# serial_cla_adder

serial_cla_adder, sequential cells colored by netlist name:
(4 px per µm) Other sequential cells in the stronger gray, the rest of the logic in the fainter gray.
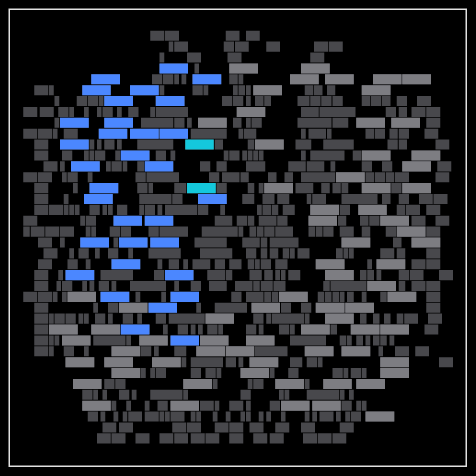
serial_cla_adder, M4 wires:
(4 px per µm) Supply wires on this layer in gray.
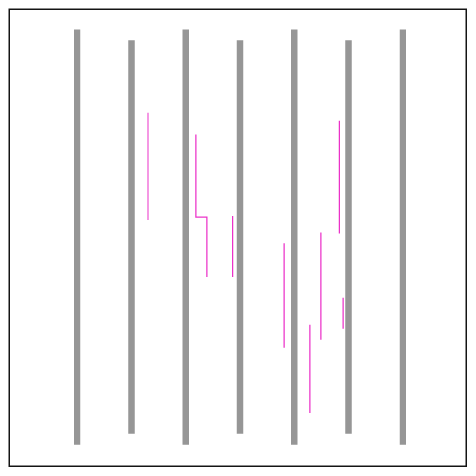
`src/rtl/serial_cla_adder.sv`:
```
// ---------------------------------------------------------------------------
// serial_cla_adder
//   Digit-serial adder. Operands are captured on a valid/ready handshake and
//   summed one DIGIT-bit slice per cycle, LSB slice first. Inside a slice the
//   carries come from a parallel-prefix (group P/G) network, and the slice
//   carry-out is registered into the next slice. The result is held behind a
//   valid/ready handshake until the consumer takes it.
//
// Ports
//   clk_i        rising-edge clock
//   rst_ni       synchronous, active-low reset
//   in_valid_i   operand bundle valid
//   in_ready_o   operands accepted (high only in IDLE)
//   a_i, b_i     operands (WIDTH bits)
//   cin_i        carry into bit 0
//   out_valid_o  result valid (high only in DONE)
//   out_ready_i  consumer accepts the result
//   sum_o        low WIDTH bits of a+b+cin
//   cout_o       carry out of bit WIDTH-1
//   ovf_o        signed overflow (carry into MSB xor carry out)
//   grp_p_o      whole-word group propagate, AND of all a[i]^b[i]
// ---------------------------------------------------------------------------
module serial_cla_adder #(
  parameter int WIDTH = 32,
  parameter int DIGIT = 8
) (
  input  logic             clk_i,
  input  logic             rst_ni,
  input  logic             in_valid_i,
  output logic             in_ready_o,
  input  logic [WIDTH-1:0] a_i,
  input  logic [WIDTH-1:0] b_i,
  input  logic             cin_i,
  output logic             out_valid_o,
  input  logic             out_ready_i,
  output logic [WIDTH-1:0] sum_o,
  output logic             cout_o,
  output logic             ovf_o,
  output logic             grp_p_o
);

  localparam int NUM_DIG = WIDTH / DIGIT;
  localparam int CNT_W   = (NUM_DIG > 1) ? $clog2(NUM_DIG) : 1;
  localparam logic [CNT_W-1:0] LAST_CNT = CNT_W'(NUM_DIG - 1);
  localparam logic [CNT_W-1:0] ZERO_CNT = {CNT_W{1'b0}};
  localparam logic [CNT_W-1:0] ONE_CNT  = CNT_W'(1);

  typedef enum logic [1:0] {
    ST_IDLE = 2'd0,
    ST_RUN  = 2'd1,
    ST_DONE = 2'd2
  } state_t;

  // Kogge-Stone prefix over one slice. Returns the carry into every slice bit
  // (index 0 = incoming carry) plus the slice carry-out at index DIGIT.
  function automatic logic [DIGIT:0] prefix_carries(
    input logic [DIGIT-1:0] p,
    input logic [DIGIT-1:0] g,
    input logic             c0
  );
    logic [DIGIT-1:0] gg;
    logic [DIGIT-1:0] pp;
    logic [DIGIT-1:0] gn;
    logic [DIGIT-1:0] pn;
    logic [DIGIT:0]   c;
    gg = g;
    pp = p;
    for (int d = 1; d < DIGIT; d = d * 2) begin
      gn = gg;
      pn = pp;
      for (int i = 0; i < DIGIT; i++) begin
        if (i >= d) begin
          gn[i] = gg[i] | (pp[i] & gg[i-d]);
          pn[i] = pp[i] & pp[i-d];
        end else begin
          gn[i] = gg[i];
          pn[i] = pp[i];
        end
      end
      gg = gn;
      pp = pn;
    end
    // gg[i]/pp[i] now span bits [i:0] of the slice
    c[0] = c0;
    for (int i = 0; i < DIGIT; i++) begin
      c[i+1] = gg[i] | (pp[i] & c0);
    end
    return c;
  endfunction

  state_t             state_q,     state_d;
  logic [CNT_W-1:0]   cnt_q,       cnt_d;
  logic               carry_q,     carry_d;
  logic [WIDTH-1:0]   a_q,         a_d;
  logic [WIDTH-1:0]   b_q,         b_d;
  logic               grp_acc_q,   grp_acc_d;
  logic [WIDTH-1:0]   sum_q,       sum_d;
  logic               cout_q,      cout_d;
  logic               ovf_q,       ovf_d;
  logic               grp_p_q,     grp_p_d;
  logic               out_valid_q, out_valid_d;

  logic [DIGIT-1:0]   slice_a;
  logic [DIGIT-1:0]   slice_b;
  logic [DIGIT-1:0]   slice_p;
  logic [DIGIT-1:0]   slice_g;
  logic [DIGIT:0]     slice_c;
  logic [DIGIT-1:0]   slice_sum;

  // Current slice operands, bit propagate/generate and prefix carries
  always_comb begin
    slice_a   = a_q[cnt_q*DIGIT +: DIGIT];
    slice_b   = b_q[cnt_q*DIGIT +: DIGIT];
    slice_p   = slice_a ^ slice_b;
    slice_g   = slice_a & slice_b;
    slice_c   = prefix_carries(slice_p, slice_g, carry_q);
    slice_sum = slice_p ^ slice_c[DIGIT-1:0];
  end

  // Next-state and datapath update for the handshake FSM
  always_comb begin
    state_d     = state_q;
    cnt_d       = cnt_q;
    carry_d     = carry_q;
    a_d         = a_q;
    b_d         = b_q;
    grp_acc_d   = grp_acc_q;
    sum_d       = sum_q;
    cout_d      = cout_q;
    ovf_d       = ovf_q;
    grp_p_d     = grp_p_q;
    out_valid_d = out_valid_q;
    case (state_q)
      ST_IDLE: begin
        if (in_valid_i) begin
          a_d       = a_i;
          b_d       = b_i;
          carry_d   = cin_i;
          cnt_d     = ZERO_CNT;
          grp_acc_d = 1'b1;
          state_d   = ST_RUN;
        end else begin
          state_d   = ST_IDLE;
        end
      end
      ST_RUN: begin
        sum_d[cnt_q*DIGIT +: DIGIT] = slice_sum;
        carry_d   = slice_c[DIGIT];
        grp_acc_d = grp_acc_q & (&slice_p);
        if (cnt_q == LAST_CNT) begin
          // slice_c[DIGIT-1] is the carry into bit WIDTH-1
          cout_d      = slice_c[DIGIT];
          ovf_d       = slice_c[DIGIT-1] ^ slice_c[DIGIT];
          grp_p_d     = grp_acc_q & (&slice_p);
          out_valid_d = 1'b1;
          cnt_d       = ZERO_CNT;
          state_d     = ST_DONE;
        end else begin
          cnt_d       = cnt_q + ONE_CNT;
          state_d     = ST_RUN;
        end
      end
      ST_DONE: begin
        if (out_ready_i) begin
          out_valid_d = 1'b0;
          state_d     = ST_IDLE;
        end else begin
          state_d     = ST_DONE;
        end
      end
      default: begin
        out_valid_d = 1'b0;
        cnt_d       = ZERO_CNT;
        state_d     = ST_IDLE;
      end
    endcase
  end

  // State and output registers with synchronous active-low reset
  always_ff @(posedge clk_i) begin
    if (!rst_ni) begin
      state_q     <= ST_IDLE;
      cnt_q       <= ZERO_CNT;
      carry_q     <= 1'b0;
      a_q         <= {WIDTH{1'b0}};
      b_q         <= {WIDTH{1'b0}};
      grp_acc_q   <= 1'b0;
      sum_q       <= {WIDTH{1'b0}};
      cout_q      <= 1'b0;
      ovf_q       <= 1'b0;
      grp_p_q     <= 1'b0;
      out_valid_q <= 1'b0;
    end else begin
      state_q     <= state_d;
      cnt_q       <= cnt_d;
      carry_q     <= carry_d;
      a_q         <= a_d;
      b_q         <= b_d;
      grp_acc_q   <= grp_acc_d;
      sum_q       <= sum_d;
      cout_q      <= cout_d;
      ovf_q       <= ovf_d;
      grp_p_q     <= grp_p_d;
      out_valid_q <= out_valid_d;
    end
  end

  assign in_ready_o  = (state_q == ST_IDLE);
  assign out_valid_o = out_valid_q;
  assign sum_o       = sum_q;
  assign cout_o      = cout_q;
  assign ovf_o       = ovf_q;
  assign grp_p_o     = grp_p_q;

endmodule
```
`config.mk`:
```
export PLATFORM = sky130hd
export DESIGN_NAME = serial_cla_adder
export DESIGN_NICKNAME = d
export VERILOG_FILES = /design/src/rtl/serial_cla_adder.sv
export SDC_FILE = /design/constraint.sdc
export NUM_CORES = 1
export LEC_CHECK = 0
export CORE_MARGIN = 3
export CORE_UTILIZATION = 41
export DETAILED_ROUTE_END_ITERATION = 10
export PLACE_DENSITY = 0.67
export SETUP_SLACK_MARGIN = 0.05
export SYNTH_ARGS = -nofsm -noshare
export SYNTH_HDL_FRONTEND = slang
export SYNTH_SLANG_ARGS = --single-unit
```
`constraint.sdc`:
```
create_clock -name clk_i -period 3.45 [get_ports clk_i]
set_clock_uncertainty 0.05 [all_clocks]
set_input_delay 0.5175 -clock clk_i [delete_from_list [all_inputs] [get_ports clk_i]]
set_output_delay 0.5175 -clock clk_i [all_outputs]
set_load 0.1 [all_outputs]
```
==> impl_metrics.csv <==
group,metric,value,unit
critical_path,rrSetupSlack,0.45,ns
placed_design,preCtsSetupSlack,0.450,ns
final_timing,layout_setup_ws,0.445,ns
finish,nonClkBufAreaFrac,0.180,
placed_design,dp_hpwl,8690,µm
clocking,post_cts_buffers,0,
finish,clock_buffers,9,
clocking,cts_tree,"yes",
placed_design,place_congestion,0.848,
critical_path,cp_num_buf_inv,1,
global_route,use_met3,0.0324,
critical_path,rr_worst_depth,8,
synthesis,syn_avg_cell_area,9.27,µm²
clocking,htreeDepth,3,
power_and_ir_drop,leakage,2.28,nW
finish,n_all_buffers,113,
clocking,clk-insertion-delay-late,0.35,ns
critical_path,crit_family,"AND-OR/OR-AND gates",
critical_path,rr_endpoint,"sum_o[7]",
placed_design,placed_area,5940,µm²
routing,avgRoutedWirePerCell,15.2,µm
final_timing,hold_viol,0,
synthesis,top_cells_by_count,"nand2_1 (150), dfxtp_1 (106), a21boi_0 (67)",
finish,layout.area.comb,2510,µm²
final_timing,relSlewSlack,0.343,
power_and_ir_drop,pg_comb,0.000423,W
global_route,grt.overflow.total,0,
floorplan,rows,38,
global_route,grt_usage,0.183,
critical_path,crit_type,"flip-flop to flip-flop",
synthesis,syn_nets,600,
final_timing,period_used_share,0.871,
routing,drt_iter0_drc,194,
finish,final_cell_area,6210,µm²
finish,layout_top_cell,"nand2_1",
critical_path,path_max_fanout,16,
power_and_ir_drop,powerDensity,433,nW/µm²
synthesis,synth.distinct_cells,43,
floorplan,io_pins,106,
run_status,status,"finished, final reports clean",
synthesis,most_common_cell,"nand2_1",
critical_path,r2r-start,"cnt_q[0]",
power_and_ir_drop,clock_power_share,0.357,
About 'sequential cells colored by netlist name' of serial_cla_adder:
| signal | color | flops |
|---|---|---|
| b_q | blue | 32 |
| cnt_q | cyan | 2 |
Seq power: 0.00131 W
sequential cell area share: 0.342

About 'M4 wires' of serial_cla_adder:
longest straight run: 27.9 µm
main direction: vertical
nets with wire on the layer: 6
wire length on this layer: 189 µm
via count: 3901
drt total wl: 11500 µm

-- state kept, by name (all words and copies together) (netlist names) --
name and flops:
ovf_o 1, cnt_q 2, a_q 32, cout_o 1, grp_p_o 1, out_valid_o 1, grp_acc_q 1, carry_q 1
state_q 2, b_q 32, sum_o 32
-- cells by family after synthesis --
kind of cell / synth area share
muxes: 0.0755
AOI/OAI and AO/OA: 0.188
and+or+nand+nor: 0.204
buffers and inverters: 0.0317
adders and majority gates: 0.0435
DFF: 0.445
xor gates and xnor gates: 0.0128

# scb_cmd_seq

scb_cmd_seq, M4 wires:
(1.5 px per µm) Supply wires on this layer in gray.
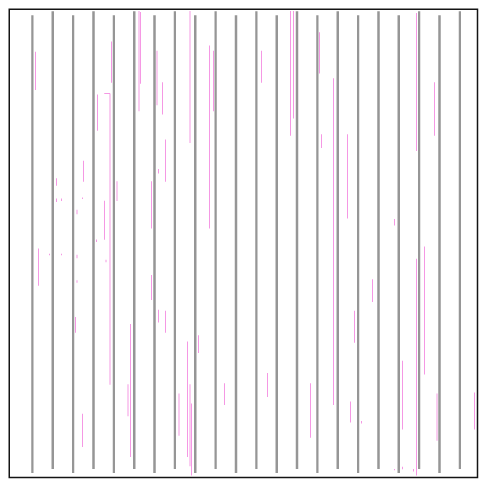
scb_cmd_seq, routed metal, one color a layer:
(1.5 px per µm) Two of the layers only.
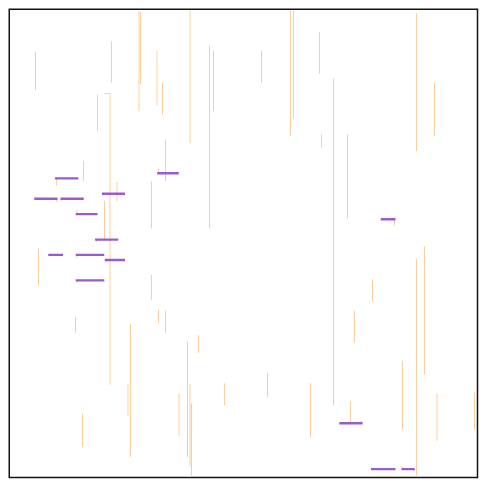
<file path="src/rtl/scb_cmd_seq.sv">
// scb_cmd_seq: buffers SPI transactions in a FIFO and sequences them into the SCB SPI engine
// using the dacset/finish handshake, with a usec timeout and sticky error flags.
module scb_cmd_seq #(
  parameter int DEPTH      = 4,
  parameter int AW         = 2,
  parameter int TIMEOUT_US = 1000
) (
  input  logic          clk,
  input  logic          rst,
  input  logic          usec_66m,
  input  logic          cmd_wr,
  input  logic [135:0]  cmd_wr_data,
  input  logic [7:0]    cmd_wr_len,
  output logic [AW:0]   fifo_count,
  output logic          fifo_full,
  output logic          busy,
  input  logic          scb_en,
  input  logic          scb_command_dac_finish,
  input  logic [127:0]  SCB_SPIREAD,
  output logic          command_dacset,
  output logic [135:0]  SCB_SPICMD,
  output logic [7:0]    SCB_SPILENGTH,
  output logic [127:0]  rd_data,
  output logic          rd_valid,
  output logic [15:0]   done_cnt,
  input  logic          err_clr,
  output logic          err_overflow,
  output logic          err_badlen,
  output logic          err_timeout
);
  localparam int TW = $clog2(TIMEOUT_US + 1);
  typedef enum logic [2:0] {IDLE, LOAD, WAIT_FIN, WAIT_REL, ERROR} state_t;
  state_t state_q, state_d;
  logic [143:0] mem [DEPTH];
  logic [AW-1:0] wp_q, wp_d, rp_q, rp_d;
  logic [AW:0] cnt_q, cnt_d;
  logic [TW-1:0] tmo_q, tmo_d;
  logic [135:0] cmd_q, cmd_d;
  logic [7:0] len_q, len_d;
  logic [127:0] rd_data_q, rd_data_d;
  logic [15:0] done_q, done_d;
  logic dacset_q, dacset_d, rd_valid_q, rd_valid_d;
  logic ovf_q, ovf_d, badlen_q, badlen_d, tmo_err_q, tmo_err_d;
  logic full, bad, push, pop, tmo_hit;
  always_comb begin
    full = cnt_q == (AW+1)'(DEPTH);
    bad = cmd_wr && cmd_wr_len > 8'd16;
    push = cmd_wr && !bad && !full;
    pop = state_q == IDLE && cnt_q != '0 && scb_en;
    wp_d = wp_q + AW'(push);
    rp_d = rp_q + AW'(pop);
    cnt_d = cnt_q + (AW+1)'(push) - (AW+1)'(pop);
    state_d = state_q;
    cmd_d = cmd_q;
    len_d = len_q;
    dacset_d = dacset_q;
    tmo_d = tmo_q;
    tmo_hit = 1'b0;
    rd_data_d = rd_data_q;
    rd_valid_d = 1'b0;
    done_d = done_q;
    case (state_q)
      IDLE: if (pop) begin
        {cmd_d, len_d} = mem[rp_q];
        state_d = LOAD;
      end
      LOAD: begin
        dacset_d = 1'b1;
        tmo_d = '0;
        state_d = WAIT_FIN;
      end
      WAIT_FIN: begin
        tmo_d = tmo_q + TW'(usec_66m);
        if (scb_command_dac_finish) begin
          rd_data_d = SCB_SPIREAD;
          rd_valid_d = 1'b1;
          done_d = done_q + 16'd1;
          dacset_d = 1'b0;
          state_d = WAIT_REL;
        end else if (tmo_d >= TW'(TIMEOUT_US)) begin
          dacset_d = 1'b0;
          tmo_hit = 1'b1;
          state_d = ERROR;
        end
      end
      WAIT_REL: state_d = (!scb_command_dac_finish && scb_en) ? IDLE : WAIT_REL;
      ERROR: state_d = err_clr ? IDLE : ERROR;
      default: state_d = IDLE;
    endcase
    ovf_d = !err_clr && (ovf_q || (cmd_wr && !bad && full));
    badlen_d = !err_clr && (badlen_q || bad);
    tmo_err_d = !err_clr && (tmo_err_q || tmo_hit);
  end
  always_ff @(posedge clk) if (push) mem[wp_q] <= {cmd_wr_data, cmd_wr_len};
  always_ff @(posedge clk or posedge rst) begin
    if (rst) begin
      state_q <= IDLE;
      wp_q <= '0;
      rp_q <= '0;
      cnt_q <= '0;
      tmo_q <= '0;
      cmd_q <= '0;
      len_q <= '0;
      rd_data_q <= '0;
      done_q <= '0;
      dacset_q <= 1'b0;
      rd_valid_q <= 1'b0;
      ovf_q <= 1'b0;
      badlen_q <= 1'b0;
      tmo_err_q <= 1'b0;
    end else begin
      state_q <= state_d;
      wp_q <= wp_d;
      rp_q <= rp_d;
      cnt_q <= cnt_d;
      tmo_q <= tmo_d;
      cmd_q <= cmd_d;
      len_q <= len_d;
      rd_data_q <= rd_data_d;
      done_q <= done_d;
      dacset_q <= dacset_d;
      rd_valid_q <= rd_valid_d;
      ovf_q <= ovf_d;
      badlen_q <= badlen_d;
      tmo_err_q <= tmo_err_d;
    end
  end
  assign fifo_count = cnt_q;
  assign fifo_full = full;
  assign busy = state_q != IDLE || cnt_q != '0;
  assign command_dacset = dacset_q;
  assign SCB_SPICMD = cmd_q;
  assign SCB_SPILENGTH = len_q;
  assign rd_data = rd_data_q;
  assign rd_valid = rd_valid_q;
  assign done_cnt = done_q;
  assign err_overflow = ovf_q;
  assign err_badlen = badlen_q;
  assign err_timeout = tmo_err_q;
endmodule

</file>
<file path="config.mk">
export PLATFORM = sky130hd
export DESIGN_NAME = scb_cmd_seq
export DESIGN_NICKNAME = d
export VERILOG_FILES = /design/src/rtl/scb_cmd_seq.sv
export SDC_FILE = /design/constraint.sdc
export NUM_CORES = 1
export LEC_CHECK = 0
export ABC_AREA = 1
export CAP_MARGIN = 15
export CORE_UTILIZATION = 35
export DETAILED_ROUTE_END_ITERATION = 8
export HOLD_SLACK_MARGIN = 0.06
export PLACE_DENSITY_LB_ADDON = 0.15
export SLEW_MARGIN = 0
export SYNTH_ARGS = -nofsm -noshare
export SYNTH_HDL_FRONTEND = slang
export SYNTH_SLANG_ARGS = --single-unit
</file>
<file path="constraint.sdc">
create_clock -name clk -period 13 [get_ports clk]
set_input_delay 1.3 -clock clk [delete_from_list [all_inputs] [get_ports clk]]
set_output_delay 1.3 -clock clk [all_outputs]
set_load 0.05 [all_outputs]
</file>
==> impl_metrics.csv <==
group,metric,value,unit
final_timing,clock_skew,0.0168,ns
floorplan,initCoreUtil,0.353,
synthesis,top_cell_area_share,0.517,
global_route,grt.overflow.total,0,
critical_path,cp_slowest_cell,"buf_4",
synthesis,ys_seq_share,0.751,
critical_path,rr_endpoint,"SCB_SPICMD[10]",
finish,layout.nets,3616,
synthesis,ys_ff,889,
power_and_ir_drop,pwr-share-seq,0.357,
global_route,antenna_found_initial,19,
power_and_ir_drop,top_power_group,"combinational cells",
routing,via_per_inst,4.82,
finish,clock_buffers,144,
clocking,htreeDepth,3,
critical_path,rr_worst_depth,7,
run_status,status,"finished, final reports clean",
worst_hold_path,holdPathEnd,"rd_data[121]",
run,drv_cap,0,
synthesis,synth.distinct_cells,34,
synthesis,simple_gate_area_frac,0.141,
final_timing,hold_viol,0,
final_timing,finalMaxSlewViolations,0,
## Picture notes: 'M4 wires' of scb_cmd_seq
main direction: vertical
wire length on this layer: 2320 µm
longest straight run: 218 µm
share of all routed wire: 2.4%
via count: 22500
drt total wl: 96700 µm

## Picture notes: 'routed metal, one color a layer' of scb_cmd_seq
| layer | color | wire length |
|---|---|---|
| metal 5 | purple | 194 µm |
| metal 4 | orange | 2320 µm |
GRT Total Usage: 0.199
routed len/inst: 20.7 µm

-- per-layer routing --
metal	up-vias	GRT usage	part of all wire
met2	668	0.345	0.50
li1	10700	-	-
met3	148	0.0545	0.067
met5	-	0	0.0020
met1	11000	0.239	0.40
met4	30	0.0627	0.024
-- metrics by stage --
stage,instance area (µm²),std cells,setup slack (ns)
floorplan,33500,2780,0.647
global placement,40300,4495,7.43
detailed placement,40300,4495,7.41
CTS,43400,4675,8.11
global route,43400,4678,8.01
finish,43400,4679,8.29

# port_link_flat

--- src/rtl/port_link_if.sv ---
// One side of a port_link: the core's write/read handshake toward its neighbour.
// master = core side, slave = link side.
interface port_link_if #(parameter int WIDTH = 11);
  logic             write;
  logic [WIDTH-1:0] out;
  logic             wready;
  logic             read;
  logic             rready;
  logic [WIDTH-1:0] in;

  modport master (output write, out, read, input wready, rready, in);
  modport slave  (input write, out, read, output wready, rready, in);
endinterface

--- src/rtl/port_link.sv ---
// Bidirectional one-word rendezvous mailbox between two neighbouring cores.
// Channel 0 carries A->B, channel 1 carries B->A; both are the same 4-state FSM.
//
// state | meaning
// EMPTY | no word held; a write captures out and moves to FULL
// FULL  | word valid to reader (rready); writer blocked until read
// ACK   | one-cycle wready pulse back to the writer
// GUARD | absorbs the writer's still-high write after it saw wready
module port_link #(
  parameter int WIDTH = 11
) (
  input logic         clk,
  input logic         rst,
  port_link_if.slave  a,
  port_link_if.slave  b
);

  typedef enum logic [1:0] {
    EMPTY = 2'b00,
    FULL  = 2'b01,
    ACK   = 2'b10,
    GUARD = 2'b11
  } state_t;

  logic [1:0]       chWrite;
  logic [1:0]       chRead;
  logic [1:0]       chWready;
  logic [1:0]       chRready;
  logic [WIDTH-1:0] chWData [2];
  logic [WIDTH-1:0] chRData [2];

  assign chWrite    = {b.write, a.write};
  assign chRead     = {a.read, b.read};
  assign chWData[0] = a.out;
  assign chWData[1] = b.out;

  assign a.wready = chWready[0];
  assign b.rready = chRready[0];
  assign b.in     = chRData[0];
  assign b.wready = chWready[1];
  assign a.rready = chRready[1];
  assign a.in     = chRData[1];

  for (genvar c = 0; c < 2; c++) begin : g_chan
    state_t           state;
    state_t           nextState;
    logic [WIDTH-1:0] data;
    logic             rReady;
    logic             wReady;

    always_ff @(posedge clk or posedge rst) begin
      if (rst) begin
        state <= EMPTY;
        data  <= '0;
      end else begin
        state <= nextState;
        // Capture only from EMPTY so a held write never overwrites a pending word.
        if (state == EMPTY && chWrite[c]) begin
          data <= chWData[c];
        end
      end
    end

    always_comb begin
      nextState = state;
      rReady    = 1'b0;
      wReady    = 1'b0;
      case (state)
        EMPTY: begin
          if (chWrite[c]) nextState = FULL;
        end
        FULL: begin
          rReady = 1'b1;
          if (chRead[c]) nextState = ACK;
        end
        ACK: begin
          wReady    = 1'b1;
          nextState = GUARD;
        end
        GUARD: begin
          nextState = EMPTY;
        end
        default: begin
          nextState = EMPTY;
        end
      endcase
    end

    assign chRready[c] = rReady;
    assign chWready[c] = wReady;
    assign chRData[c]  = data;
  end

endmodule

--- src/flat_wrapper.sv ---
// flat-port wrapper written by rule: the top's interface ports become plain ports
module port_link_flat 
#(
  parameter int WIDTH = 11
)
  (clk, rst, a_write, a_out, a_read, a_wready, a_rready, a_in, b_write, b_out, b_read, b_wready, b_rready, b_in);
  port_link_if #(.WIDTH(WIDTH)) a_i ();
  port_link_if #(.WIDTH(WIDTH)) b_i ();
  input logic clk;
  input logic rst;
  input wire logic [$bits(a_i.write)-1:0] a_write;
  input wire logic [$bits(a_i.out)-1:0] a_out;
  input wire logic [$bits(a_i.read)-1:0] a_read;
  output wire logic [$bits(a_i.wready)-1:0] a_wready;
  output wire logic [$bits(a_i.rready)-1:0] a_rready;
  output wire logic [$bits(a_i.in)-1:0] a_in;
  input wire logic [$bits(b_i.write)-1:0] b_write;
  input wire logic [$bits(b_i.out)-1:0] b_out;
  input wire logic [$bits(b_i.read)-1:0] b_read;
  output wire logic [$bits(b_i.wready)-1:0] b_wready;
  output wire logic [$bits(b_i.rready)-1:0] b_rready;
  output wire logic [$bits(b_i.in)-1:0] b_in;
  assign a_i.write = a_write;
  assign a_i.out = a_out;
  assign a_i.read = a_read;
  assign a_wready = a_i.wready;
  assign a_rready = a_i.rready;
  assign a_in = a_i.in;
  assign b_i.write = b_write;
  assign b_i.out = b_out;
  assign b_i.read = b_read;
  assign b_wready = b_i.wready;
  assign b_rready = b_i.rready;
  assign b_in = b_i.in;
  port_link #(.WIDTH(WIDTH)) u_core (.clk(clk), .rst(rst), .a(a_i), .b(b_i));
endmodule
--- config.mk ---
export PLATFORM = sky130hd
export DESIGN_NAME = port_link_flat
export DESIGN_NICKNAME = d
export VERILOG_FILES = /design/src/rtl/port_link_if.sv /design/src/rtl/port_link.sv /design/src/flat_wrapper.sv
export SDC_FILE = /design/constraint.sdc
export NUM_CORES = 1
export LEC_CHECK = 0
export CORE_MARGIN = 10
export CORE_UTILIZATION = 35
export DETAILED_ROUTE_END_ITERATION = 8
export PLACE_DENSITY = 0.75
export SYNTH_ARGS = -nofsm -noshare
export SYNTH_HDL_FRONTEND = slang
export SYNTH_SLANG_ARGS = --single-unit
--- constraint.sdc ---
create_clock -name clk -period 1.8 [get_ports clk]
set_input_delay 0.36 -clock clk [delete_from_list [all_inputs] [get_ports clk]]
set_output_delay 0.36 -clock clk [all_outputs]
set_load 0.1 [all_outputs]
port_link_flat, congestion heat map:
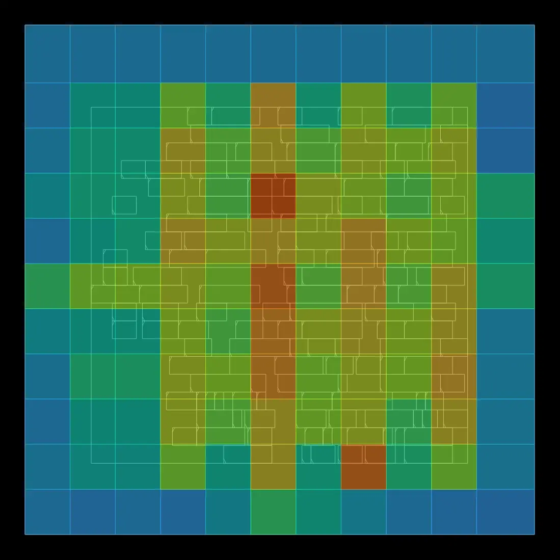
Core Util, Final: 0.661
GRT Total Usage: 0.0963

port_link_flat, M1 wires:
(8 px per µm) Supply wires on this layer in gray. Cells faint in the background.
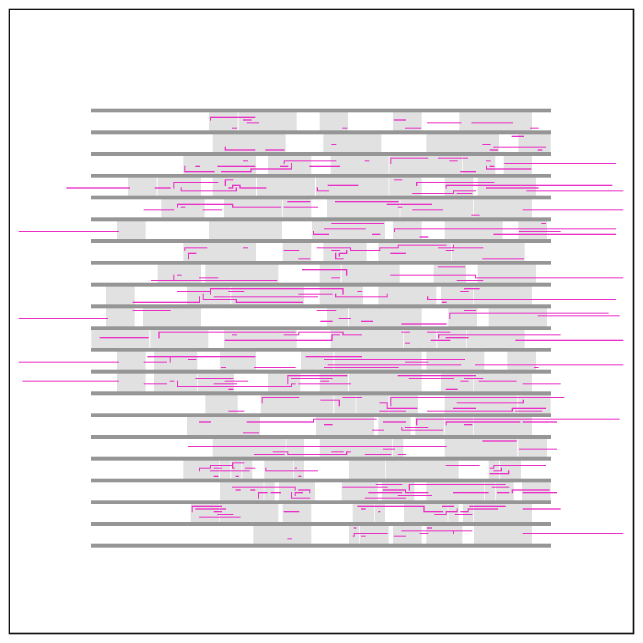
share of all routed wire: 44%
longest straight run: 32.2 µm
met1 global-route usage: 0.120
via count: 779

==> impl_metrics.csv <==
group,metric,value,unit
synthesis,synthFlopType,"dfrtp_1",
global_route,grt_pass1_vias,862,
floorplan,rows,20,
final_timing,max_slew.worst_pin.slew,0.363,ns
finish,drive_gt1_frac,0.448,
synthesis,top_cell_area_share,0.556,
synthesis,fa_ha_area_frac,0.0855,
clocking,postCtsHoldBufs,0,
synthesis,syn_nets,113,
placed_design,io_buffers,53,
global_route,grt_first_pass_wirelength,4710,µm
routing,dr.pass1.iters,3,
global_route,grt_max_degree,27,
synthesis,ys_cells,77,
final_timing,clock_skew,0.00803,ns
finish,diodes,0,
critical_path,cp_slowest_cell,"dfrtp_1",
run_status,status,"finished, final reports clean",
port_link_flat, met3 routing:
(4 px per µm) Cells faint in the background.
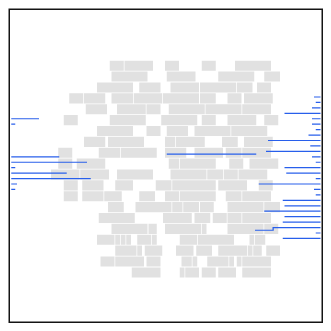
share of all routed wire: 8.9%
main direction: horizontal
longest straight run: 22.1 µm
wire length on this layer: 257 µm
met3 usage: 0.0392
drt total wl: 2900 µm

==> flip-flops by register name, indices dropped and copies added (netlist names) <==
register             cells
u_core.a.in             11
u_core.g_chan.state      4
u_core.b.in             11
==> worst min-delay path: stages <==
cell,delay (ns)
clkdlybuf4s50_1,0.40
inv_1,0.05
buf_4,0.30
==> cell type report <==
cell class | count | area, µm² | share of cell area
clock buffer | 3 | 22.5 | 0.0109
multi-input combinational | 40 | 469 | 0.227
timing repair buffer | 55 | 806 | 0.390
tap | 44 | 55.1 | 0.0266
inverter | 9 | 33.8 | 0.0163
clock inverter | 1 | 30.0 | 0.0145
sequential | 26 | 651 | 0.315

# bbox_sample_scanner

$ cat src/rtl/raster_pkg.sv
// rtl/raster_pkg.sv - raster constants and scan state shared by the bbox, scan and edge-test stages
package raster_pkg;

    localparam int COORD_W    = 16;
    localparam int FRAC       = 6;
    localparam int PIXEL_STEP = 64;
    localparam int HALF_PIXEL = 32;

    typedef enum logic [1:0] {
        IDLE   = 2'd0,
        SCAN   = 2'd1,
        FINISH = 2'd2
    } scan_state_e;

endpackage

$ cat src/rtl/axis_stepper.sv
// rtl/axis_stepper.sv - one scan axis: registered coordinate with load/step/reload and at-max flag
//   clk_i, rst_i          : clock, synchronous active-high reset
//   load_i, min_i, max_i  : capture new bounds; coordinate starts at min_i
//   step_i, reload_i      : advance by STEP, or return to the captured minimum
//   sample_o              : registered coordinate + OFFSET
//   at_max_o              : registered (coordinate == captured maximum)
module axis_stepper #(
    parameter int             W      = 16,
    parameter logic [W-1:0]   STEP   = W'(64),
    parameter logic [W-1:0]   OFFSET = W'(32)
) (
    input  logic         clk_i,
    input  logic         rst_i,
    input  logic         load_i,
    input  logic [W-1:0] min_i,
    input  logic [W-1:0] max_i,
    input  logic         step_i,
    input  logic         reload_i,
    output logic [W-1:0] sample_o,
    output logic         at_max_o
);

    logic [W-1:0] min_q,    min_d;
    logic [W-1:0] max_q,    max_d;
    logic [W-1:0] coord_q,  coord_d;
    logic [W-1:0] sample_q, sample_d;
    logic         at_max_q, at_max_d;
    logic         upd;

    assign upd = load_i | step_i | reload_i;

    always_comb begin
        min_d   = min_q;
        max_d   = max_q;
        coord_d = coord_q;
        if (load_i) begin
            min_d   = min_i;
            max_d   = max_i;
            coord_d = min_i;
        end else if (reload_i) begin
            coord_d = min_q;
        end else if (step_i) begin
            coord_d = coord_q + STEP;
        end
        // The compare is made on the un-wrapped target, so a max at the top
        // of the range still terminates even though the next step would wrap.
        at_max_d = (coord_d == max_d);
        sample_d = coord_d + OFFSET;
    end

    always_ff @(posedge clk_i) begin
        if (rst_i) begin
            min_q    <= '0;
            max_q    <= '0;
            coord_q  <= '0;
            sample_q <= '0;
            at_max_q <= 1'b0;
        end else if (upd) begin
            min_q    <= min_d;
            max_q    <= max_d;
            coord_q  <= coord_d;
            sample_q <= sample_d;
            at_max_q <= at_max_d;
        end
    end

    assign sample_o = sample_q;
    assign at_max_o = at_max_q;

endmodule

$ cat src/rtl/bbox_sample_scanner.sv
// rtl/bbox_sample_scanner.sv - walks each pixel of a bounding box in raster order, one centre sample per pixel
//   CLK, RST                         : clock, synchronous active-high reset
//   bbox_valid/bbox_ready            : box handshake, XMIN/XMAX/YMIN/YMAX sampled at capture
//   sample_valid/sample_ready        : sample stream with sample_x, sample_y, sample_last
//   done                             : one-cycle pulse after a box finishes or is rejected as empty
module bbox_sample_scanner
    import raster_pkg::*;
#(
    parameter int WIDTH         = raster_pkg::COORD_W,
    parameter int FRAC          = raster_pkg::FRAC,
    parameter int SAMPLE_OFFSET = raster_pkg::HALF_PIXEL
) (
    input  logic             CLK,
    input  logic             RST,
    input  logic             bbox_valid,
    output logic             bbox_ready,
    input  logic [WIDTH-1:0] XMIN,
    input  logic [WIDTH-1:0] XMAX,
    input  logic [WIDTH-1:0] YMIN,
    input  logic [WIDTH-1:0] YMAX,
    output logic             sample_valid,
    input  logic             sample_ready,
    output logic [WIDTH-1:0] sample_x,
    output logic [WIDTH-1:0] sample_y,
    output logic             sample_last,
    output logic             done
);

    localparam logic [WIDTH-1:0] STEP      = WIDTH'(1) << FRAC;
    localparam logic [WIDTH-1:0] FRAC_MASK = ~(STEP - WIDTH'(1));
    localparam logic [WIDTH-1:0] OFFSET    = WIDTH'(SAMPLE_OFFSET);

    scan_state_e state_q;
    logic        bbox_ready_q;
    logic        sample_valid_q;
    logic        done_q;

    logic [WIDTH-1:0] xmin_c, xmax_c, ymin_c, ymax_c;
    logic             box_empty;
    logic             take, load, hs;
    logic             x_at_max, y_at_max, is_last;
    logic             x_step, x_reload, y_step;

    // Boxes arrive rounded to pixels; any stray fractional bits are dropped.
    assign xmin_c    = XMIN & FRAC_MASK;
    assign xmax_c    = XMAX & FRAC_MASK;
    assign ymin_c    = YMIN & FRAC_MASK;
    assign ymax_c    = YMAX & FRAC_MASK;
    assign box_empty = (xmin_c > xmax_c) || (ymin_c > ymax_c);

    assign take     = (state_q == IDLE) && bbox_valid && bbox_ready_q;
    assign load     = take && !box_empty;
    assign hs       = (state_q == SCAN) && sample_ready;
    assign is_last  = x_at_max && y_at_max;
    assign x_step   = hs && !x_at_max;
    assign x_reload = hs && x_at_max && !y_at_max;
    assign y_step   = x_reload;

    always_ff @(posedge CLK) begin
        if (RST) begin
            state_q        <= IDLE;
            bbox_ready_q   <= 1'b0;
            sample_valid_q <= 1'b0;
            done_q         <= 1'b0;
        end else begin
            case (state_q)
                IDLE: begin
                    done_q <= 1'b0;
                    if (take) begin
                        bbox_ready_q <= 1'b0;
                        if (box_empty) begin
                            state_q <= FINISH;
                            done_q  <= 1'b1;
                        end else begin
                            state_q        <= SCAN;
                            sample_valid_q <= 1'b1;
                        end
                    end else begin
                        // Covers the first idle cycle after reset release.
                        bbox_ready_q <= 1'b1;
                    end
                end
                SCAN: begin
                    if (hs && is_last) begin
                        state_q        <= FINISH;
                        sample_valid_q <= 1'b0;
                        done_q         <= 1'b1;
                    end
                end
                FINISH: begin
                    state_q      <= IDLE;
                    done_q       <= 1'b0;
                    bbox_ready_q <= 1'b1;
                end
                default: begin
                    state_q        <= IDLE;
                    bbox_ready_q   <= 1'b0;
                    sample_valid_q <= 1'b0;
                    done_q         <= 1'b0;
                end
            endcase
        end
    end

    axis_stepper #(.W(WIDTH), .STEP(STEP), .OFFSET(OFFSET)) u_x (
        .clk_i    (CLK),
        .rst_i    (RST),
        .load_i   (load),
        .min_i    (xmin_c),
        .max_i    (xmax_c),
        .step_i   (x_step),
        .reload_i (x_reload),
        .sample_o (sample_x),
        .at_max_o (x_at_max)
    );

    axis_stepper #(.W(WIDTH), .STEP(STEP), .OFFSET(OFFSET)) u_y (
        .clk_i    (CLK),
        .rst_i    (RST),
        .load_i   (load),
        .min_i    (ymin_c),
        .max_i    (ymax_c),
        .step_i   (y_step),
        .reload_i (1'b0),
        .sample_o (sample_y),
        .at_max_o (y_at_max)
    );

    assign bbox_ready   = bbox_ready_q;
    assign sample_valid = sample_valid_q;
    // Both flags are registers; gating with the registered valid keeps it low outside SCAN.
    assign sample_last  = sample_valid_q && is_last;
    assign done         = done_q;

endmodule

$ cat config.mk
export PLATFORM = sky130hd
export DESIGN_NAME = bbox_sample_scanner
export DESIGN_NICKNAME = d
export VERILOG_FILES = /design/src/rtl/raster_pkg.sv /design/src/rtl/axis_stepper.sv /design/src/rtl/bbox_sample_scanner.sv
export SDC_FILE = /design/constraint.sdc
export NUM_CORES = 1
export LEC_CHECK = 0
export ABC_AREA = 1
export CAP_MARGIN = 15
export CORE_ASPECT_RATIO = 1.2
export CORE_MARGIN = 2
export CORE_UTILIZATION = 56
export DETAILED_ROUTE_END_ITERATION = 8
export GPL_ROUTABILITY_DRIVEN = 0
export PLACE_DENSITY = 0.86
export SLEW_MARGIN = 25
export SYNTH_ARGS = -nofsm -noshare
export SYNTH_HDL_FRONTEND = slang
export SYNTH_HIERARCHICAL = 1
export SYNTH_SLANG_ARGS = --single-unit
$ cat constraint.sdc
create_clock -name CLK -period 3.7 [get_ports CLK]
set_input_delay 0.37 -clock CLK [delete_from_list [all_inputs] [get_ports CLK]]
set_output_delay 0.37 -clock CLK [all_outputs]
set_load 0.01 [all_outputs]
bbox_sample_scanner, M1 wires:
(4 px per µm) Supply wires on this layer in gray. Cells faint in the background.
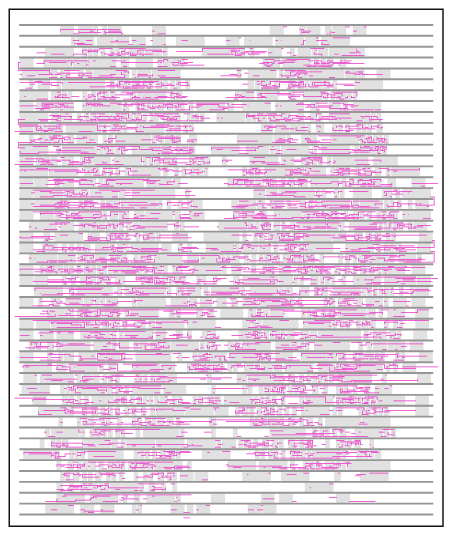
longest straight run: 31.7 µm
main direction: horizontal
share of all routed wire: 40%
nets with wire on the layer: 1143
wire length on this layer: 7080 µm
via count: 6894
drt total wl: 17500 µm
met1 global-route usage: 0.285

bbox_sample_scanner, met3 routing:
(3 px per µm) Cells faint in the background.
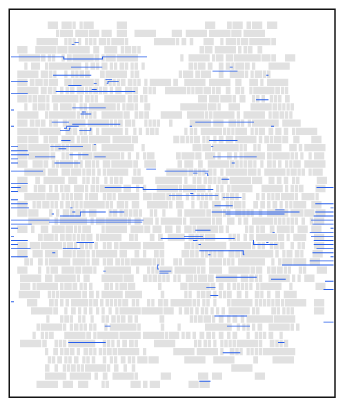
main direction: horizontal
wire length on this layer: 843 µm
nets with wire on the layer: 97
share of all routed wire: 4.8%
met3 usage: 0.0466

==> impl_metrics.csv <==
group,metric,value,unit
finish,nonClkBufAreaFrac,0.106,
floorplan,rows,45,
synthesis,yosysWarnings,6,
synthesis,muxShareOfSynthArea,0.00826,
placed_design,placed_area,8190,µm²
finish,drive_gt1_frac,0.111,
routing,routed.top_layer,"met4",
critical_path,crit_family,"simple AND/OR/NAND/NOR gates",
synthesis,ys_ff,125,
finish,dominant-cell-class,"combinational gates",
worst_hold_path,min_path_type,"flip-flop to flip-flop",
power_and_ir_drop,leakage,4.25,nW
synthesis,async_reset_ff_frac,0,
routing,route.antenna.remaining_nets,0,
final_timing,setup_viol,0,
final_timing,layout_setup_ws,0.321,ns
critical_path,rr_endpoint,"u_x/sample_o[13]",
floorplan,chipHeight,129,µm
critical_path,cp.depth,19,
finish,comb_cells,766,
synthesis,edf_count,0,
global_route,grt_usage,0.263,
critical_path,rrSetupSlack,0.74,ns
final_timing,relSlewSlack,0.559,
routing,dr.pass1.iters,5,
finish,layout.nets,1264,
critical_path,path_max_fanout,30,
synthesis,yosys-top-cells-area,"dfxtp_1 (34%), nand2_1 (14%), inv_1 (7.8%)",
routing,wl_met3,843,µm
routing,drt_iter0_drc,360,
final_timing,rsz0062_at_grt,"no",
critical_path,cp-endpoint,"u_x/sample_o[12]",
floorplan,dieArea,13900,µm²
clocking,path_clk_slew,0.06,ns
power_and_ir_drop,powerDensity,445,nW/µm²
critical_path,cp_slowest_cell,"clkdlybuf4s50_1",
finish,flop-count,125,
run_status,status,"finished, final reports clean",
routing,drc_errors,0,
power_and_ir_drop,vdd_drop_max,0.000343,V
## power by group
group	switching, W	internal (W)	total [W]
Sequential	0.0000409	0.00143	0.00147
Combinational	0.000412	0.000285	0.000698
Clock	0.000601	0.00115	0.00175
Total	0.00105	0.00287	0.00392
## state kept, by name, summed over array words and instances, names as in the netlist
name,flops
u_x/coord_q,16
u_x/max_q,16
u_x/min_q,16
u_y/coord_q,16
u_y/max_q,16
u_y/min_q,16
u_x/sample_o,11
u_y/sample_o,11
state_q,2
bbox_ready,1
done,1
sample_valid,1
u_x/at_max_o,1
u_y/at_max_o,1

# msg_scheduler

msg_scheduler, M4 wires:
(2 px per µm) Supply wires on this layer in gray.
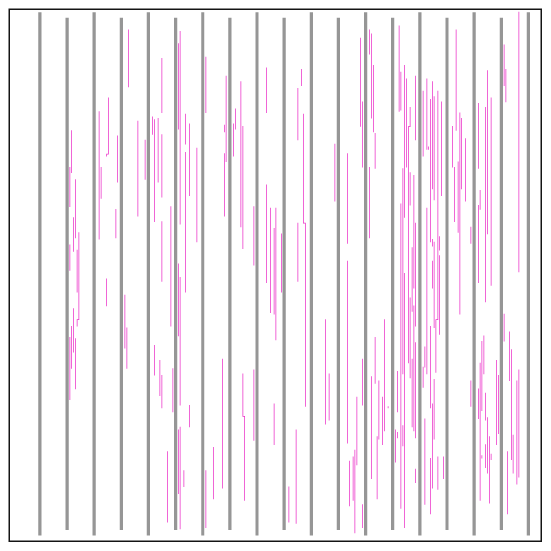
msg_scheduler, congestion heat map:
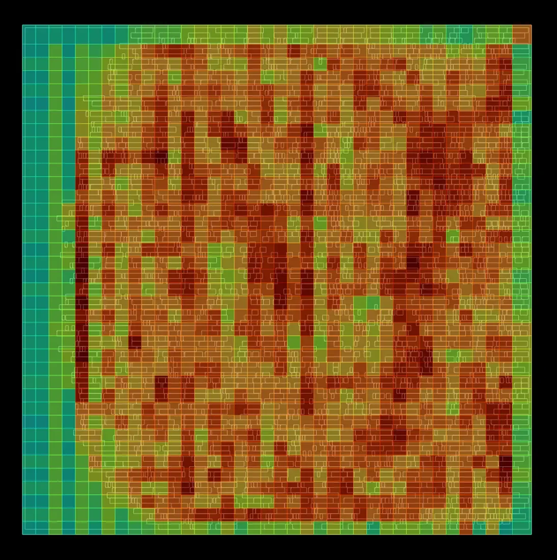
### config.mk
export PLATFORM = sky130hd
export DESIGN_NAME = msg_scheduler
export DESIGN_NICKNAME = d
export VERILOG_FILES = /design/src/rtl/msg_scheduler.sv
export SDC_FILE = /design/constraint.sdc
export NUM_CORES = 2
export LEC_CHECK = 0
export CORE_UTILIZATION = 53
export CTS_CLUSTER_SIZE = 28
export DETAILED_ROUTE_END_ITERATION = 12
export PLACE_DENSITY = 0.7
export RECOVER_POWER = 100
export SLEW_MARGIN = 10
export SYNTH_ARGS = -nofsm -noshare
export SYNTH_HDL_FRONTEND = slang
export SYNTH_SLANG_ARGS = --single-unit
### constraint.sdc
create_clock -name clk -period 11.1 [get_ports clk]
set_input_delay 1.665 -clock clk [delete_from_list [all_inputs] [get_ports clk]]
set_output_delay 1.665 -clock clk [all_outputs]
set_load 0.1 [all_outputs]
### src/rtl/msg_scheduler.sv
// SHA-256 message schedule: fetches W0..W15 for one block, expands to W0..W63 in a
// 16-word circular window and streams W_t over valid/ready. Option: MSG_SCHED_PASSTHRU_EN.
module msg_scheduler #(
    parameter int ADDR_W = 8,
    parameter int BLK_W  = 4
) (
    input  logic              clk,
    input  logic              rst_n,
    input  logic              start,
    input  logic [BLK_W-1:0]  block_idx,
    output logic              req_word,
    output logic [ADDR_W-1:0] word_address,
    input  logic [31:0]       word_data,
    input  logic              word_valid,
    output logic [31:0]       w_data,
    output logic [5:0]        w_index,
    output logic              w_valid,
    input  logic              w_ready,
    output logic              busy,
    output logic              block_done
);

    typedef enum logic [1:0] {IDLE, FETCH, EMIT, DONE} state_t;

    state_t            state, state_next;
    logic [BLK_W-1:0]  blk;
    logic [3:0]        fetch_idx;
    logic [31:0]       window [16];
    logic              capture;
    logic              accept;
    logic [5:0]        next_t;
    logic [3:0]        next_lo;
    logic [31:0]       next_w;

    function automatic logic [31:0] sig0(input logic [31:0] x);
        return {x[6:0], x[31:7]} ^ {x[17:0], x[31:18]} ^ (x >> 3);
    endfunction

    function automatic logic [31:0] sig1(input logic [31:0] x);
        return {x[16:0], x[31:17]} ^ {x[18:0], x[31:19]} ^ (x >> 10);
    endfunction

    assign word_address = ADDR_W'({blk, fetch_idx});
    assign capture      = req_word && word_valid;
    assign accept       = w_valid && w_ready;

    // The word following W_t never depends on W_t, so it can be built from the window
    // in the same cycle that W_t is written back.
    always_comb begin
        next_t  = w_index + 6'd1;
        next_lo = next_t[3:0];
        if (next_t < 6'd16) begin
            next_w = window[next_lo];
        end else begin
            next_w = sig1(window[next_lo - 4'd2]) + window[next_lo - 4'd7]
                   + sig0(window[next_lo - 4'd15]) + window[next_lo];
        end
    end

    always_ff @(posedge clk) begin
        if (!rst_n) begin
            state <= IDLE;
        end else begin
            state <= state_next;
        end
    end

    always_comb begin
        state_next = state;
        req_word   = 1'b0;
        busy       = (state != IDLE);
        block_done = 1'b0;
        case (state)
            IDLE: begin
                if (start) begin
                    state_next = FETCH;
                end
            end
            FETCH: begin
`ifdef MSG_SCHED_PASSTHRU_EN
                req_word = !w_valid;
`else
                req_word = 1'b1;
`endif
                if (capture && fetch_idx == 4'd15) begin
                    state_next = EMIT;
                end
            end
            EMIT: begin
                if (accept && w_index == 6'd63) begin
                    state_next = DONE;
                end
            end
            DONE: begin
                block_done = 1'b1;
                state_next = IDLE;
            end
            default: state_next = IDLE;
        endcase
    end

    always_ff @(posedge clk) begin
        if (!rst_n) begin
            blk       <= '0;
            fetch_idx <= '0;
            w_valid   <= 1'b0;
            w_data    <= '0;
            w_index   <= '0;
            for (int k = 0; k < 16; k++) begin
                window[k] <= '0;
            end
        end else begin
            case (state)
                IDLE: begin
                    if (start) begin
                        blk       <= block_idx;
                        fetch_idx <= '0;
                    end
                end
                FETCH: begin
                    if (capture) begin
                        window[fetch_idx] <= word_data;
                        if (fetch_idx != 4'd15) begin
                            fetch_idx <= fetch_idx + 4'd1;
                        end
                    end
`ifdef MSG_SCHED_PASSTHRU_EN
                    // Each fetched word is offered immediately; the last one stays pending into EMIT.
                    if (capture) begin
                        w_valid <= 1'b1;
                        w_data  <= word_data;
                        w_index <= {2'b00, fetch_idx};
                    end else if (accept) begin
                        w_valid <= 1'b0;
                    end
`else
                    if (capture && fetch_idx == 4'd15) begin
                        w_valid <= 1'b1;
                        w_data  <= window[0];
                        w_index <= '0;
                    end
`endif
                end
                EMIT: begin
                    if (accept) begin
                        if (w_index >= 6'd16) begin
                            window[w_index[3:0]] <= w_data;
                        end
                        if (w_index == 6'd63) begin
                            w_valid <= 1'b0;
                        end else begin
                            w_index <= next_t;
                            w_data  <= next_w;
                        end
                    end
                end
                default: ;
            endcase
        end
    end

endmodule

==> impl_metrics.csv <==
group,metric,value,unit
critical_path,cp-endpoint,"window[14][10]",
finish,comb_area_frac,0.479,
critical_path,start_kind,"input port",
clocking,htreeDepth,2,
routing,dr.pass1.iters,11,
critical_path,max_stage_delay,2.27,ns
final_timing,rsz0062_at_grt,"no",
finish,diodes,1,
run_status,status,"finished, violations left",
clocking,cts_buffers,59,
synthesis,edf_count,512,
routing,met1Wirelength,46000,µm
critical_path,cpMostUsedCell,"clkbuf_1",
finish,area_delta_synth_final,10.3,%
routing,drt_iter0_drc,4093,
synthesis,simple_gate_area_frac,0.0839,
global_route,antenna_found_initial,2,
floorplan,initCoreUtil,0.536,
clocking,cts_tree,"yes",
synthesis,yosysTopAreaCell,"edfxtp_1",
synthesis,synth.distinct_cells,62,
power_and_ir_drop,power.clock.total,0.00204,W
final_timing,fin_setup_tns,0,ns
power_and_ir_drop,pwr-share-seq,0.283,
global_route,grt_util_met2,0.564,
run_status,violations,"max-capacitance violations, max-slew violations",
synthesis,fa_ha_area_frac,0.0471,
critical_path,worstPathRequired,11.00,ns
synthesis,ys_seq_share,0.445,
clocking,cts.repair.resized,0,
critical_path,cp_slowest_cell,"clkbuf_1",
critical_path,rr_endpoint,"w_data[30]",
final_timing,finalMaxSlewViolations,494,
finish,final_layout_top_logic_cells,"nor2_1 (567), edfxtp_1 (512), mux4_2 (415)",
finish,clock_buffers,73,
synthesis,aoi_share,0.0435,
final_timing,max_slew.worst_pin.slew,3.16,ns
critical_path,worstSetupStartpoint,"rst_n",
placed_design,dp_hpwl,81800,µm
run,drv_cap,16,
routing,wl_met3,18900,µm
finish,comb_cells,1895,
worst_hold_path,holdPathEnd,"blk[1]",
critical_path,rrSetupSlack,1.51,ns
global_route,grt_max_degree,145,
synthesis,muxShareOfSynthArea,0.311,
finish,drive_gt1_frac,0.245,
global_route,grt_pass1_vias,25900,
final_timing,period_used_share,0.920,
finish,fill_cells,5299,
floorplan,rows,96,
About 'M4 wires' of msg_scheduler:
share of all routed wire: 5.1%
longest straight run: 152 µm
nets with wire on the layer: 95
main direction: vertical
wire length on this layer: 6690 µm
drt total wl: 130000 µm
via count: 26500

About 'congestion heat map' of msg_scheduler:
GRT busiest layer: met2
met1 global-route usage: 0.506

[metrics by stage]
stage	worst slack [ns]	utilization	area (µm²)	power, W	hold slack [ns]
after floorplan	1.52	-	36700	0.00581	0.522
after global placement	2.30	0.563	38600	0.00696	0.456
after detailed placement	2.08	0.564	38700	0.00699	0.460
after CTS	2.07	0.592	40600	0.00900	0.468
after global routing	0.847	0.591	40500	0.00948	0.503
final	0.891	0.591	40500	0.00909	0.465
[registers in the layout, summed over array words and instances (netlist names)]
register / flops
blk: 4
fetch_idx: 4
state: 2
w_data: 32
w_index: 6
w_valid: 1
window: 512

# bresenham_line

**config.mk**
```make
export PLATFORM = sky130hd
export DESIGN_NAME = bresenham_line
export DESIGN_NICKNAME = d
export VERILOG_FILES = /design/src/rtl/bresenham_line.sv
export SDC_FILE = /design/constraint.sdc
export NUM_CORES = 1
export LEC_CHECK = 0
export ABC_CLOCK_PERIOD_IN_PS = 5000
export CAP_MARGIN = 20
export CORE_AREA = 2 2 138 140
export DETAILED_ROUTE_END_ITERATION = 8
export DIE_AREA = 0 0 140 142
export DONT_BUFFER_PORTS = 1
export GPL_TIMING_DRIVEN = 0
export HOLD_SLACK_MARGIN = 0.12
export PLACE_DENSITY = 0.64
export SYNTH_ARGS = -nofsm -noshare
export SYNTH_HDL_FRONTEND = slang
export SYNTH_SLANG_ARGS = --single-unit
```
**constraint.sdc**
```tcl
create_clock -name clk -period 5 [get_ports clk]
set_clock_uncertainty 0.1 [all_clocks]
set_input_delay 1.5 -clock clk [delete_from_list [all_inputs] [get_ports clk]]
set_output_delay 1.5 -clock clk [all_outputs]
set_load 0.005 [all_outputs]
```
**src/rtl/bresenham_line.sv**
```systemverilog
// bresenham_line
//   Rasterises one segment (x1,y1)->(x2,y2) into single-pixel framebuffer
//   writes with integer Bresenham. Covers all octants and single points.
//   Pixels outside the visible area are skipped without being written.
//
// Ports
//   clk          clock, all logic on posedge
//   reset        synchronous, active-high
//   start        line request, sampled only while ready=1
//   ready        1 = idle, a start is accepted
//   x1, y1       start point (unsigned), latched on the start cycle
//   x2, y2       end point (unsigned), latched on the start cycle
//   pixel_x/y    pixel coordinate, valid while pixel_write=1
//   pixel_write  pixel valid; held stable until pixel_ready
//   pixel_ready  framebuffer accepts the pixel (transfer = write & ready)
//
// state | meaning
// IDLE  | waiting for start, ready=1
// INIT  | derive dx, dy, step directions, initial error, cur=(x1,y1)
// PLOT  | present cur (or skip it if off screen); finish at the endpoint
// STEP  | advance cur by one Bresenham step
module bresenham_line #(
  parameter int HOR_ACTIVE_PIXELS = 640,
  parameter int VER_ACTIVE_PIXELS = 480,
  localparam int X_WIDTH = $clog2(HOR_ACTIVE_PIXELS),
  localparam int Y_WIDTH = $clog2(VER_ACTIVE_PIXELS),
  localparam int W = ((X_WIDTH > Y_WIDTH) ? X_WIDTH : Y_WIDTH) + 2
) (
  input  logic               clk,
  input  logic               reset,
  input  logic               start,
  output logic               ready,
  input  logic [X_WIDTH-1:0] x1,
  input  logic [Y_WIDTH-1:0] y1,
  input  logic [X_WIDTH-1:0] x2,
  input  logic [Y_WIDTH-1:0] y2,
  output logic [X_WIDTH-1:0] pixel_x,
  output logic [Y_WIDTH-1:0] pixel_y,
  output logic               pixel_write,
  input  logic               pixel_ready
);

  typedef enum logic [1:0] {IDLE, INIT, PLOT, STEP} state_t;

  // One extra bit so a power-of-two screen size still compares correctly.
  localparam logic [X_WIDTH:0] X_LIM = HOR_ACTIVE_PIXELS[X_WIDTH:0];
  localparam logic [Y_WIDTH:0] Y_LIM = VER_ACTIVE_PIXELS[Y_WIDTH:0];

  state_t state, state_next;

  logic [X_WIDTH-1:0] x1_q, x2_q, cur_x;
  logic [Y_WIDTH-1:0] y1_q, y2_q, cur_y;
  logic               sx_neg, sy_neg;
  logic signed [W-1:0] dx, dy, err;

  logic [X_WIDTH-1:0] adx;
  logic [Y_WIDTH-1:0] ady;
  logic signed [W-1:0] init_dx, init_dy, e2, err_step;
  logic step_x, step_y, on_screen, at_end;

  assign adx     = (x2_q >= x1_q) ? (x2_q - x1_q) : (x1_q - x2_q);
  assign ady     = (y2_q >= y1_q) ? (y2_q - y1_q) : (y1_q - y2_q);
  assign init_dx = $signed({{(W-X_WIDTH){1'b0}}, adx});
  assign init_dy = -$signed({{(W-Y_WIDTH){1'b0}}, ady});

  assign e2     = err <<< 1;
  assign step_x = (e2 >= dy);
  assign step_y = (e2 <= dx);

  // Both axis contributions fold into the error in the same cycle.
  always_comb begin
    err_step = err;
    if (step_x) err_step = err_step + dy;
    if (step_y) err_step = err_step + dx;
  end

  assign on_screen = ({1'b0, cur_x} < X_LIM) && ({1'b0, cur_y} < Y_LIM);
  assign at_end    = (cur_x == x2_q) && (cur_y == y2_q);

  assign pixel_x = cur_x;
  assign pixel_y = cur_y;

  always_ff @(posedge clk) begin
    if (reset) state <= IDLE;
    else       state <= state_next;
  end

  always_comb begin
    state_next  = state;
    ready       = 1'b0;
    pixel_write = 1'b0;
    case (state)
      IDLE: begin
        ready = 1'b1;
        if (start) state_next = INIT;
      end
      INIT: state_next = PLOT;
      PLOT: begin
        pixel_write = on_screen;
        // Off-screen pixels do not wait for the framebuffer.
        if (!on_screen || pixel_ready)
          state_next = at_end ? IDLE : STEP;
      end
      STEP: state_next = PLOT;
      default: state_next = IDLE;
    endcase
  end

  always_ff @(posedge clk) begin
    if (reset) begin
      x1_q   <= '0;
      y1_q   <= '0;
      x2_q   <= '0;
      y2_q   <= '0;
      cur_x  <= '0;
      cur_y  <= '0;
      sx_neg <= 1'b0;
      sy_neg <= 1'b0;
      dx     <= '0;
      dy     <= '0;
      err    <= '0;
    end else begin
      case (state)
        IDLE: begin
          if (start) begin
            x1_q <= x1;
            y1_q <= y1;
            x2_q <= x2;
            y2_q <= y2;
          end
        end
        INIT: begin
          dx     <= init_dx;
          dy     <= init_dy;
          err    <= init_dx + init_dy;
          sx_neg <= !(x1_q < x2_q);
          sy_neg <= !(y1_q < y2_q);
          cur_x  <= x1_q;
          cur_y  <= y1_q;
        end
        STEP: begin
          err <= err_step;
          if (step_x) cur_x <= sx_neg ? (cur_x - 1'b1) : (cur_x + 1'b1);
          if (step_y) cur_y <= sy_neg ? (cur_y - 1'b1) : (cur_y + 1'b1);
        end
        default: ;
      endcase
    end
  end

endmodule
```
bresenham_line, M4 wires:
(3 px per µm) Supply wires on this layer in gray.
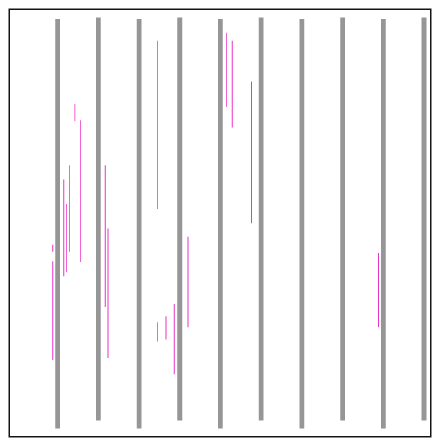
main direction: vertical
share of all routed wire: 2.3%
longest straight run: 55.8 µm
wire length on this layer: 507 µm
nets with wire on the layer: 16
drt total wl: 22300 µm
via count: 7182

==> final cells by class <==
cell class | instances | area share
Sequential cell | 94 | 0.214
Timing Repair Buffer | 3 | 0.00255
Multi-Input combinational cell | 805 | 0.654
Clock inverter | 5 | 0.00468
Clock buffer | 11 | 0.0286
Buffer | 41 | 0.0208
Tap cell | 234 | 0.0332
Inverter | 100 | 0.0425
==> final timing paths <==
| check | start | to | depth (start not counted) |
|---|---|---|---|
| min | dy[11] | dy[11] | 2 |
| max | dy[1] | err[9] | 23 |
| max reg2reg | dy[1] | err[9] | 23 |
| min reg2reg | dy[11] | dy[11] | 2 |
==> impl_metrics.csv <==
group,metric,value,unit
run_status,status,"finished, final reports clean",
placed_design,place_congestion,0.951,
synthesis,synthFlopType,"dfxtp_1",
routing,wl_met3,1210,µm
critical_path,path_max_fanout,10,
clocking,root_buffer,"clkbuf_16",
synthesis,edf_count,0,
final_timing,relSlewSlack,0.503,
critical_path,cpMostUsedCell,"o21a_1",
floorplan,initCoreUtil,0.441,
synthesis,ys_seq_share,0.231,
synthesis,synth.distinct_cells,76,
power_and_ir_drop,seq_cell_power,0.00100,W
clocking,cts.repair.resized,8,
global_route,grt_pass1_vias,6877,
routing,avgRoutedWirePerCell,17.3,µm
floorplan,rows,50,
final_timing,fin_crit,4.79,ns
clocking,cts_buffers,9,
synthesis,yosys_area,8130,µm²
finish,area_delta_synth_final,8.57,%
floorplan,dieArea,19900,µm²
power_and_ir_drop,cellInternalPower,0.00256,W
power_and_ir_drop,top_power_group,"combinational cells",
routing,dr_wl_met2,10300,µm
critical_path,max_stage_delay,0.38,ns
clocking,postCtsHoldBufs,0,
routing,drc_errors,0,
synthesis,top_cell_area_share,0.231,
clocking,clock_path_buffers,2,
floorplan,core_area,18500,µm²
routing,route.antenna.remaining_nets,0,
clocking,post_cts_buffers,0,
final_timing,finalMaxSlewViolations,0,
placed_design,dp_cells,1274,

# vga_timing_gen

`config.mk`:
```
export PLATFORM = sky130hd
export DESIGN_NAME = vga_timing_gen
export DESIGN_NICKNAME = d
export VERILOG_FILES = /design/src/rtl/vga_timing_gen.sv
export SDC_FILE = /design/constraint.sdc
export NUM_CORES = 1
export LEC_CHECK = 0
export CAP_MARGIN = 10
export CORE_ASPECT_RATIO = 0.75
export CORE_MARGIN = 1.5
export CORE_UTILIZATION = 50
export CTS_BUF_LIST = sky130_fd_sc_hd__clkbuf_16
export DETAILED_ROUTE_END_ITERATION = 6
export PLACE_DENSITY = 0.77
export SYNTH_ARGS = -nofsm -noshare
export SYNTH_HDL_FRONTEND = slang
export SYNTH_SLANG_ARGS = --single-unit
```
`constraint.sdc`:
```
create_clock -name clk -period 5.4 [get_ports clk]
set_input_delay 1.08 -clock clk [delete_from_list [all_inputs] [get_ports clk]]
set_output_delay 1.08 -clock clk [all_outputs]
set_load 0.01 [all_outputs]
```
`src/rtl/vga_timing_gen.sv`:
```
// 640x480@60 Hz VGA raster timing generator with registered, zero-lag sync/DE/coordinate outputs.
// Define VGA_TEST_PATTERN_EN to drive an 8-bar colour pattern on rgb; otherwise rgb is tied to zero.
module vga_timing_gen #(
    parameter int unsigned H_ACTIVE = 640,
    parameter int unsigned H_FP     = 16,
    parameter int unsigned H_SYNC   = 96,
    parameter int unsigned H_BP     = 48,
    parameter int unsigned V_ACTIVE = 480,
    parameter int unsigned V_FP     = 10,
    parameter int unsigned V_SYNC   = 2,
    parameter int unsigned V_BP     = 33,
    parameter bit          SYNC_POL = 1'b0
) (
    input  logic        clk,
    input  logic        resetn,
    output logic        VGAMOD_HS,
    output logic        VGAMOD_VS,
    output logic        de,
    output logic [9:0]  x,
    output logic [9:0]  y,
    output logic        line_start,
    output logic        frame_start,
    output logic [7:0]  frame_cnt,
    output logic [11:0] rgb
);

    localparam int unsigned CW      = 10;
    localparam int unsigned BW      = CW + 1;
    localparam int unsigned H_TOTAL = H_ACTIVE + H_FP + H_SYNC + H_BP;
    localparam int unsigned V_TOTAL = V_ACTIVE + V_FP + V_SYNC + V_BP;

    // Boundaries carry one extra bit so a 1024-count total still compares correctly.
    localparam logic [CW-1:0] H_MAX  = CW'(H_TOTAL - 1);
    localparam logic [CW-1:0] V_MAX  = CW'(V_TOTAL - 1);
    localparam logic [BW-1:0] H_ACT  = BW'(H_ACTIVE);
    localparam logic [BW-1:0] V_ACT  = BW'(V_ACTIVE);
    localparam logic [BW-1:0] HS_BEG = BW'(H_ACTIVE + H_FP);
    localparam logic [BW-1:0] HS_END = BW'(H_ACTIVE + H_FP + H_SYNC);
    localparam logic [BW-1:0] VS_BEG = BW'(V_ACTIVE + V_FP);
    localparam logic [BW-1:0] VS_END = BW'(V_ACTIVE + V_FP + V_SYNC);

    logic [CW-1:0] h_q, h_d, v_q, v_d;
    logic          hs_q, hs_d, vs_q, vs_d, de_q, de_d;
    logic [CW-1:0] x_q, x_d, y_q, y_d;
    logic          ls_q, ls_d, fs_q, fs_d;
    logic [7:0]    fc_q, fc_d;

    // Next position and its decode; outputs register the decode of the position being entered.
    always_comb begin
        h_d  = h_q;
        v_d  = v_q;
        hs_d = ~SYNC_POL;
        vs_d = ~SYNC_POL;
        de_d = 1'b0;
        x_d  = '0;
        y_d  = '0;
        ls_d = 1'b0;
        fs_d = 1'b0;
        fc_d = fc_q;

        if (h_q == H_MAX) begin
            h_d = '0;
            v_d = (v_q == V_MAX) ? '0 : v_q + CW'(1);
        end else begin
            h_d = h_q + CW'(1);
        end

        de_d = ({1'b0, h_d} < H_ACT) && ({1'b0, v_d} < V_ACT);
        if (({1'b0, h_d} >= HS_BEG) && ({1'b0, h_d} < HS_END)) hs_d = SYNC_POL;
        if (({1'b0, v_d} >= VS_BEG) && ({1'b0, v_d} < VS_END)) vs_d = SYNC_POL;
        if (de_d) begin
            x_d = h_d;
            y_d = v_d;
        end
        ls_d = (h_d == '0);
        fs_d = (h_d == '0) && (v_d == '0);
        if (fs_d) fc_d = fc_q + 8'd1;
    end

    always_ff @(posedge clk or negedge resetn) begin
        if (!resetn) begin
            h_q  <= H_MAX;
            v_q  <= V_MAX;
            hs_q <= ~SYNC_POL;
            vs_q <= ~SYNC_POL;
            de_q <= 1'b0;
            x_q  <= '0;
            y_q  <= '0;
            ls_q <= 1'b0;
            fs_q <= 1'b0;
            fc_q <= 8'hFF;
        end else begin
            h_q  <= h_d;
            v_q  <= v_d;
            hs_q <= hs_d;
            vs_q <= vs_d;
            de_q <= de_d;
            x_q  <= x_d;
            y_q  <= y_d;
            ls_q <= ls_d;
            fs_q <= fs_d;
            fc_q <= fc_d;
        end
    end

`ifdef VGA_TEST_PATTERN_EN
    localparam int unsigned BAR_W = H_ACTIVE / 8;

    logic [2:0]  bar_c;
    logic [11:0] rgb_q, rgb_d;

    // Bar index bits select full-scale R/G/B; blanking forces black.
    always_comb begin
        rgb_d = '0;
        bar_c = 3'(x_d / CW'(BAR_W));
        if (de_d) rgb_d = {{4{bar_c[2]}}, {4{bar_c[1]}}, {4{bar_c[0]}}};
    end

    always_ff @(posedge clk or negedge resetn) begin
        if (!resetn) rgb_q <= '0;
        else         rgb_q <= rgb_d;
    end

    assign rgb = rgb_q;
`else
    assign rgb = 12'h000;
`endif

    assign VGAMOD_HS   = hs_q;
    assign VGAMOD_VS   = vs_q;
    assign de          = de_q;
    assign x           = x_q;
    assign y           = y_q;
    assign line_start  = ls_q;
    assign frame_start = fs_q;
    assign frame_cnt   = fc_q;

endmodule

```
vga_timing_gen, routed metal, one color a layer:
(6 px per µm) Two of the layers only.
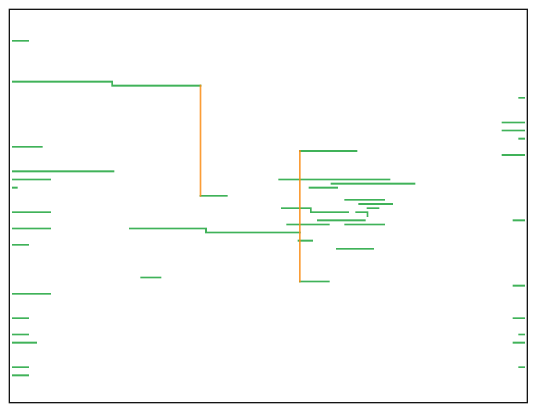
| layer | color | wire length |
|---|---|---|
| metal 4 | orange | 40.1 µm |
| metal 3 | green | 264 µm |
via count: 1840
drt total wl: 4800 µm
routed len/inst: 14.3 µm
GRT Total Usage: 0.188

vga_timing_gen, congestion heat map:
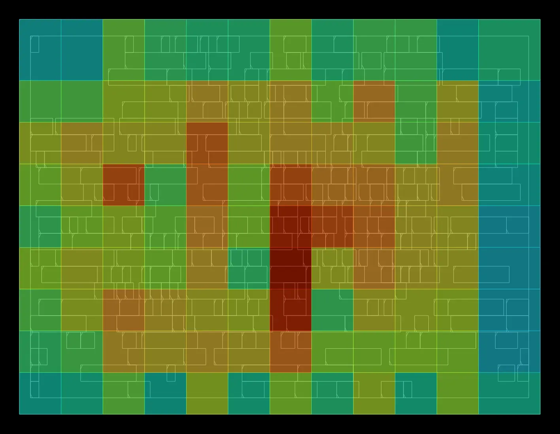
met1 global-route usage: 0.271
GRT busiest layer: met1

path summary, 6_finish.rpt:
path	start	endpoint	slack, ns	cells past startpoint
hold / removal	frame_cnt[7]	frame_cnt[7]	0.49	1
setup / recovery	h_q[6]	x[3]	1.97	7
hold reg to reg	frame_cnt[7]	frame_cnt[7]	0.49	1
max in group asynchronous	resetn	y[6]	4.09	2
setup reg to reg	h_q[6]	x[3]	1.97	7
min in group asynchronous	resetn	y[3]	0.90	2
layer usage:
metal | part of all wire | vias to the layer above
li1 | - | 902
met2 | 0.44 | 61
met1 | 0.50 | 872
met4 | 0.0083 | 0
met5 | 0 | -
met3 | 0.055 | 5
==> impl_metrics.csv <==
group,metric,value,unit
run_status,status,"finished, final reports clean",
final_timing,timing.fmax,291,MHz
clocking,path_clk_slew,0.06,ns
finish,final_cell_area,3040,µm²
routing,via_per_inst,5.48,
synthesis,ys_ff,53,
critical_path,arrival,3.62,ns
finish,layout.nets,281,
finish,final-clk-cell-share,0.0461,
finish,seq_share,0.444,
global_route,grt.overflow.total,0,
finish,stdcell_count,336,
power_and_ir_drop,leakage,1.31,nW
worst_hold_path,min_path_type,"flip-flop to flip-flop",
finish,comb_cells,166,
final_timing,fin_setup_tns,0,ns
finish,finish.utilization,0.617,
clocking,cts.repair.resized,0,
synthesis,ys_cells,247,
floorplan,core_area,4930,µm²
clocking,htreeDepth,2,
critical_path,start_kind,"flip-flop",
finish,ff_latch_area,1350,µm²
finish,fill_cells,419,
routing,dr.pass1.iters,4,
placed_design,dp_cells,328,
floorplan,dieArea,5620,µm²
finish,dominant-cell-class,"sequential cells",
synthesis,async_reset_ff_frac,1.00,
finish,flop-count,53,
floorplan,die_x,86.1,µm
finish,nonClkBufAreaFrac,0.113,
final_timing,relSlewSlack,0.379,
synthesis,edf_count,0,
global_route,grt_util_met2,0.271,
synthesis,ys_sh_xor,0.0643,
critical_path,path_max_fanout,20,
critical_path,max_stage_delay,0.68,ns
floorplan,rows,22,
critical_path,setup.worst_path.end_class,"flip-flop",
synthesis,simple_gate_area_frac,0.226,
clocking,post_cts_buffers,0,
power_and_ir_drop,vdd_drop_max,0.000186,V
placed_design,place_congestion,0.924,
synthesis,logic_family,"simple AND/OR/NAND/NOR gates",
global_route,antenna_found_initial,0,
power_and_ir_drop,powerDensity,233,nW/µm²
power_and_ir_drop,top_power_group,"registers",
synthesis,top_cell_area_share,0.319,
placed_design,placed_area,2900,µm²
finish,comb_area_frac,0.355,
synthesis,synthFlopType,"dfrtp_1",
synthesis,yosysTopAreaCell,"dfrtp_1",
synthesis,synth.distinct_cells,46,
placed_design,preCtsSetupSlack,1.96,ns
routing,drc_errors,0,
run,drv_cap,0,
global_route,grt_first_pass_wirelength,8100,µm
power_and_ir_drop,combPwrFrac,0.018,
final_timing,max_slew.worst_pin.slew,0.923,ns
final_timing,rsz0062_at_grt,"no",
placed_design,io_buffers,34,
finish,diodes,0,
clocking,clk-insertion-delay-late,0.29,ns
synthesis,aoi_share,0.0797,
critical_path,crit_type,"flip-flop to flip-flop",
placed_design,dp_hpwl,3370,µm
synthesis,yosysWarnings,0,
finish,layout.area.comb,1080,µm²
final_timing,clock_skew,0.00513,ns

# uart_tx_flat

## config.mk

```make
export PLATFORM = sky130hd
export DESIGN_NAME = uart_tx_flat
export DESIGN_NICKNAME = d
export VERILOG_FILES = /design/src/rtl/uart_tx_if.sv /design/src/rtl/uart_tx.sv /design/src/flat_wrapper.sv
export SDC_FILE = /design/constraint.sdc
export NUM_CORES = 1
export LEC_CHECK = 0
export CAP_MARGIN = 20
export CORE_UTILIZATION = 55
export CTS_CLUSTER_SIZE = 25
export DETAILED_ROUTE_END_ITERATION = 10
export DONT_BUFFER_PORTS = 1
export PLACE_DENSITY = 0.73
export SKIP_LAST_GASP = 1
export SLEW_MARGIN = 20
export SYNTH_ARGS = -nofsm -noshare
export SYNTH_HDL_FRONTEND = slang
export SYNTH_SLANG_ARGS = --single-unit
```

## constraint.sdc

```tcl
create_clock -name clk -period 1.65 [get_ports clk]
set_clock_uncertainty 0.1 [all_clocks]
set_input_delay 0.33 -clock clk [delete_from_list [all_inputs] [get_ports clk]]
set_output_delay 0.33 -clock clk [all_outputs]
set_load 0.01 [all_outputs]
```

## src/rtl/uart_tx_if.sv

```systemverilog
// Byte-request handshake between the packetizer FSM (master) and the UART transmitter (slave).
// tx_busy is partly combinational on start_tx so the master sees busy in its request cycle.
interface uart_tx_if;
    logic       start_tx;
    logic [7:0] tx_data;
    logic       tx_busy;
    logic       tx_done;
    logic       tx_overrun;

    modport master (
        output start_tx,
        output tx_data,
        input  tx_busy,
        input  tx_done,
        input  tx_overrun
    );

    modport slave (
        input  start_tx,
        input  tx_data,
        output tx_busy,
        output tx_done,
        output tx_overrun
    );
endinterface

```

## src/rtl/uart_tx.sv

```systemverilog
// UART transmitter: one byte per start_tx strobe becomes an 8-bit asynchronous frame on tx,
// with optional parity and 1 or 2 stop bits; bit timing comes from an internal baud counter.
module uart_tx #(
    parameter int CLKS_PER_BIT = 868,
    parameter int PARITY_EN    = 0,
    parameter int PARITY_ODD   = 0,
    parameter int STOP_BITS    = 1
) (
    input  logic     clk,
    input  logic     rst,
    uart_tx_if.slave bus,
    output logic     tx
);

    localparam int                BAUD_W    = $clog2(CLKS_PER_BIT);
    localparam logic [BAUD_W-1:0] BAUD_LAST = BAUD_W'(CLKS_PER_BIT - 1);
    localparam logic              STOP_LAST = 1'(STOP_BITS - 1);
    localparam logic              ODD_SEL   = (PARITY_ODD != 0);

    typedef enum logic [2:0] {
        S_IDLE   = 3'd0,
        S_START  = 3'd1,
        S_DATA   = 3'd2,
        S_PARITY = 3'd3,
        S_STOP   = 3'd4
    } state_t;

    state_t            state_q, state_d;
    logic [BAUD_W-1:0] baud_q, baud_d;
    logic [2:0]        bit_q, bit_d;
    logic [7:0]        shift_q, shift_d;
    logic              par_q, par_d;
    logic              stop_q, stop_d;
    logic              tx_q, tx_d;
    logic              done_q, done_d;
    logic              ovr_q, ovr_d;
    logic              tick_s;
    logic              accept_s;

    function automatic logic parity_f(input logic [7:0] byte_v, input logic odd_v);
        return (^byte_v) ^ odd_v;
    endfunction

    assign tick_s   = (baud_q == BAUD_LAST);
    assign accept_s = (state_q == S_IDLE) && bus.start_tx;

    assign tx             = tx_q;
    assign bus.tx_done    = done_q;
    assign bus.tx_overrun = ovr_q;
    // Combinational start_tx term stops the upstream FSM issuing a second read on the accept edge.
    assign bus.tx_busy    = (state_q != S_IDLE) || bus.start_tx;

    // State register.
    always_ff @(posedge clk or posedge rst) begin
        if (rst) begin
            state_q <= S_IDLE;
        end else begin
            state_q <= state_d;
        end
    end

    // Next-state logic: every transition except acceptance happens on a baud tick.
    always_comb begin
        state_d = state_q;
        case (state_q)
            S_IDLE: begin
                if (bus.start_tx) state_d = S_START;
                else              state_d = S_IDLE;
            end
            S_START: begin
                if (tick_s) state_d = S_DATA;
                else        state_d = S_START;
            end
            S_DATA: begin
                if (tick_s && (bit_q == 3'd7)) state_d = (PARITY_EN != 0) ? S_PARITY : S_STOP;
                else                           state_d = S_DATA;
            end
            S_PARITY: begin
                if (tick_s) state_d = S_STOP;
                else        state_d = S_PARITY;
            end
            S_STOP: begin
                if (tick_s && (stop_q == STOP_LAST)) state_d = S_IDLE;
                else                                 state_d = S_STOP;
            end
            default: state_d = S_IDLE;
        endcase
    end

    // Output and datapath next values; tx is precomputed from the next state so it leaves a flop.
    always_comb begin
        baud_d  = baud_q;
        bit_d   = bit_q;
        shift_d = shift_q;
        par_d   = par_q;
        stop_d  = stop_q;
        tx_d    = 1'b1;

        // Parity is taken from the byte as accepted, never from the shifting register.
        if (accept_s) begin
            baud_d  = {BAUD_W{1'b0}};
            bit_d   = 3'd0;
            shift_d = bus.tx_data;
            par_d   = parity_f(bus.tx_data, ODD_SEL);
            stop_d  = 1'b0;
        end else if ((state_q == S_IDLE) || tick_s) begin
            baud_d = {BAUD_W{1'b0}};
            if ((state_q == S_DATA) && tick_s) begin
                bit_d   = bit_q + 3'd1;
                shift_d = {1'b0, shift_q[7:1]};
            end else if ((state_q == S_STOP) && tick_s) begin
                stop_d = stop_q + 1'b1;
            end else begin
                bit_d = bit_q;
            end
        end else begin
            baud_d = baud_q + BAUD_W'(1);
        end

        case (state_d)
            S_IDLE:   tx_d = 1'b1;
            S_START:  tx_d = 1'b0;
            S_DATA:   tx_d = shift_d[0];
            S_PARITY: tx_d = par_q;
            S_STOP:   tx_d = 1'b1;
            default:  tx_d = 1'b1;
        endcase

        done_d = (state_q == S_STOP) && (state_d == S_IDLE);
        ovr_d  = bus.start_tx && (state_q != S_IDLE);
    end

    // Datapath and output registers; reset forces the line high and drops any frame in flight.
    always_ff @(posedge clk or posedge rst) begin
        if (rst) begin
            baud_q  <= {BAUD_W{1'b0}};
            bit_q   <= 3'd0;
            shift_q <= 8'd0;
            par_q   <= 1'b0;
            stop_q  <= 1'b0;
            tx_q    <= 1'b1;
            done_q  <= 1'b0;
            ovr_q   <= 1'b0;
        end else begin
            baud_q  <= baud_d;
            bit_q   <= bit_d;
            shift_q <= shift_d;
            par_q   <= par_d;
            stop_q  <= stop_d;
            tx_q    <= tx_d;
            done_q  <= done_d;
            ovr_q   <= ovr_d;
        end
    end

endmodule

```

## src/flat_wrapper.sv

```systemverilog
// flat-port wrapper written by rule: the top's interface ports become plain ports
module uart_tx_flat 
#(
    parameter int CLKS_PER_BIT = 868,
    parameter int PARITY_EN    = 0,
    parameter int PARITY_ODD   = 0,
    parameter int STOP_BITS    = 1
)
  (clk, rst, tx, bus_start_tx, bus_tx_data, bus_tx_busy, bus_tx_done, bus_tx_overrun);
  uart_tx_if bus_i ();
  input  logic clk;
  input  logic rst;
  output logic tx;
  input wire logic [$bits(bus_i.start_tx)-1:0] bus_start_tx;
  input wire logic [$bits(bus_i.tx_data)-1:0] bus_tx_data;
  output wire logic [$bits(bus_i.tx_busy)-1:0] bus_tx_busy;
  output wire logic [$bits(bus_i.tx_done)-1:0] bus_tx_done;
  output wire logic [$bits(bus_i.tx_overrun)-1:0] bus_tx_overrun;
  assign bus_i.start_tx = bus_start_tx;
  assign bus_i.tx_data = bus_tx_data;
  assign bus_tx_busy = bus_i.tx_busy;
  assign bus_tx_done = bus_i.tx_done;
  assign bus_tx_overrun = bus_i.tx_overrun;
  uart_tx #(.CLKS_PER_BIT(CLKS_PER_BIT), .PARITY_EN(PARITY_EN), .PARITY_ODD(PARITY_ODD), .STOP_BITS(STOP_BITS)) u_core (.clk(clk), .rst(rst), .bus(bus_i), .tx(tx));
endmodule
```

uart_tx_flat, met3 routing:
(8 px per µm) Cells faint in the background.
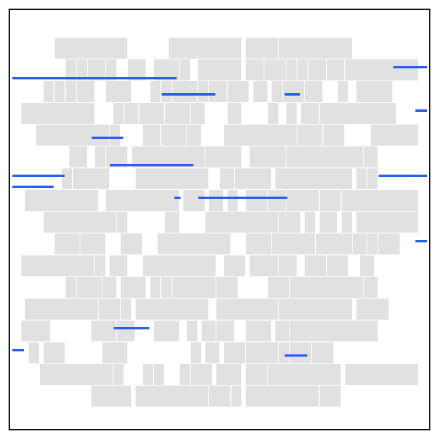
wire length on this layer: 84.0 µm
main direction: horizontal
nets with wire on the layer: 12
longest straight run: 20.2 µm
share of all routed wire: 3.1%
met3 usage: 0.0609
via count: 1041

uart_tx_flat, M1 wires:
(12 px per µm) Supply wires on this layer in gray. Cells faint in the background.
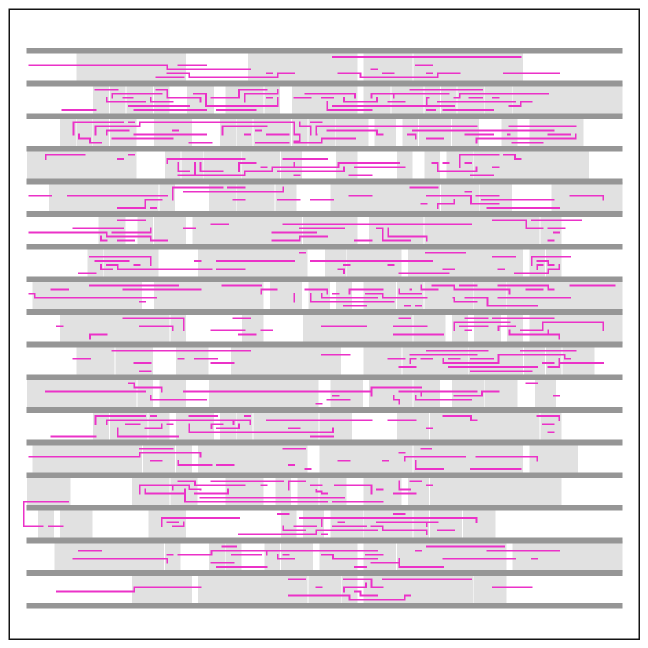
share of all routed wire: 45%
longest straight run: 15.6 µm
nets with wire on the layer: 167
main direction: horizontal
met1 global-route usage: 0.309
drt total wl: 2720 µm

==> impl_metrics.csv <==
group,metric,value,unit
run_status,status,"finished, violations left",
run_status,violations,"negative setup slack",
floorplan,dieArea,2740,µm²
final_timing,fin_crit,1.67,ns
worst_hold_path,min_path_type,"input port to flip-flop",
final_timing,layout_setup_ws,-0.0192,ns
routing,drc_errors,0,
final_timing,fin_setup_tns,-0.0192,ns
final_timing,setup_viol,1,
floorplan,rows,17,
finish,diodes,0,
synthesis,syn_area,1400,µm²
synthesis,top_cells_by_count,"dfrtp_1 (28), nor2_1 (24), nand2_1 (11), xnor2_1 (11), nand3_1 (9)",
synthesis,fa_ha_area_frac,0.0269,
synthesis,ys_cells,139,
synthesis,ys_ff,29,
floorplan,chipHeight,52.4,µm
critical_path,worstPathRequired,1.80,ns
finish,largest_reg_flops,10,
critical_path,r2r-start,"u_core.baud_q[0]",
## power groups by stage
stage / Combinational [W] / Clock [W] / Sequential (W)
floorplan: 0.000273 / 0 / 0.000955
global placement: 0.000414 / 0 / 0.000946
detailed placement: 0.000439 / 0 / 0.000950
CTS: 0.000459 / 0.000617 / 0.000940
global route: 0.000571 / 0.000651 / 0.000958
finish: 0.000509 / 0.000599 / 0.000941
## metal layers
layer	track usage	vias up	part of all wire
met4	0.118	0	0.017
li1	-	529	-
met2	0.333	19	0.50
met1	0.309	488	0.45
met5	0	-	0
met3	0.0609	5	0.031

# qspi_mbox_engine

==> src/rtl/qspi_mbox_pkg.sv <==
// Shared definitions for the mailbox engine: opcodes, slot layout, FSM states.
package qspi_mbox_pkg;

  typedef enum logic [3:0] {
    OpAdd  = 4'd0,
    OpSub  = 4'd1,
    OpMul  = 4'd2,
    OpAnd  = 4'd3,
    OpOr   = 4'd4,
    OpXor  = 4'd5,
    OpMinu = 4'd6,
    OpMaxu = 4'd7
  } opcode_e;

  // Byte offsets inside a channel slot
  localparam int unsigned OFS_CMD  = 0;
  localparam int unsigned OFS_STAT = 1;
  localparam int unsigned OFS_A    = 4;

  // Bit positions in CMD and STAT bytes
  localparam int unsigned CMD_GO_BIT    = 7;
  localparam int unsigned STAT_DONE_BIT = 0;
  localparam int unsigned STAT_ERR_BIT  = 1;

  typedef enum logic [2:0] {
    StIdle,
    StPoll,
    StLdA,
    StLdB,
    StExec,
    StStRes,
    StStStat,
    StStCmd
  } state_e;

endpackage

==> src/rtl/mbox_alu.sv <==
// Combinational integer ALU; results are modulo 2^OPND_W, opcodes 8..15 flag illegal.
module mbox_alu
  import qspi_mbox_pkg::*;
#(
  parameter int unsigned OPND_W = 32
) (
  input  logic [3:0]        opcode,
  input  logic [OPND_W-1:0] a,
  input  logic [OPND_W-1:0] b,
  output logic [OPND_W-1:0] res,
  output logic              illegal
);

  // Operation decode
  always_comb begin
    res     = '0;
    illegal = 1'b0;
    case (opcode)
      OpAdd:   res = a + b;
      OpSub:   res = a - b;
      OpMul:   res = a * b;
      OpAnd:   res = a & b;
      OpOr:    res = a | b;
      OpXor:   res = a ^ b;
      OpMinu:  res = (a < b) ? a : b;
      OpMaxu:  res = (a < b) ? b : a;
      default: illegal = 1'b1;
    endcase
  end

endmodule

==> src/rtl/qspi_mbox_engine.sv <==
// Round-robin mailbox engine on RAM port B: polls channel slots, loads operands
// byte-serially, executes one ALU op and writes result, status and cleared command.
module qspi_mbox_engine
  import qspi_mbox_pkg::*;
#(
  parameter int unsigned ADDR_W    = 32,
  parameter int unsigned OPND_W    = 32,
  parameter int unsigned NUM_CH    = 4,
  parameter int unsigned CH_BASE   = 0,
  parameter int unsigned CH_STRIDE = 16,
  parameter int unsigned RD_LAT    = 1,
  localparam int unsigned CH_W     = (NUM_CH > 1) ? $clog2(NUM_CH) : 1
) (
  input  logic              clk,
  input  logic              rst_n,
  input  logic              en,
  output logic [ADDR_W-1:0] addr,
  input  logic [7:0]        data_in,
  output logic [7:0]        data_out,
  output logic              wen,
  output logic              busy,
  output logic              done,
  output logic [CH_W-1:0]   done_ch
);

  localparam int unsigned NBYTES = OPND_W / 8;
  localparam logic [ADDR_W-1:0] OFS_A_ADDR = ADDR_W'(OFS_A);
  localparam logic [ADDR_W-1:0] OFS_B_ADDR = ADDR_W'(OFS_A + NBYTES);
  localparam logic [ADDR_W-1:0] OFS_R_ADDR = ADDR_W'(OFS_A + 2 * NBYTES);

  state_e            state_q, state_d;
  logic [CH_W-1:0]   ch_q, ch_d;
  logic [1:0]        wait_q, wait_d;
  logic [3:0]        byte_q, byte_d;
  logic [3:0]        op_q, op_d;
  logic              err_q, err_d;
  logic [OPND_W-1:0] a_q, a_d;
  logic [OPND_W-1:0] b_q, b_d;
  logic [OPND_W-1:0] res_q, res_d;
  logic              busy_q, busy_d;
  logic              done_q, done_d;
  logic [CH_W-1:0]   done_ch_q, done_ch_d;

  logic [CH_W-1:0]   ch_next;
  logic [ADDR_W-1:0] slot_base;
  logic              rd_ready;
  logic              last_byte;
  logic [3:0]        alu_op;
  logic [OPND_W-1:0] alu_res;
  logic              alu_illegal;

  assign ch_next   = (ch_q == CH_W'(NUM_CH - 1)) ? '0 : ch_q + 1'b1;
  assign slot_base = ADDR_W'(CH_BASE) + ADDR_W'(ch_q) * ADDR_W'(CH_STRIDE);
  // data_in reflects the address held RD_LAT cycles earlier
  assign rd_ready  = (wait_q == 2'(RD_LAT));
  assign last_byte = (byte_q == 4'(NBYTES - 1));

  // During POLL the ALU decodes the incoming CMD byte to judge legality
  assign alu_op = (state_q == StPoll) ? data_in[3:0] : op_q;

  mbox_alu #(
    .OPND_W(OPND_W)
  ) u_alu (
    .opcode (alu_op),
    .a      (a_q),
    .b      (b_q),
    .res    (alu_res),
    .illegal(alu_illegal)
  );

  assign busy    = busy_q;
  assign done    = done_q;
  assign done_ch = done_ch_q;

  // State and datapath registers
  always_ff @(posedge clk or negedge rst_n) begin
    if (!rst_n) begin
      state_q   <= StIdle;
      ch_q      <= '0;
      wait_q    <= '0;
      byte_q    <= '0;
      op_q      <= '0;
      err_q     <= 1'b0;
      a_q       <= '0;
      b_q       <= '0;
      res_q     <= '0;
      busy_q    <= 1'b0;
      done_q    <= 1'b0;
      done_ch_q <= '0;
    end else begin
      state_q   <= state_d;
      ch_q      <= ch_d;
      wait_q    <= wait_d;
      byte_q    <= byte_d;
      op_q      <= op_d;
      err_q     <= err_d;
      a_q       <= a_d;
      b_q       <= b_d;
      res_q     <= res_d;
      busy_q    <= busy_d;
      done_q    <= done_d;
      done_ch_q <= done_ch_d;
    end
  end

  // Next-state logic and RAM port-B outputs
  always_comb begin
    state_d   = state_q;
    ch_d      = ch_q;
    wait_d    = wait_q;
    byte_d    = byte_q;
    op_d      = op_q;
    err_d     = err_q;
    a_d       = a_q;
    b_d       = b_q;
    res_d     = res_q;
    busy_d    = busy_q;
    done_d    = 1'b0;
    done_ch_d = done_ch_q;
    addr      = '0;
    data_out  = '0;
    wen       = 1'b0;

    case (state_q)
      StIdle: begin
        if (en) begin
          state_d = StPoll;
          wait_d  = '0;
        end
      end

      StPoll: begin
        addr = slot_base + ADDR_W'(OFS_CMD);
        if (!rd_ready) begin
          wait_d = wait_q + 2'd1;
        end else begin
          wait_d = '0;
          if (!data_in[CMD_GO_BIT]) begin
            ch_d    = ch_next;
            state_d = StIdle;
          end else begin
            op_d   = data_in[3:0];
            busy_d = 1'b1;
            byte_d = '0;
            if (alu_illegal) begin
              err_d   = 1'b1;
              state_d = StStStat;
            end else begin
              err_d   = 1'b0;
              state_d = StLdA;
            end
          end
        end
      end

      StLdA: begin
        addr = slot_base + OFS_A_ADDR + ADDR_W'(byte_q);
        if (!rd_ready) begin
          wait_d = wait_q + 2'd1;
        end else begin
          wait_d = '0;
          for (int k = 0; k < NBYTES; k++) begin
            if (byte_q == 4'(k)) a_d[8*k +: 8] = data_in;
          end
          if (last_byte) begin
            byte_d  = '0;
            state_d = StLdB;
          end else begin
            byte_d = byte_q + 4'd1;
          end
        end
      end

      StLdB: begin
        addr = slot_base + OFS_B_ADDR + ADDR_W'(byte_q);
        if (!rd_ready) begin
          wait_d = wait_q + 2'd1;
        end else begin
          wait_d = '0;
          for (int k = 0; k < NBYTES; k++) begin
            if (byte_q == 4'(k)) b_d[8*k +: 8] = data_in;
          end
          if (last_byte) begin
            byte_d  = '0;
            state_d = StExec;
          end else begin
            byte_d = byte_q + 4'd1;
          end
        end
      end

      StExec: begin
        res_d   = alu_res;
        byte_d  = '0;
        state_d = StStRes;
      end

      StStRes: begin
        addr = slot_base + OFS_R_ADDR + ADDR_W'(byte_q);
        wen  = 1'b1;
        for (int k = 0; k < NBYTES; k++) begin
          if (byte_q == 4'(k)) data_out = res_q[8*k +: 8];
        end
        if (last_byte) begin
          byte_d  = '0;
          state_d = StStStat;
        end else begin
          byte_d = byte_q + 4'd1;
        end
      end

      StStStat: begin
        addr                    = slot_base + ADDR_W'(OFS_STAT);
        wen                     = 1'b1;
        data_out[STAT_ERR_BIT]  = err_q;
        data_out[STAT_DONE_BIT] = ~err_q;
        state_d                 = StStCmd;
      end

      StStCmd: begin
        // Writing the opcode back with GO clear hands the slot to the host
        addr      = slot_base + ADDR_W'(OFS_CMD);
        wen       = 1'b1;
        data_out  = {4'b0000, op_q};
        busy_d    = 1'b0;
        done_d    = 1'b1;
        done_ch_d = ch_q;
        ch_d      = ch_next;
        state_d   = StIdle;
      end

      default: state_d = StIdle;
    endcase
  end

endmodule

==> config.mk <==
export PLATFORM = sky130hd
export DESIGN_NAME = qspi_mbox_engine
export DESIGN_NICKNAME = d
export VERILOG_FILES = /design/src/rtl/qspi_mbox_pkg.sv /design/src/rtl/mbox_alu.sv /design/src/rtl/qspi_mbox_engine.sv
export SDC_FILE = /design/constraint.sdc
export NUM_CORES = 2
export LEC_CHECK = 0
export ABC_AREA = 0
export CAP_MARGIN = 20
export CORE_ASPECT_RATIO = 0.9
export CORE_MARGIN = 1
export CORE_UTILIZATION = 50
export CTS_BUF_LIST = sky130_fd_sc_hd__clkbuf_4 sky130_fd_sc_hd__clkbuf_8
export DETAILED_ROUTE_END_ITERATION = 12
export PLACE_DENSITY = 0.66
export SETUP_SLACK_MARGIN = 0.1
export SYNTH_ARGS = -nofsm -noshare
export SYNTH_HDL_FRONTEND = slang
export SYNTH_SLANG_ARGS = --single-unit
==> constraint.sdc <==
create_clock -name clk -period 8.45 [get_ports clk]
set_input_delay 1.2675 -clock clk [delete_from_list [all_inputs] [get_ports clk]]
set_output_delay 1.2675 -clock clk [all_outputs]
set_load 0.005 [all_outputs]
qspi_mbox_engine, sequential cells colored by netlist name:
(2 px per µm) Other sequential cells in the stronger gray, the rest of the logic in the fainter gray.
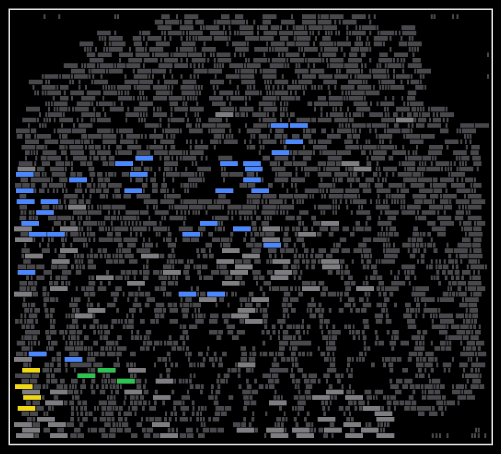
| signal | color | flops |
|---|---|---|
| state_q | green | 3 |
| op_q | yellow | 4 |
| b_q | blue | 32 |
Core Util, Final: 0.537
Flop area: 2900 µm²
sequential cell area share: 0.107

qspi_mbox_engine, congestion heat map:
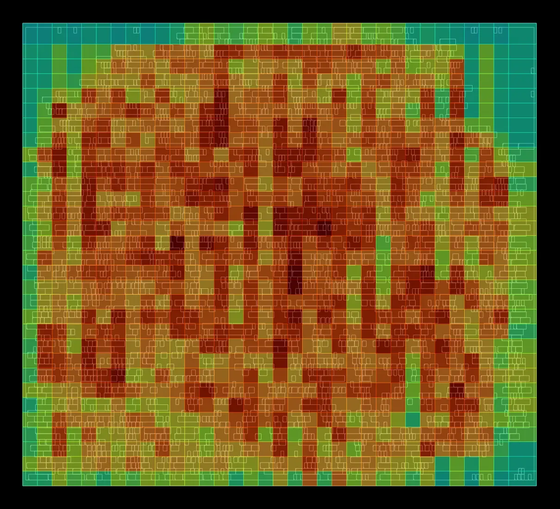
GRT busiest layer: met2
M2 GR Usage: 0.588
routed len/inst: 26.4 µm
met1 global-route usage: 0.524
met3 usage: 0.0851

==> impl_metrics.csv <==
group,metric,value,unit
run_status,status,"finished, final reports clean",
routing,route.antenna.remaining_nets,0,
synthesis,ys_sh_xor,0.0355,
synthesis,yosysWarnings,0,
synthesis,async_reset_ff_frac,1.00,
clocking,clkSinkCount,116,
global_route,grt_max_degree,70,
synthesis,top_cells_by_count,"inv_1 (474), nor2_1 (411), fa_1 (410)",
finish,layout.area.comb,20200,µm²
floorplan,initCoreUtil,0.507,
critical_path,setup.worst_path.end_class,"flip-flop",
critical_path,cpMostUsedCell,"fa_1",
synthesis,syn_area,25600,µm²
critical_path,cp.depth,23,
synthesis,top_cell_area_share,0.320,
[path summary, 6_finish.rpt]
| kind | startpoint | end | slack, ns |
|---|---|---|---|
| worst max-delay path | b_q[6] | res_q[29] | 0.38 |
| worst min-delay path | res_q[5] | res_q[5] | 0.51 |
| worst max register to register | b_q[6] | res_q[29] | 0.38 |
| worst min register to register | res_q[5] | res_q[5] | 0.51 |
| max in group asynchronous | rst_n | a_q[10] | 6.46 |
| min in group asynchronous | rst_n | ch_q[0] | 0.84 |

# master_start_loader

[config.mk]
export PLATFORM = sky130hd
export DESIGN_NAME = master_start_loader
export DESIGN_NICKNAME = d
export VERILOG_FILES = /design/src/rtl/master_start_pkg.sv /design/src/rtl/ms_byte_timer.sv /design/src/rtl/master_start_loader.sv
export SDC_FILE = /design/constraint.sdc
export NUM_CORES = 1
export LEC_CHECK = 0
export ABC_AREA = 1
export CORE_UTILIZATION = 49
export DETAILED_ROUTE_END_ITERATION = 10
export PLACE_DENSITY = 0.72
export SETUP_SLACK_MARGIN = 0.1
export SLEW_MARGIN = 40
export SYNTH_ARGS = -nofsm -noshare
export SYNTH_HDL_FRONTEND = slang
export SYNTH_SLANG_ARGS = --single-unit
[constraint.sdc]
create_clock -name CLK -period 1.7 [get_ports CLK]
set_input_delay 0.255 -clock CLK [delete_from_list [all_inputs] [get_ports CLK]]
set_output_delay 0.255 -clock CLK [all_outputs]
set_load 0.02 [all_outputs]
[src/rtl/master_start_pkg.sv]
// rtl/master_start_pkg.sv - shared constants, state encoding and field layout for the MASTER_START loader
package master_start_pkg;

    // Frame framing
    localparam logic [7:0] SYNC_BYTE_DEF   = 8'hA5;
    localparam int         PAYLOAD_LEN     = 40;
    localparam int         SHADOW_W        = PAYLOAD_LEN * 8;
    localparam int         TIMEOUT_CYC_DEF = 12500;

    // Field widths in bits
    localparam int W_DDS_FREQ   = 48;
    localparam int W_DDS_DFREQ  = 48;
    localparam int W_DDS_RATE   = 32;
    localparam int W_TIME_START = 48;
    localparam int W_N_IMPULS   = 16;
    localparam int W_TI         = 32;
    localparam int W_TP         = 32;
    localparam int W_TBLANK1    = 32;
    localparam int W_TBLANK2    = 32;

    // Field byte offsets inside the payload (first payload byte = offset 0)
    localparam int OFS_DDS_FREQ   = 0;
    localparam int OFS_DDS_DFREQ  = 6;
    localparam int OFS_DDS_RATE   = 12;
    localparam int OFS_TIME_START = 16;
    localparam int OFS_N_IMPULS   = 22;
    localparam int OFS_TI         = 24;
    localparam int OFS_TP         = 28;
    localparam int OFS_TBLANK1    = 32;
    localparam int OFS_TBLANK2    = 36;

    typedef enum logic [1:0] {
        IDLE    = 2'd0,
        PAYLOAD = 2'd1,
        CHECK   = 2'd2,
        COMMIT  = 2'd3
    } ld_state_t;

    typedef struct packed {
        logic [W_DDS_FREQ-1:0]   dds_freq;
        logic [W_DDS_DFREQ-1:0]  dds_delta_freq;
        logic [W_DDS_RATE-1:0]   dds_delta_rate;
        logic [W_TIME_START-1:0] time_start;
        logic [W_N_IMPULS-1:0]   n_impuls;
        logic [W_TI-1:0]         interval_ti;
        logic [W_TP-1:0]         interval_tp;
        logic [W_TBLANK1-1:0]    tblank1;
        logic [W_TBLANK2-1:0]    tblank2;
    } ms_params_t;

    // MSB index in the shadow register of the field starting at byte offset ofs.
    // The first received byte ends up in the top byte after the full payload is shifted in.
    function automatic int shadow_msb(input int ofs);
        return SHADOW_W - 1 - 8 * ofs;
    endfunction

endpackage

[src/rtl/ms_byte_timer.sv]
// rtl/ms_byte_timer.sv - clearable inter-byte down-counter with expiry pulse
//
// Ports:
//   clk_i      in  clock
//   resetn_i   in  synchronous active-low reset
//   run_i      in  timing is active (frame in progress); counter reloads while low
//   clear_i    in  a byte was accepted this cycle; counter reloads
//   expired_o  out combinational: no byte for TIMEOUT_CYC clocks, asserted in the
//                  cycle whose edge should abort the frame
module ms_byte_timer #(
    parameter int unsigned TIMEOUT_CYC = 12500
) (
    input  logic clk_i,
    input  logic resetn_i,
    input  logic run_i,
    input  logic clear_i,
    output logic expired_o
);

    localparam int CW = (TIMEOUT_CYC > 2) ? $clog2(TIMEOUT_CYC) : 1;
    localparam logic [CW-1:0] LOAD = CW'(TIMEOUT_CYC - 1);

    logic [CW-1:0] cnt_q;

    // Counts remaining idle clocks; reaching zero is equivalent to an idle
    // up-counter having reached TIMEOUT_CYC-1.
    always_ff @(posedge clk_i) begin
        if (!resetn_i || clear_i || !run_i) begin
            cnt_q <= LOAD;
        end else if (cnt_q != '0) begin
            cnt_q <= cnt_q - 1'b1;
        end
    end

    assign expired_o = run_i && !clear_i && (cnt_q == '0);

endmodule

[src/rtl/master_start_loader.sv]
// rtl/master_start_loader.sv - byte-serial frame receiver that loads and strobes the MASTER_START parameters
//
// Ports:
//   CLK, RESET_N            clock, synchronous active-low reset
//   DIN[7:0], DIN_VALID     incoming byte stream
//   DIN_READY               byte taken when DIN_VALID && DIN_READY (low only in COMMIT)
//   WR_DATA                 1-clk strobe: MEM_* hold a freshly validated frame
//   MEM_*                   committed parameter fields, stable between strobes
//   BUSY                    frame in progress
//   ERR_CRC, ERR_TIMEOUT    1-clk pulses: frame dropped on bad checksum / inter-byte timeout
//   FRAME_CNT[15:0]         committed frame count, wraps
module master_start_loader
    import master_start_pkg::*;
#(
    parameter logic [7:0]  SYNC_BYTE   = SYNC_BYTE_DEF,
    parameter int unsigned TIMEOUT_CYC = TIMEOUT_CYC_DEF
) (
    input  logic        CLK,
    input  logic        RESET_N,
    input  logic [7:0]  DIN,
    input  logic        DIN_VALID,
    output logic        DIN_READY,
    output logic        WR_DATA,
    output logic [47:0] MEM_DDS_freq,
    output logic [47:0] MEM_DDS_delta_freq,
    output logic [31:0] MEM_DDS_delta_rate,
    output logic [47:0] MEM_TIME_START,
    output logic [15:0] MEM_N_impuls,
    output logic [31:0] MEM_Interval_Ti,
    output logic [31:0] MEM_Interval_Tp,
    output logic [31:0] MEM_Tblank1,
    output logic [31:0] MEM_Tblank2,
    output logic        BUSY,
    output logic        ERR_CRC,
    output logic        ERR_TIMEOUT,
    output logic [15:0] FRAME_CNT
);

    localparam logic [5:0] LAST_IDX = 6'(PAYLOAD_LEN - 1);

    ld_state_t           state_q;
    logic [5:0]          idx_q;
    logic [7:0]          sum_q;
    logic [SHADOW_W-1:0] shadow_q;
    ms_params_t          mem_q;
    ms_params_t          shadow_fields;
    logic                wr_q;
    logic                err_crc_q;
    logic                err_to_q;
    logic [15:0]         frame_cnt_q;
    logic                accept;
    logic                timer_run;
    logic                timer_expired;

    assign DIN_READY = (state_q != COMMIT);
    assign accept    = DIN_VALID && DIN_READY;
    assign timer_run = (state_q == PAYLOAD) || (state_q == CHECK);

    ms_byte_timer #(
        .TIMEOUT_CYC (TIMEOUT_CYC)
    ) u_timer (
        .clk_i     (CLK),
        .resetn_i  (RESET_N),
        .run_i     (timer_run),
        .clear_i   (accept),
        .expired_o (timer_expired)
    );

    // Unpack the fully shifted shadow into named fields by byte offset.
    always_comb begin
        shadow_fields                = '0;
        shadow_fields.dds_freq       = shadow_q[shadow_msb(OFS_DDS_FREQ)   -: W_DDS_FREQ];
        shadow_fields.dds_delta_freq = shadow_q[shadow_msb(OFS_DDS_DFREQ)  -: W_DDS_DFREQ];
        shadow_fields.dds_delta_rate = shadow_q[shadow_msb(OFS_DDS_RATE)   -: W_DDS_RATE];
        shadow_fields.time_start     = shadow_q[shadow_msb(OFS_TIME_START) -: W_TIME_START];
        shadow_fields.n_impuls       = shadow_q[shadow_msb(OFS_N_IMPULS)   -: W_N_IMPULS];
        shadow_fields.interval_ti    = shadow_q[shadow_msb(OFS_TI)         -: W_TI];
        shadow_fields.interval_tp    = shadow_q[shadow_msb(OFS_TP)         -: W_TP];
        shadow_fields.tblank1        = shadow_q[shadow_msb(OFS_TBLANK1)    -: W_TBLANK1];
        shadow_fields.tblank2        = shadow_q[shadow_msb(OFS_TBLANK2)    -: W_TBLANK2];
    end

    always_ff @(posedge CLK) begin
        if (!RESET_N) begin
            state_q     <= IDLE;
            idx_q       <= '0;
            sum_q       <= '0;
            shadow_q    <= '0;
            mem_q       <= '0;
            wr_q        <= 1'b0;
            err_crc_q   <= 1'b0;
            err_to_q    <= 1'b0;
            frame_cnt_q <= '0;
        end else begin
            // Strobes are single-cycle unless re-asserted below.
            wr_q      <= 1'b0;
            err_crc_q <= 1'b0;
            err_to_q  <= 1'b0;
            unique case (state_q)
                IDLE: begin
                    if (accept && (DIN == SYNC_BYTE)) begin
                        state_q <= PAYLOAD;
                        idx_q   <= '0;
                        sum_q   <= '0;
                    end
                end
                PAYLOAD: begin
                    if (accept) begin
                        shadow_q <= {shadow_q[SHADOW_W-9:0], DIN};
                        sum_q    <= sum_q + DIN;
                        idx_q    <= idx_q + 6'd1;
                        if (idx_q == LAST_IDX) begin
                            state_q <= CHECK;
                        end
                    end else if (timer_expired) begin
                        err_to_q <= 1'b1;
                        state_q  <= IDLE;
                    end
                end
                CHECK: begin
                    if (accept) begin
                        if (DIN == sum_q) begin
                            mem_q       <= shadow_fields;
                            wr_q        <= 1'b1;
                            frame_cnt_q <= frame_cnt_q + 16'd1;
                            state_q     <= COMMIT;
                        end else begin
                            err_crc_q <= 1'b1;
                            state_q   <= IDLE;
                        end
                    end else if (timer_expired) begin
                        err_to_q <= 1'b1;
                        state_q  <= IDLE;
                    end
                end
                COMMIT: begin
                    state_q <= IDLE;
                end
                default: begin
                    state_q <= IDLE;
                end
            endcase
        end
    end

    assign WR_DATA            = wr_q;
    assign ERR_CRC            = err_crc_q;
    assign ERR_TIMEOUT        = err_to_q;
    assign BUSY               = (state_q != IDLE);
    assign FRAME_CNT          = frame_cnt_q;
    assign MEM_DDS_freq       = mem_q.dds_freq;
    assign MEM_DDS_delta_freq = mem_q.dds_delta_freq;
    assign MEM_DDS_delta_rate = mem_q.dds_delta_rate;
    assign MEM_TIME_START     = mem_q.time_start;
    assign MEM_N_impuls       = mem_q.n_impuls;
    assign MEM_Interval_Ti    = mem_q.interval_ti;
    assign MEM_Interval_Tp    = mem_q.interval_tp;
    assign MEM_Tblank1        = mem_q.tblank1;
    assign MEM_Tblank2        = mem_q.tblank2;

endmodule

master_start_loader, M1 wires:
(2 px per µm) Supply wires on this layer in gray. Cells faint in the background.
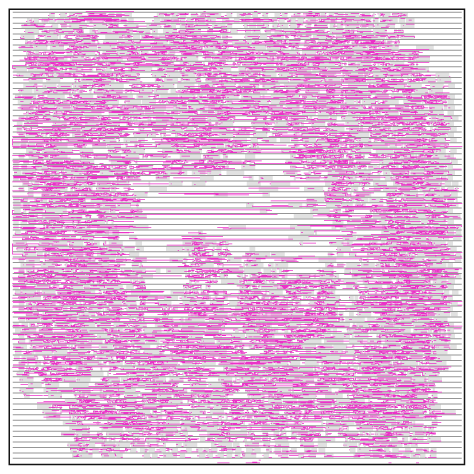
main direction: horizontal
longest straight run: 89.7 µm
drt total wl: 83200 µm
via count: 24100

master_start_loader, routed metal, one color a layer:
(2 px per µm) Two of the layers only.
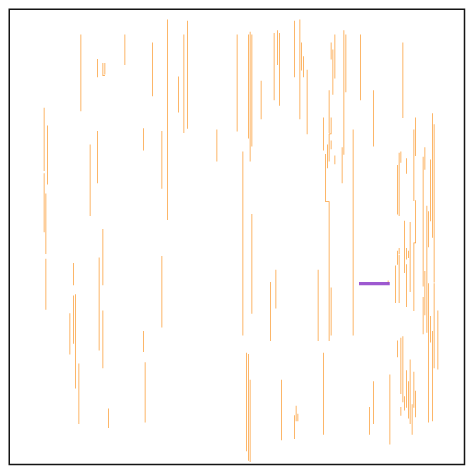
| layer | color | wire length |
|---|---|---|
| metal 5 | purple | 13.8 µm |
| metal 4 | orange | 3530 µm |
routed len/inst: 19.1 µm
GRT Total Usage: 0.287

==> impl_metrics.csv <==
group,metric,value,unit
run_status,status,"finished, violations left",
run_status,violations,"negative setup slack",
routing,route.antenna.remaining_nets,0,
finish,drive_gt1_frac,0.185,
clocking,clock_path_buffers,3,
synthesis,ys_ff,689,
critical_path,arrival,2.44,ns
critical_path,cp_slowest_cell,"dfxtp_4",
placed_design,dp_hpwl,44700,µm
finish,area_delta_synth_final,43.8,%
finish,diodes,1,
final_timing,finalMaxSlewViolations,0,
finish,nonClkBufAreaFrac,0.201,
final_timing,period_used_share,1.12,
critical_path,cp.depth,11,
critical_path,rr_endpoint,"MEM_TIME_START[30]",
clocking,cts_buffers,70,
routing,routed.top_layer,"met5",
critical_path,cp_num_buf_inv,4,
synthesis,simple_gate_area_frac,0.235,
run,warnings,33,
synthesis,top_cell_area_share,0.557,
clocking,clk-insertion-delay-late,0.61,ns
final_timing,layout_setup_ws,-0.210,ns
synthesis,syn_nets,3242,
critical_path,rr_worst_depth,11,
finish,seq_share,0.388,
global_route,grt_pass1_vias,22300,
final_timing,setup_viol,576,
clocking,cts_tree,"yes",
routing,drc_errors,0,
critical_path,setup.worst_path.end_class,"flip-flop",
global_route,grt_max_degree,95,
global_route,grt_util_met2,0.473,
critical_path,rrSetupSlack,-0.21,ns
critical_path,crit_type,"flip-flop to flip-flop",
routing,drt_iter0_drc,2563,
synthesis,synth.distinct_cells,29,
final_timing,rsz0062_at_grt,"yes",
global_route,use_met1,0.368,
final_timing,fin_setup_tns,-58.17,ns
critical_path,crit_family,"buffers and inverters",
floorplan,dieArea,51500,µm²
power_and_ir_drop,clock_power_share,0.452,
final_timing,holdWs,0.460,ns
finish,final_layout_top_logic_cells,"nor2_1 (680), dfxtp_1 (677), nand2_1 (654)",
critical_path,cp-endpoint,"MEM_TIME_START[30]",
placed_design,dp_cells,4138,
power_and_ir_drop,swShare,0.235,
synthesis,yosysWarnings,0,
critical_path,worstSetupStartpoint,"sum_q[1]",
final_timing,max_slew.worst_pin.slew,0.491,ns
critical_path,path_cells,"ha_4 -> nor2_4 -> nand2_2 -> nor2_4 -> nand3_4 -> buf_12 -> clkinv_16 -> buf_12 -> clkbuf_16 -> nand2_1 -> a21oi_1",
power_and_ir_drop,cellInternalPower,0.0271,W
placed_design,preCtsSetupSlack,-0.816,ns
synthesis,async_reset_ff_frac,0,
worst_hold_path,holdPathStages,2,
global_route,antenna_found_initial,2,
synthesis,top_cells_by_count,"nand2_1 (776), nor2_1 (694), dfxtp_1 (689)",
synthesis,fa_ha_area_frac,0.00838,
clocking,clkSinkCount,689,
global_route,grt.overflow.total,0,
floorplan,num_tap_cells,672,
synthesis,aoi_share,0.142,
clocking,cts.repair.resized,468,
synthesis,muxShareOfSynthArea,0,
finish,ff_latch_area,13800,µm²
critical_path,max_stage_delay,0.35,ns
synthesis,yosys_area,24800,µm²
floorplan,rows,82,
power groups by stage:
stage	registers [W]	clock network (W)	logic, W
4_1_cts	0.0172	0.0161	0.00203
3_3_place_gp	0.0175	0	0.00171
3_5_place_dp	0.0175	0	0.00176
6_report	0.0172	0.0160	0.00222
5_1_grt	0.0173	0.0168	0.00243
2_1_floorplan	0.0173	0	0.00119
worst reg2reg max path: cells and delay by family (launching register included):
kind / cells / cell delay, ns
compound gates: 1 / 0.13
simple gates: 5 / 0.49
flops: 1 / 0.35
fa+ha+maj: 1 / 0.25
buf+inv: 4 / 0.62

# sample_packer_flat

sample_packer_flat, congestion heat map:
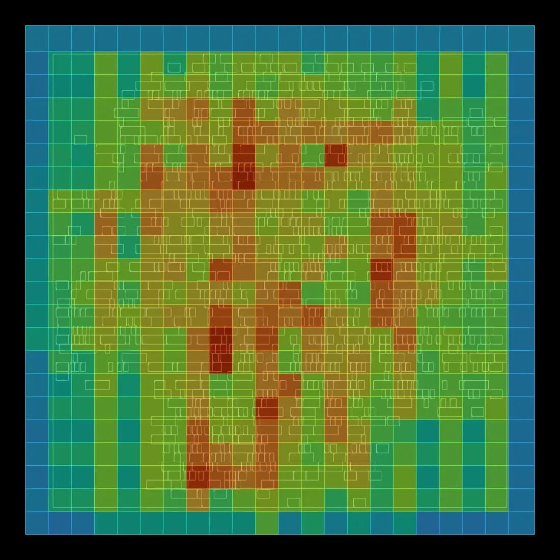
sample_packer_flat, M4 wires:
(3 px per µm) Supply wires on this layer in gray.
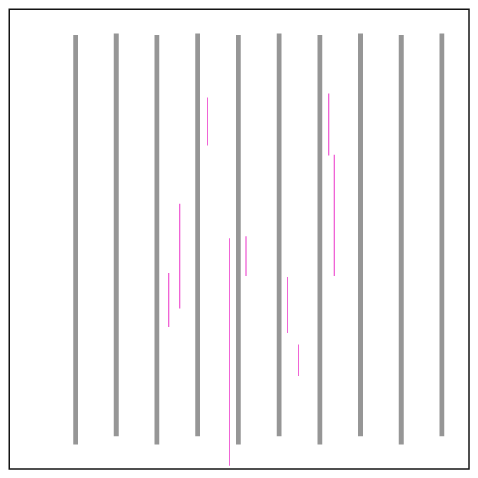
sample_packer_flat, M1 wires:
(4 px per µm) Supply wires on this layer in gray. Cells faint in the background.
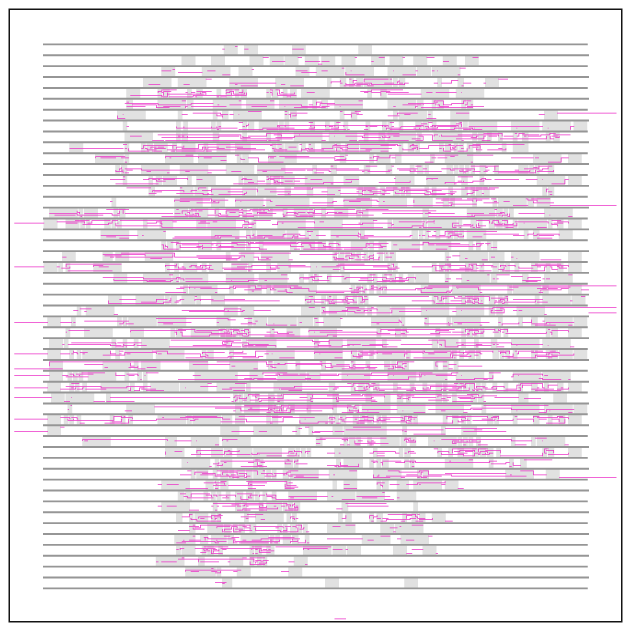
$ cat config.mk
export PLATFORM = sky130hd
export DESIGN_NAME = sample_packer_flat
export DESIGN_NICKNAME = d
export VERILOG_FILES = /design/src/rtl/sample_bus_pkg.sv /design/src/rtl/sample_packer_if.sv /design/src/rtl/sample_tick_gen.sv /design/src/rtl/sample_packer.sv /design/src/flat_wrapper.sv
export SDC_FILE = /design/constraint.sdc
export NUM_CORES = 1
export LEC_CHECK = 0
export ABC_AREA = 1
export CORE_MARGIN = 8
export CORE_UTILIZATION = 35
export CTS_BUF_LIST = sky130_fd_sc_hd__clkbuf_4 sky130_fd_sc_hd__clkbuf_8
export DETAILED_ROUTE_END_ITERATION = 6
export GPL_TIMING_DRIVEN = 0
export PLACE_DENSITY_LB_ADDON = 0.25
export SETUP_SLACK_MARGIN = 0.02
export SLEW_MARGIN = 20
export SYNTH_ARGS = -nofsm -noshare
export SYNTH_HDL_FRONTEND = slang
export SYNTH_HIERARCHICAL = 1
export SYNTH_SLANG_ARGS = --single-unit
$ cat constraint.sdc
create_clock -name fastclk -period 2.7 [get_ports fastclk]
set_input_delay 0.405 -clock fastclk [delete_from_list [all_inputs] [get_ports fastclk]]
set_output_delay 0.405 -clock fastclk [all_outputs]
set_load 0.01 [all_outputs]
$ cat src/rtl/sample_bus_pkg.sv
// Shared widths, lane ordering and rate constants
// for the fastclk-domain channel samplers.
package sample_bus_pkg;

  localparam int DIV_50MHZ = 6668;

  localparam bit LANE_LSB_FIRST = 1'b0;
  localparam bit LANE_MSB_FIRST = 1'b1;

  function automatic int word_w(int ch_w, int spw);
    return ch_w * spw;
  endfunction

  function automatic int fill_w(int spw);
    return $clog2(spw + 1);
  endfunction

  function automatic int lane_pos(int k, int spw, bit msb_first);
    return msb_first ? (spw - 1 - k) : k;
  endfunction

endpackage

$ cat src/rtl/sample_packer_if.sv
// Valid/ready word channel between the packer
// and its downstream consumer.
interface sample_packer_if #(
  parameter int W = 64
);
  logic [W-1:0] data;
  logic         valid;
  logic         ready;

  modport master (
    output data,
    output valid,
    input  ready
  );

  modport slave (
    input  data,
    input  valid,
    output ready
  );
endinterface

$ cat src/rtl/sample_tick_gen.sv
// Free-running sample-rate divider; emits a
// one-cycle tick every DIV enabled cycles.
module sample_tick_gen
  import sample_bus_pkg::*;
#(
  parameter int DIV = DIV_50MHZ
) (
  input  logic fastclk,
  input  logic reset,
  input  logic en,
  output logic tick
);
  localparam int CW = $clog2(DIV);

  logic [CW-1:0] cnt;

  assign tick = en && (cnt == CW'(DIV - 1));

  always_ff @(posedge fastclk) begin
    if (!reset)
      cnt <= '0;
    else if (tick)
      cnt <= '0;
    else if (en)
      cnt <= cnt + 1'b1;
  end
endmodule

$ cat src/rtl/sample_packer.sv
// Synchronises din, packs SPW samples per word and
// hands words out through a 1-deep valid/ready slot.
module sample_packer
  import sample_bus_pkg::*;
#(
  parameter int CH_W        = 8,
  parameter int SPW         = 8,
  parameter int DIV         = DIV_50MHZ,
  parameter int SYNC_STAGES = 2,
  parameter bit MSB_FIRST   = LANE_LSB_FIRST,
  localparam int WW = word_w(CH_W, SPW),
  localparam int FW = fill_w(SPW)
) (
  input  logic            fastclk,
  input  logic            reset,
  input  logic            en,
  input  logic [CH_W-1:0] din,
  input  logic            flush,
  input  logic            clr_ovf,
  sample_packer_if.master out,
  output logic            overflow,
  output logic [FW-1:0]   fill_cnt
);
  logic [CH_W-1:0] sync_q [SYNC_STAGES];
  logic            tick;
  logic [WW-1:0]   asm_q;
  logic [WW-1:0]   cap;
  logic [FW-1:0]   fill_q;
  logic [FW-1:0]   fill_nx;
  logic            complete;
  logic            emit;
  logic            slot_free;

  sample_tick_gen #(
    .DIV (DIV)
  ) u_tick (
    .fastclk (fastclk),
    .reset   (reset),
    .en      (en),
    .tick    (tick)
  );

  assign fill_cnt = fill_q;

  // A tick's sample lands in cap before any flush
  // or completion decision looks at the word.
  always_comb begin
    cap     = asm_q;
    fill_nx = fill_q;
    if (tick) begin
      for (int k = 0; k < SPW; k++) begin
        if (fill_q == FW'(k))
          cap[lane_pos(k, SPW, MSB_FIRST)*CH_W +: CH_W] =
            sync_q[SYNC_STAGES-1];
      end
      fill_nx = fill_q + 1'b1;
    end
    complete  = tick && (fill_q == FW'(SPW - 1));
    emit      = complete || (flush && (fill_nx != '0));
    slot_free = !out.valid || out.ready;
  end

  always_ff @(posedge fastclk) begin
    if (!reset) begin
      for (int i = 0; i < SYNC_STAGES; i++)
        sync_q[i] <= '0;
      asm_q     <= '0;
      fill_q    <= '0;
      out.data  <= '0;
      out.valid <= 1'b0;
      overflow  <= 1'b0;
    end else begin
      sync_q[0] <= din;
      for (int i = 1; i < SYNC_STAGES; i++)
        sync_q[i] <= sync_q[i-1];

      if (out.valid && out.ready)
        out.valid <= 1'b0;

      if (emit) begin
        asm_q  <= '0;
        fill_q <= '0;
        if (slot_free) begin
          out.data  <= cap;
          out.valid <= 1'b1;
        end
      end else begin
        asm_q  <= cap;
        fill_q <= fill_nx;
      end

      if (emit && !slot_free)
        overflow <= 1'b1;
      else if (clr_ovf)
        overflow <= 1'b0;
    end
  end
endmodule
$ cat src/flat_wrapper.sv
// flat-port wrapper written by rule: the top's interface ports become plain ports
module sample_packer_flat import sample_bus_pkg::*;
#(
  parameter int CH_W        = 8,
  parameter int SPW         = 8,
  parameter int DIV         = DIV_50MHZ,
  parameter int SYNC_STAGES = 2,
  parameter bit MSB_FIRST   = LANE_LSB_FIRST,
  localparam int WW = word_w(CH_W, SPW),
  localparam int FW = fill_w(SPW)
)
  (fastclk, reset, en, din, flush, clr_ovf, overflow, fill_cnt, out_data, out_valid, out_ready);
  sample_packer_if out_i ();
  input  logic fastclk;
  input  logic reset;
  input  logic en;
  input  logic [CH_W-1:0] din;
  input  logic flush;
  input  logic clr_ovf;
  output logic overflow;
  output logic [FW-1:0] fill_cnt;
  output wire logic [$bits(out_i.data)-1:0] out_data;
  output wire logic [$bits(out_i.valid)-1:0] out_valid;
  input wire logic [$bits(out_i.ready)-1:0] out_ready;
  assign out_data = out_i.data;
  assign out_valid = out_i.valid;
  assign out_i.ready = out_ready;
  sample_packer #(.CH_W(CH_W), .SPW(SPW), .DIV(DIV), .SYNC_STAGES(SYNC_STAGES), .MSB_FIRST(MSB_FIRST)) u_core (.fastclk(fastclk), .reset(reset), .en(en), .din(din), .flush(flush), .clr_ovf(clr_ovf), .out(out_i), .overflow(overflow), .fill_cnt(fill_cnt));
endmodule
==> impl_metrics.csv <==
group,metric,value,unit
synthesis,muxShareOfSynthArea,0.0505,
critical_path,arrival,2.82,ns
critical_path,cp.depth,17,
final_timing,timing.fmax,405,MHz
power_and_ir_drop,seq_cell_power,0.00244,W
final_timing,hold_viol,0,
finish,fill_cells,1933,
floorplan,initCoreUtil,0.354,
power_and_ir_drop,combPwrFrac,0.027,
routing,drt_iter0_drc,304,
floorplan,io_pins,84,
final_timing,setup_viol,0,
synthesis,yosysWarnings,6,
routing,dr_wl_met2,7360,µm
run,warnings,29,
critical_path,max_stage_delay,0.39,ns
power_and_ir_drop,vdd_drop_max,0.000296,V
finish,stdcell_count,1191,
clocking,cts_tree,"yes",
global_route,grt_first_pass_wirelength,26500,µm
floorplan,die_x,153,µm
clocking,htreeDepth,4,
synthesis,edf_count,0,
critical_path,start_kind,"flip-flop",
synthesis,top_cells_by_count,"dfxtp_1 (163), nand2_1 (154), nor2_1 (154)",
clocking,path_clk_slew,0.08,ns
clocking,cts.repair.resized,0,
routing,drc_errors,0,
finish,final_cell_area,8050,µm²
critical_path,crit_type,"flip-flop to flip-flop",
clocking,clock_path_buffers,2,
placed_design,io_buffers,82,
synthesis,synthFlopType,"dfxtp_1",
synthesis,synthCells,846,
synthesis,syn_area,6550,µm²
synthesis,yosysTopAreaCell,"dfxtp_1",
floorplan,rows,50,
power_and_ir_drop,powerDensity,537,nW/µm²
power_and_ir_drop,pwr-share-seq,0.564,
critical_path,cp_slowest_cell,"dfxtp_1",
clocking,clkSinkCount,163,
finish,reg_top3,"u_core/asm_q x64, u_core/out.data x64, u_core/sync_q x16",
placed_design,dp_hpwl,11200,µm
synthesis,ys_ff,163,
synthesis,top_cell_area_share,0.498,
routing,met1Wirelength,7790,µm
synthesis,logic_family,"simple AND/OR/NAND/NOR gates",
synthesis,fa_ha_area_frac,0.00956,
routing,wl_met3,878,µm
power_and_ir_drop,power.clock.total,0.00177,W
run,drv_cap,0,
critical_path,worstSetupStartpoint,"u_core/u_tick/cnt[1]",
run_status,status,"finished, final reports clean",
power_and_ir_drop,leakage,3.57,nW
Notes on 'congestion heat map' of sample_packer_flat above:
GRT busiest layer: met2
Core Util, Final: 0.435
GRT Total Usage: 0.141

Notes on 'M4 wires' of sample_packer_flat above:
longest straight run: 75.5 µm
nets with wire on the layer: 3
main direction: vertical
wire length on this layer: 246 µm
share of all routed wire: 1.5%
via count: 5504
drt total wl: 16300 µm

Notes on 'M1 wires' of sample_packer_flat above:
longest straight run: 46.9 µm
wire length on this layer: 7790 µm
main direction: horizontal
met1 global-route usage: 0.179

[final cells by class]
cell class	count	area, µm²	share of cell area
timing repair buffer	82	821	0.102
tap	234	293	0.0364
inverter	78	293	0.0364
clock buffer	18	241	0.0300
sequential	163	3260	0.406
buffer	50	274	0.0340
clock inverter	11	140	0.0174
multi-input combinational	555	2720	0.338
[path summary, 6_finish.rpt]
kind	slack (ns)	to
setup / recovery	0.23	u_core/out.data[7]
hold / removal	0.29	u_core/u_tick/cnt[0]
setup reg to reg	0.23	u_core/out.data[7]
hold reg to reg	0.41	u_core/sync_q[0][13]


==> gallery <==
Congestion heat map.
shot_01.png
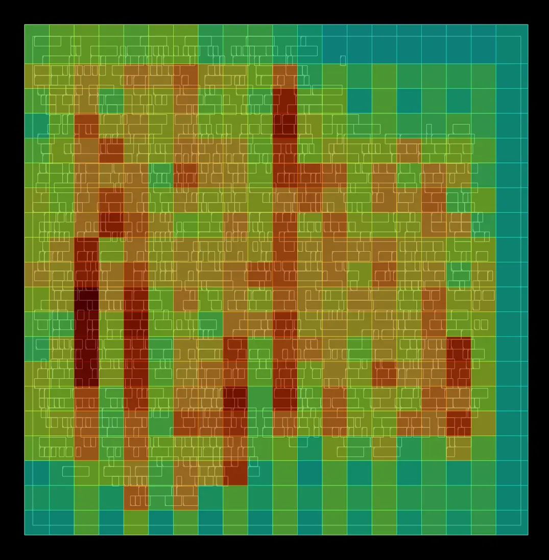
shot_02.png
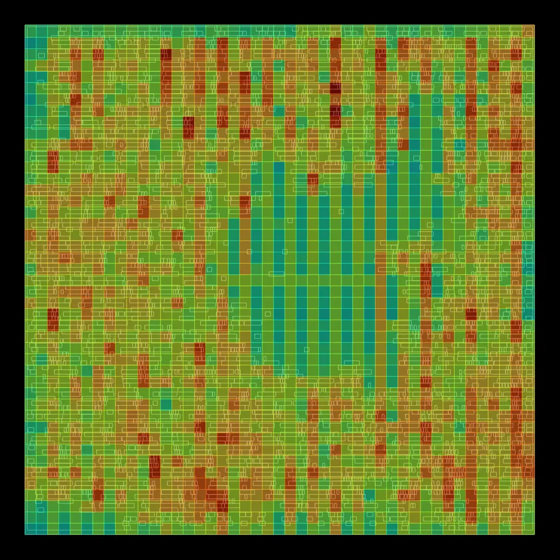
shot_03.png
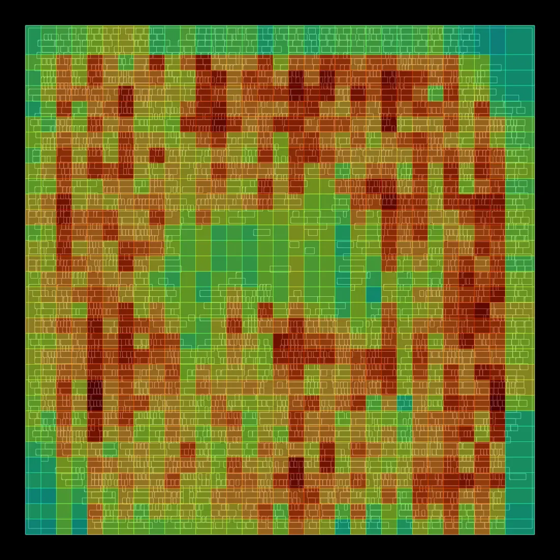
shot_04.png
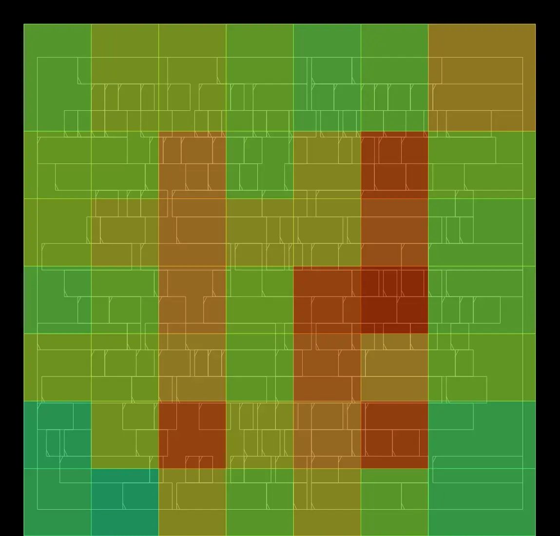
shot_05.png
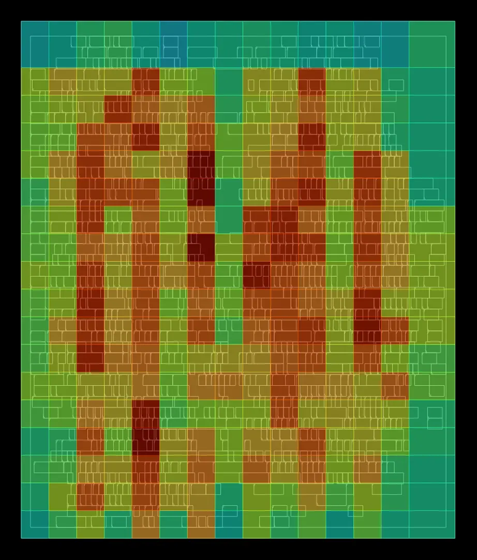
shot_06.png
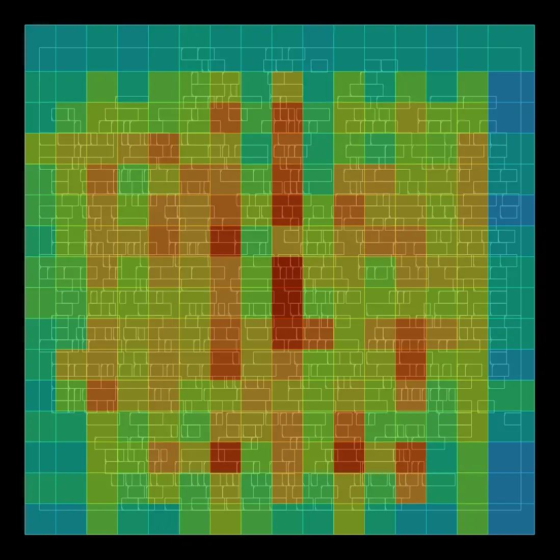
| from | picture |
|---|---|
| serial_cla_adder | shot_06.png |
| scb_cmd_seq | shot_02.png |
| bbox_sample_scanner | shot_05.png |
| master_start_loader | shot_03.png |
| uart_tx_flat | shot_04.png |
| bresenham_line | shot_01.png |


==> gallery <==
Sequential cells colored by netlist name.
Plate I
(6 px per µm) Other sequential cells in the stronger gray, the rest of the logic in the fainter gray.
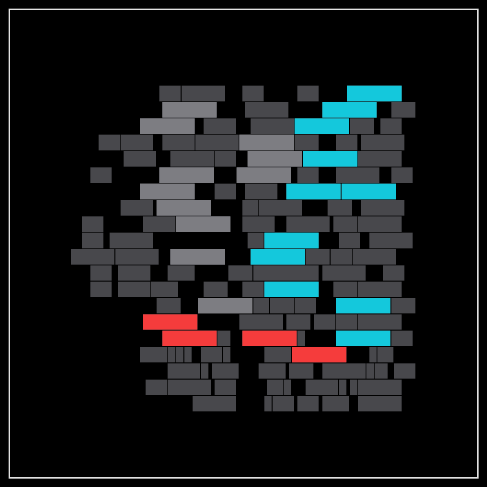
Plate II
(1.5 px per µm) Other sequential cells in the stronger gray, the rest of the logic in the fainter gray.
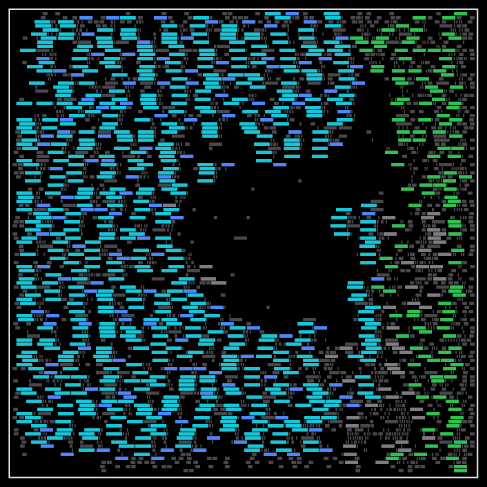
Plate III
(10 px per µm) Other sequential cells in the stronger gray, the rest of the logic in the fainter gray.
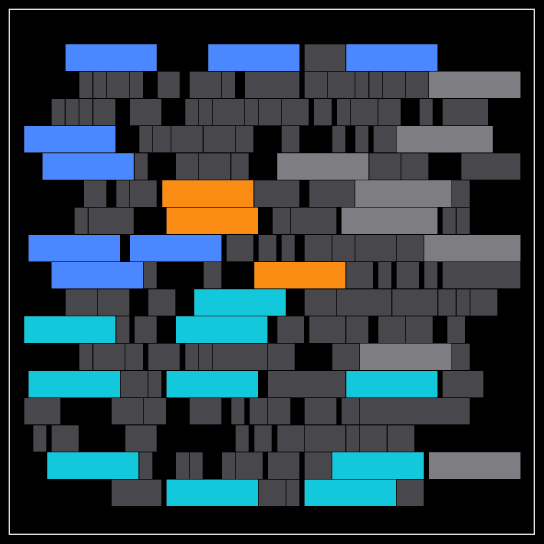
Plate IV
(2 px per µm) Other sequential cells in the stronger gray, the rest of the logic in the fainter gray.
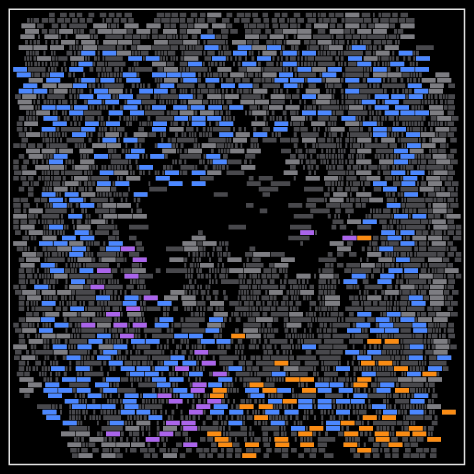
Plate V
(3 px per µm) Other sequential cells in the stronger gray, the rest of the logic in the fainter gray.
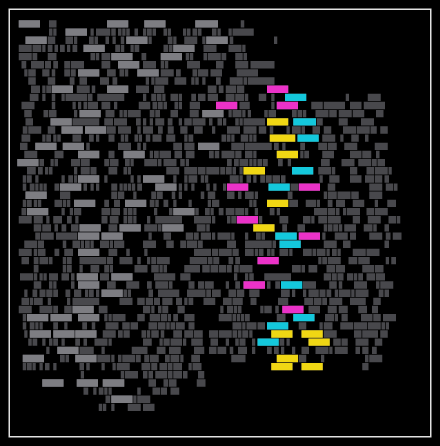
Plate VI
(3 px per µm) Other sequential cells in the stronger gray, the rest of the logic in the fainter gray.
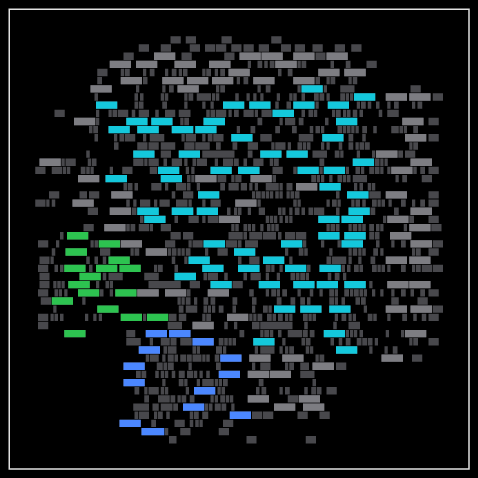
For port_link_flat, see Plate I.
For sample_packer_flat, see Plate VI.
For scb_cmd_seq, see Plate II.
For bresenham_line, see Plate V.
For master_start_loader, see Plate IV.
For uart_tx_flat, see Plate III.

No activity file was given, so power comes from the tool's default toggle rates.
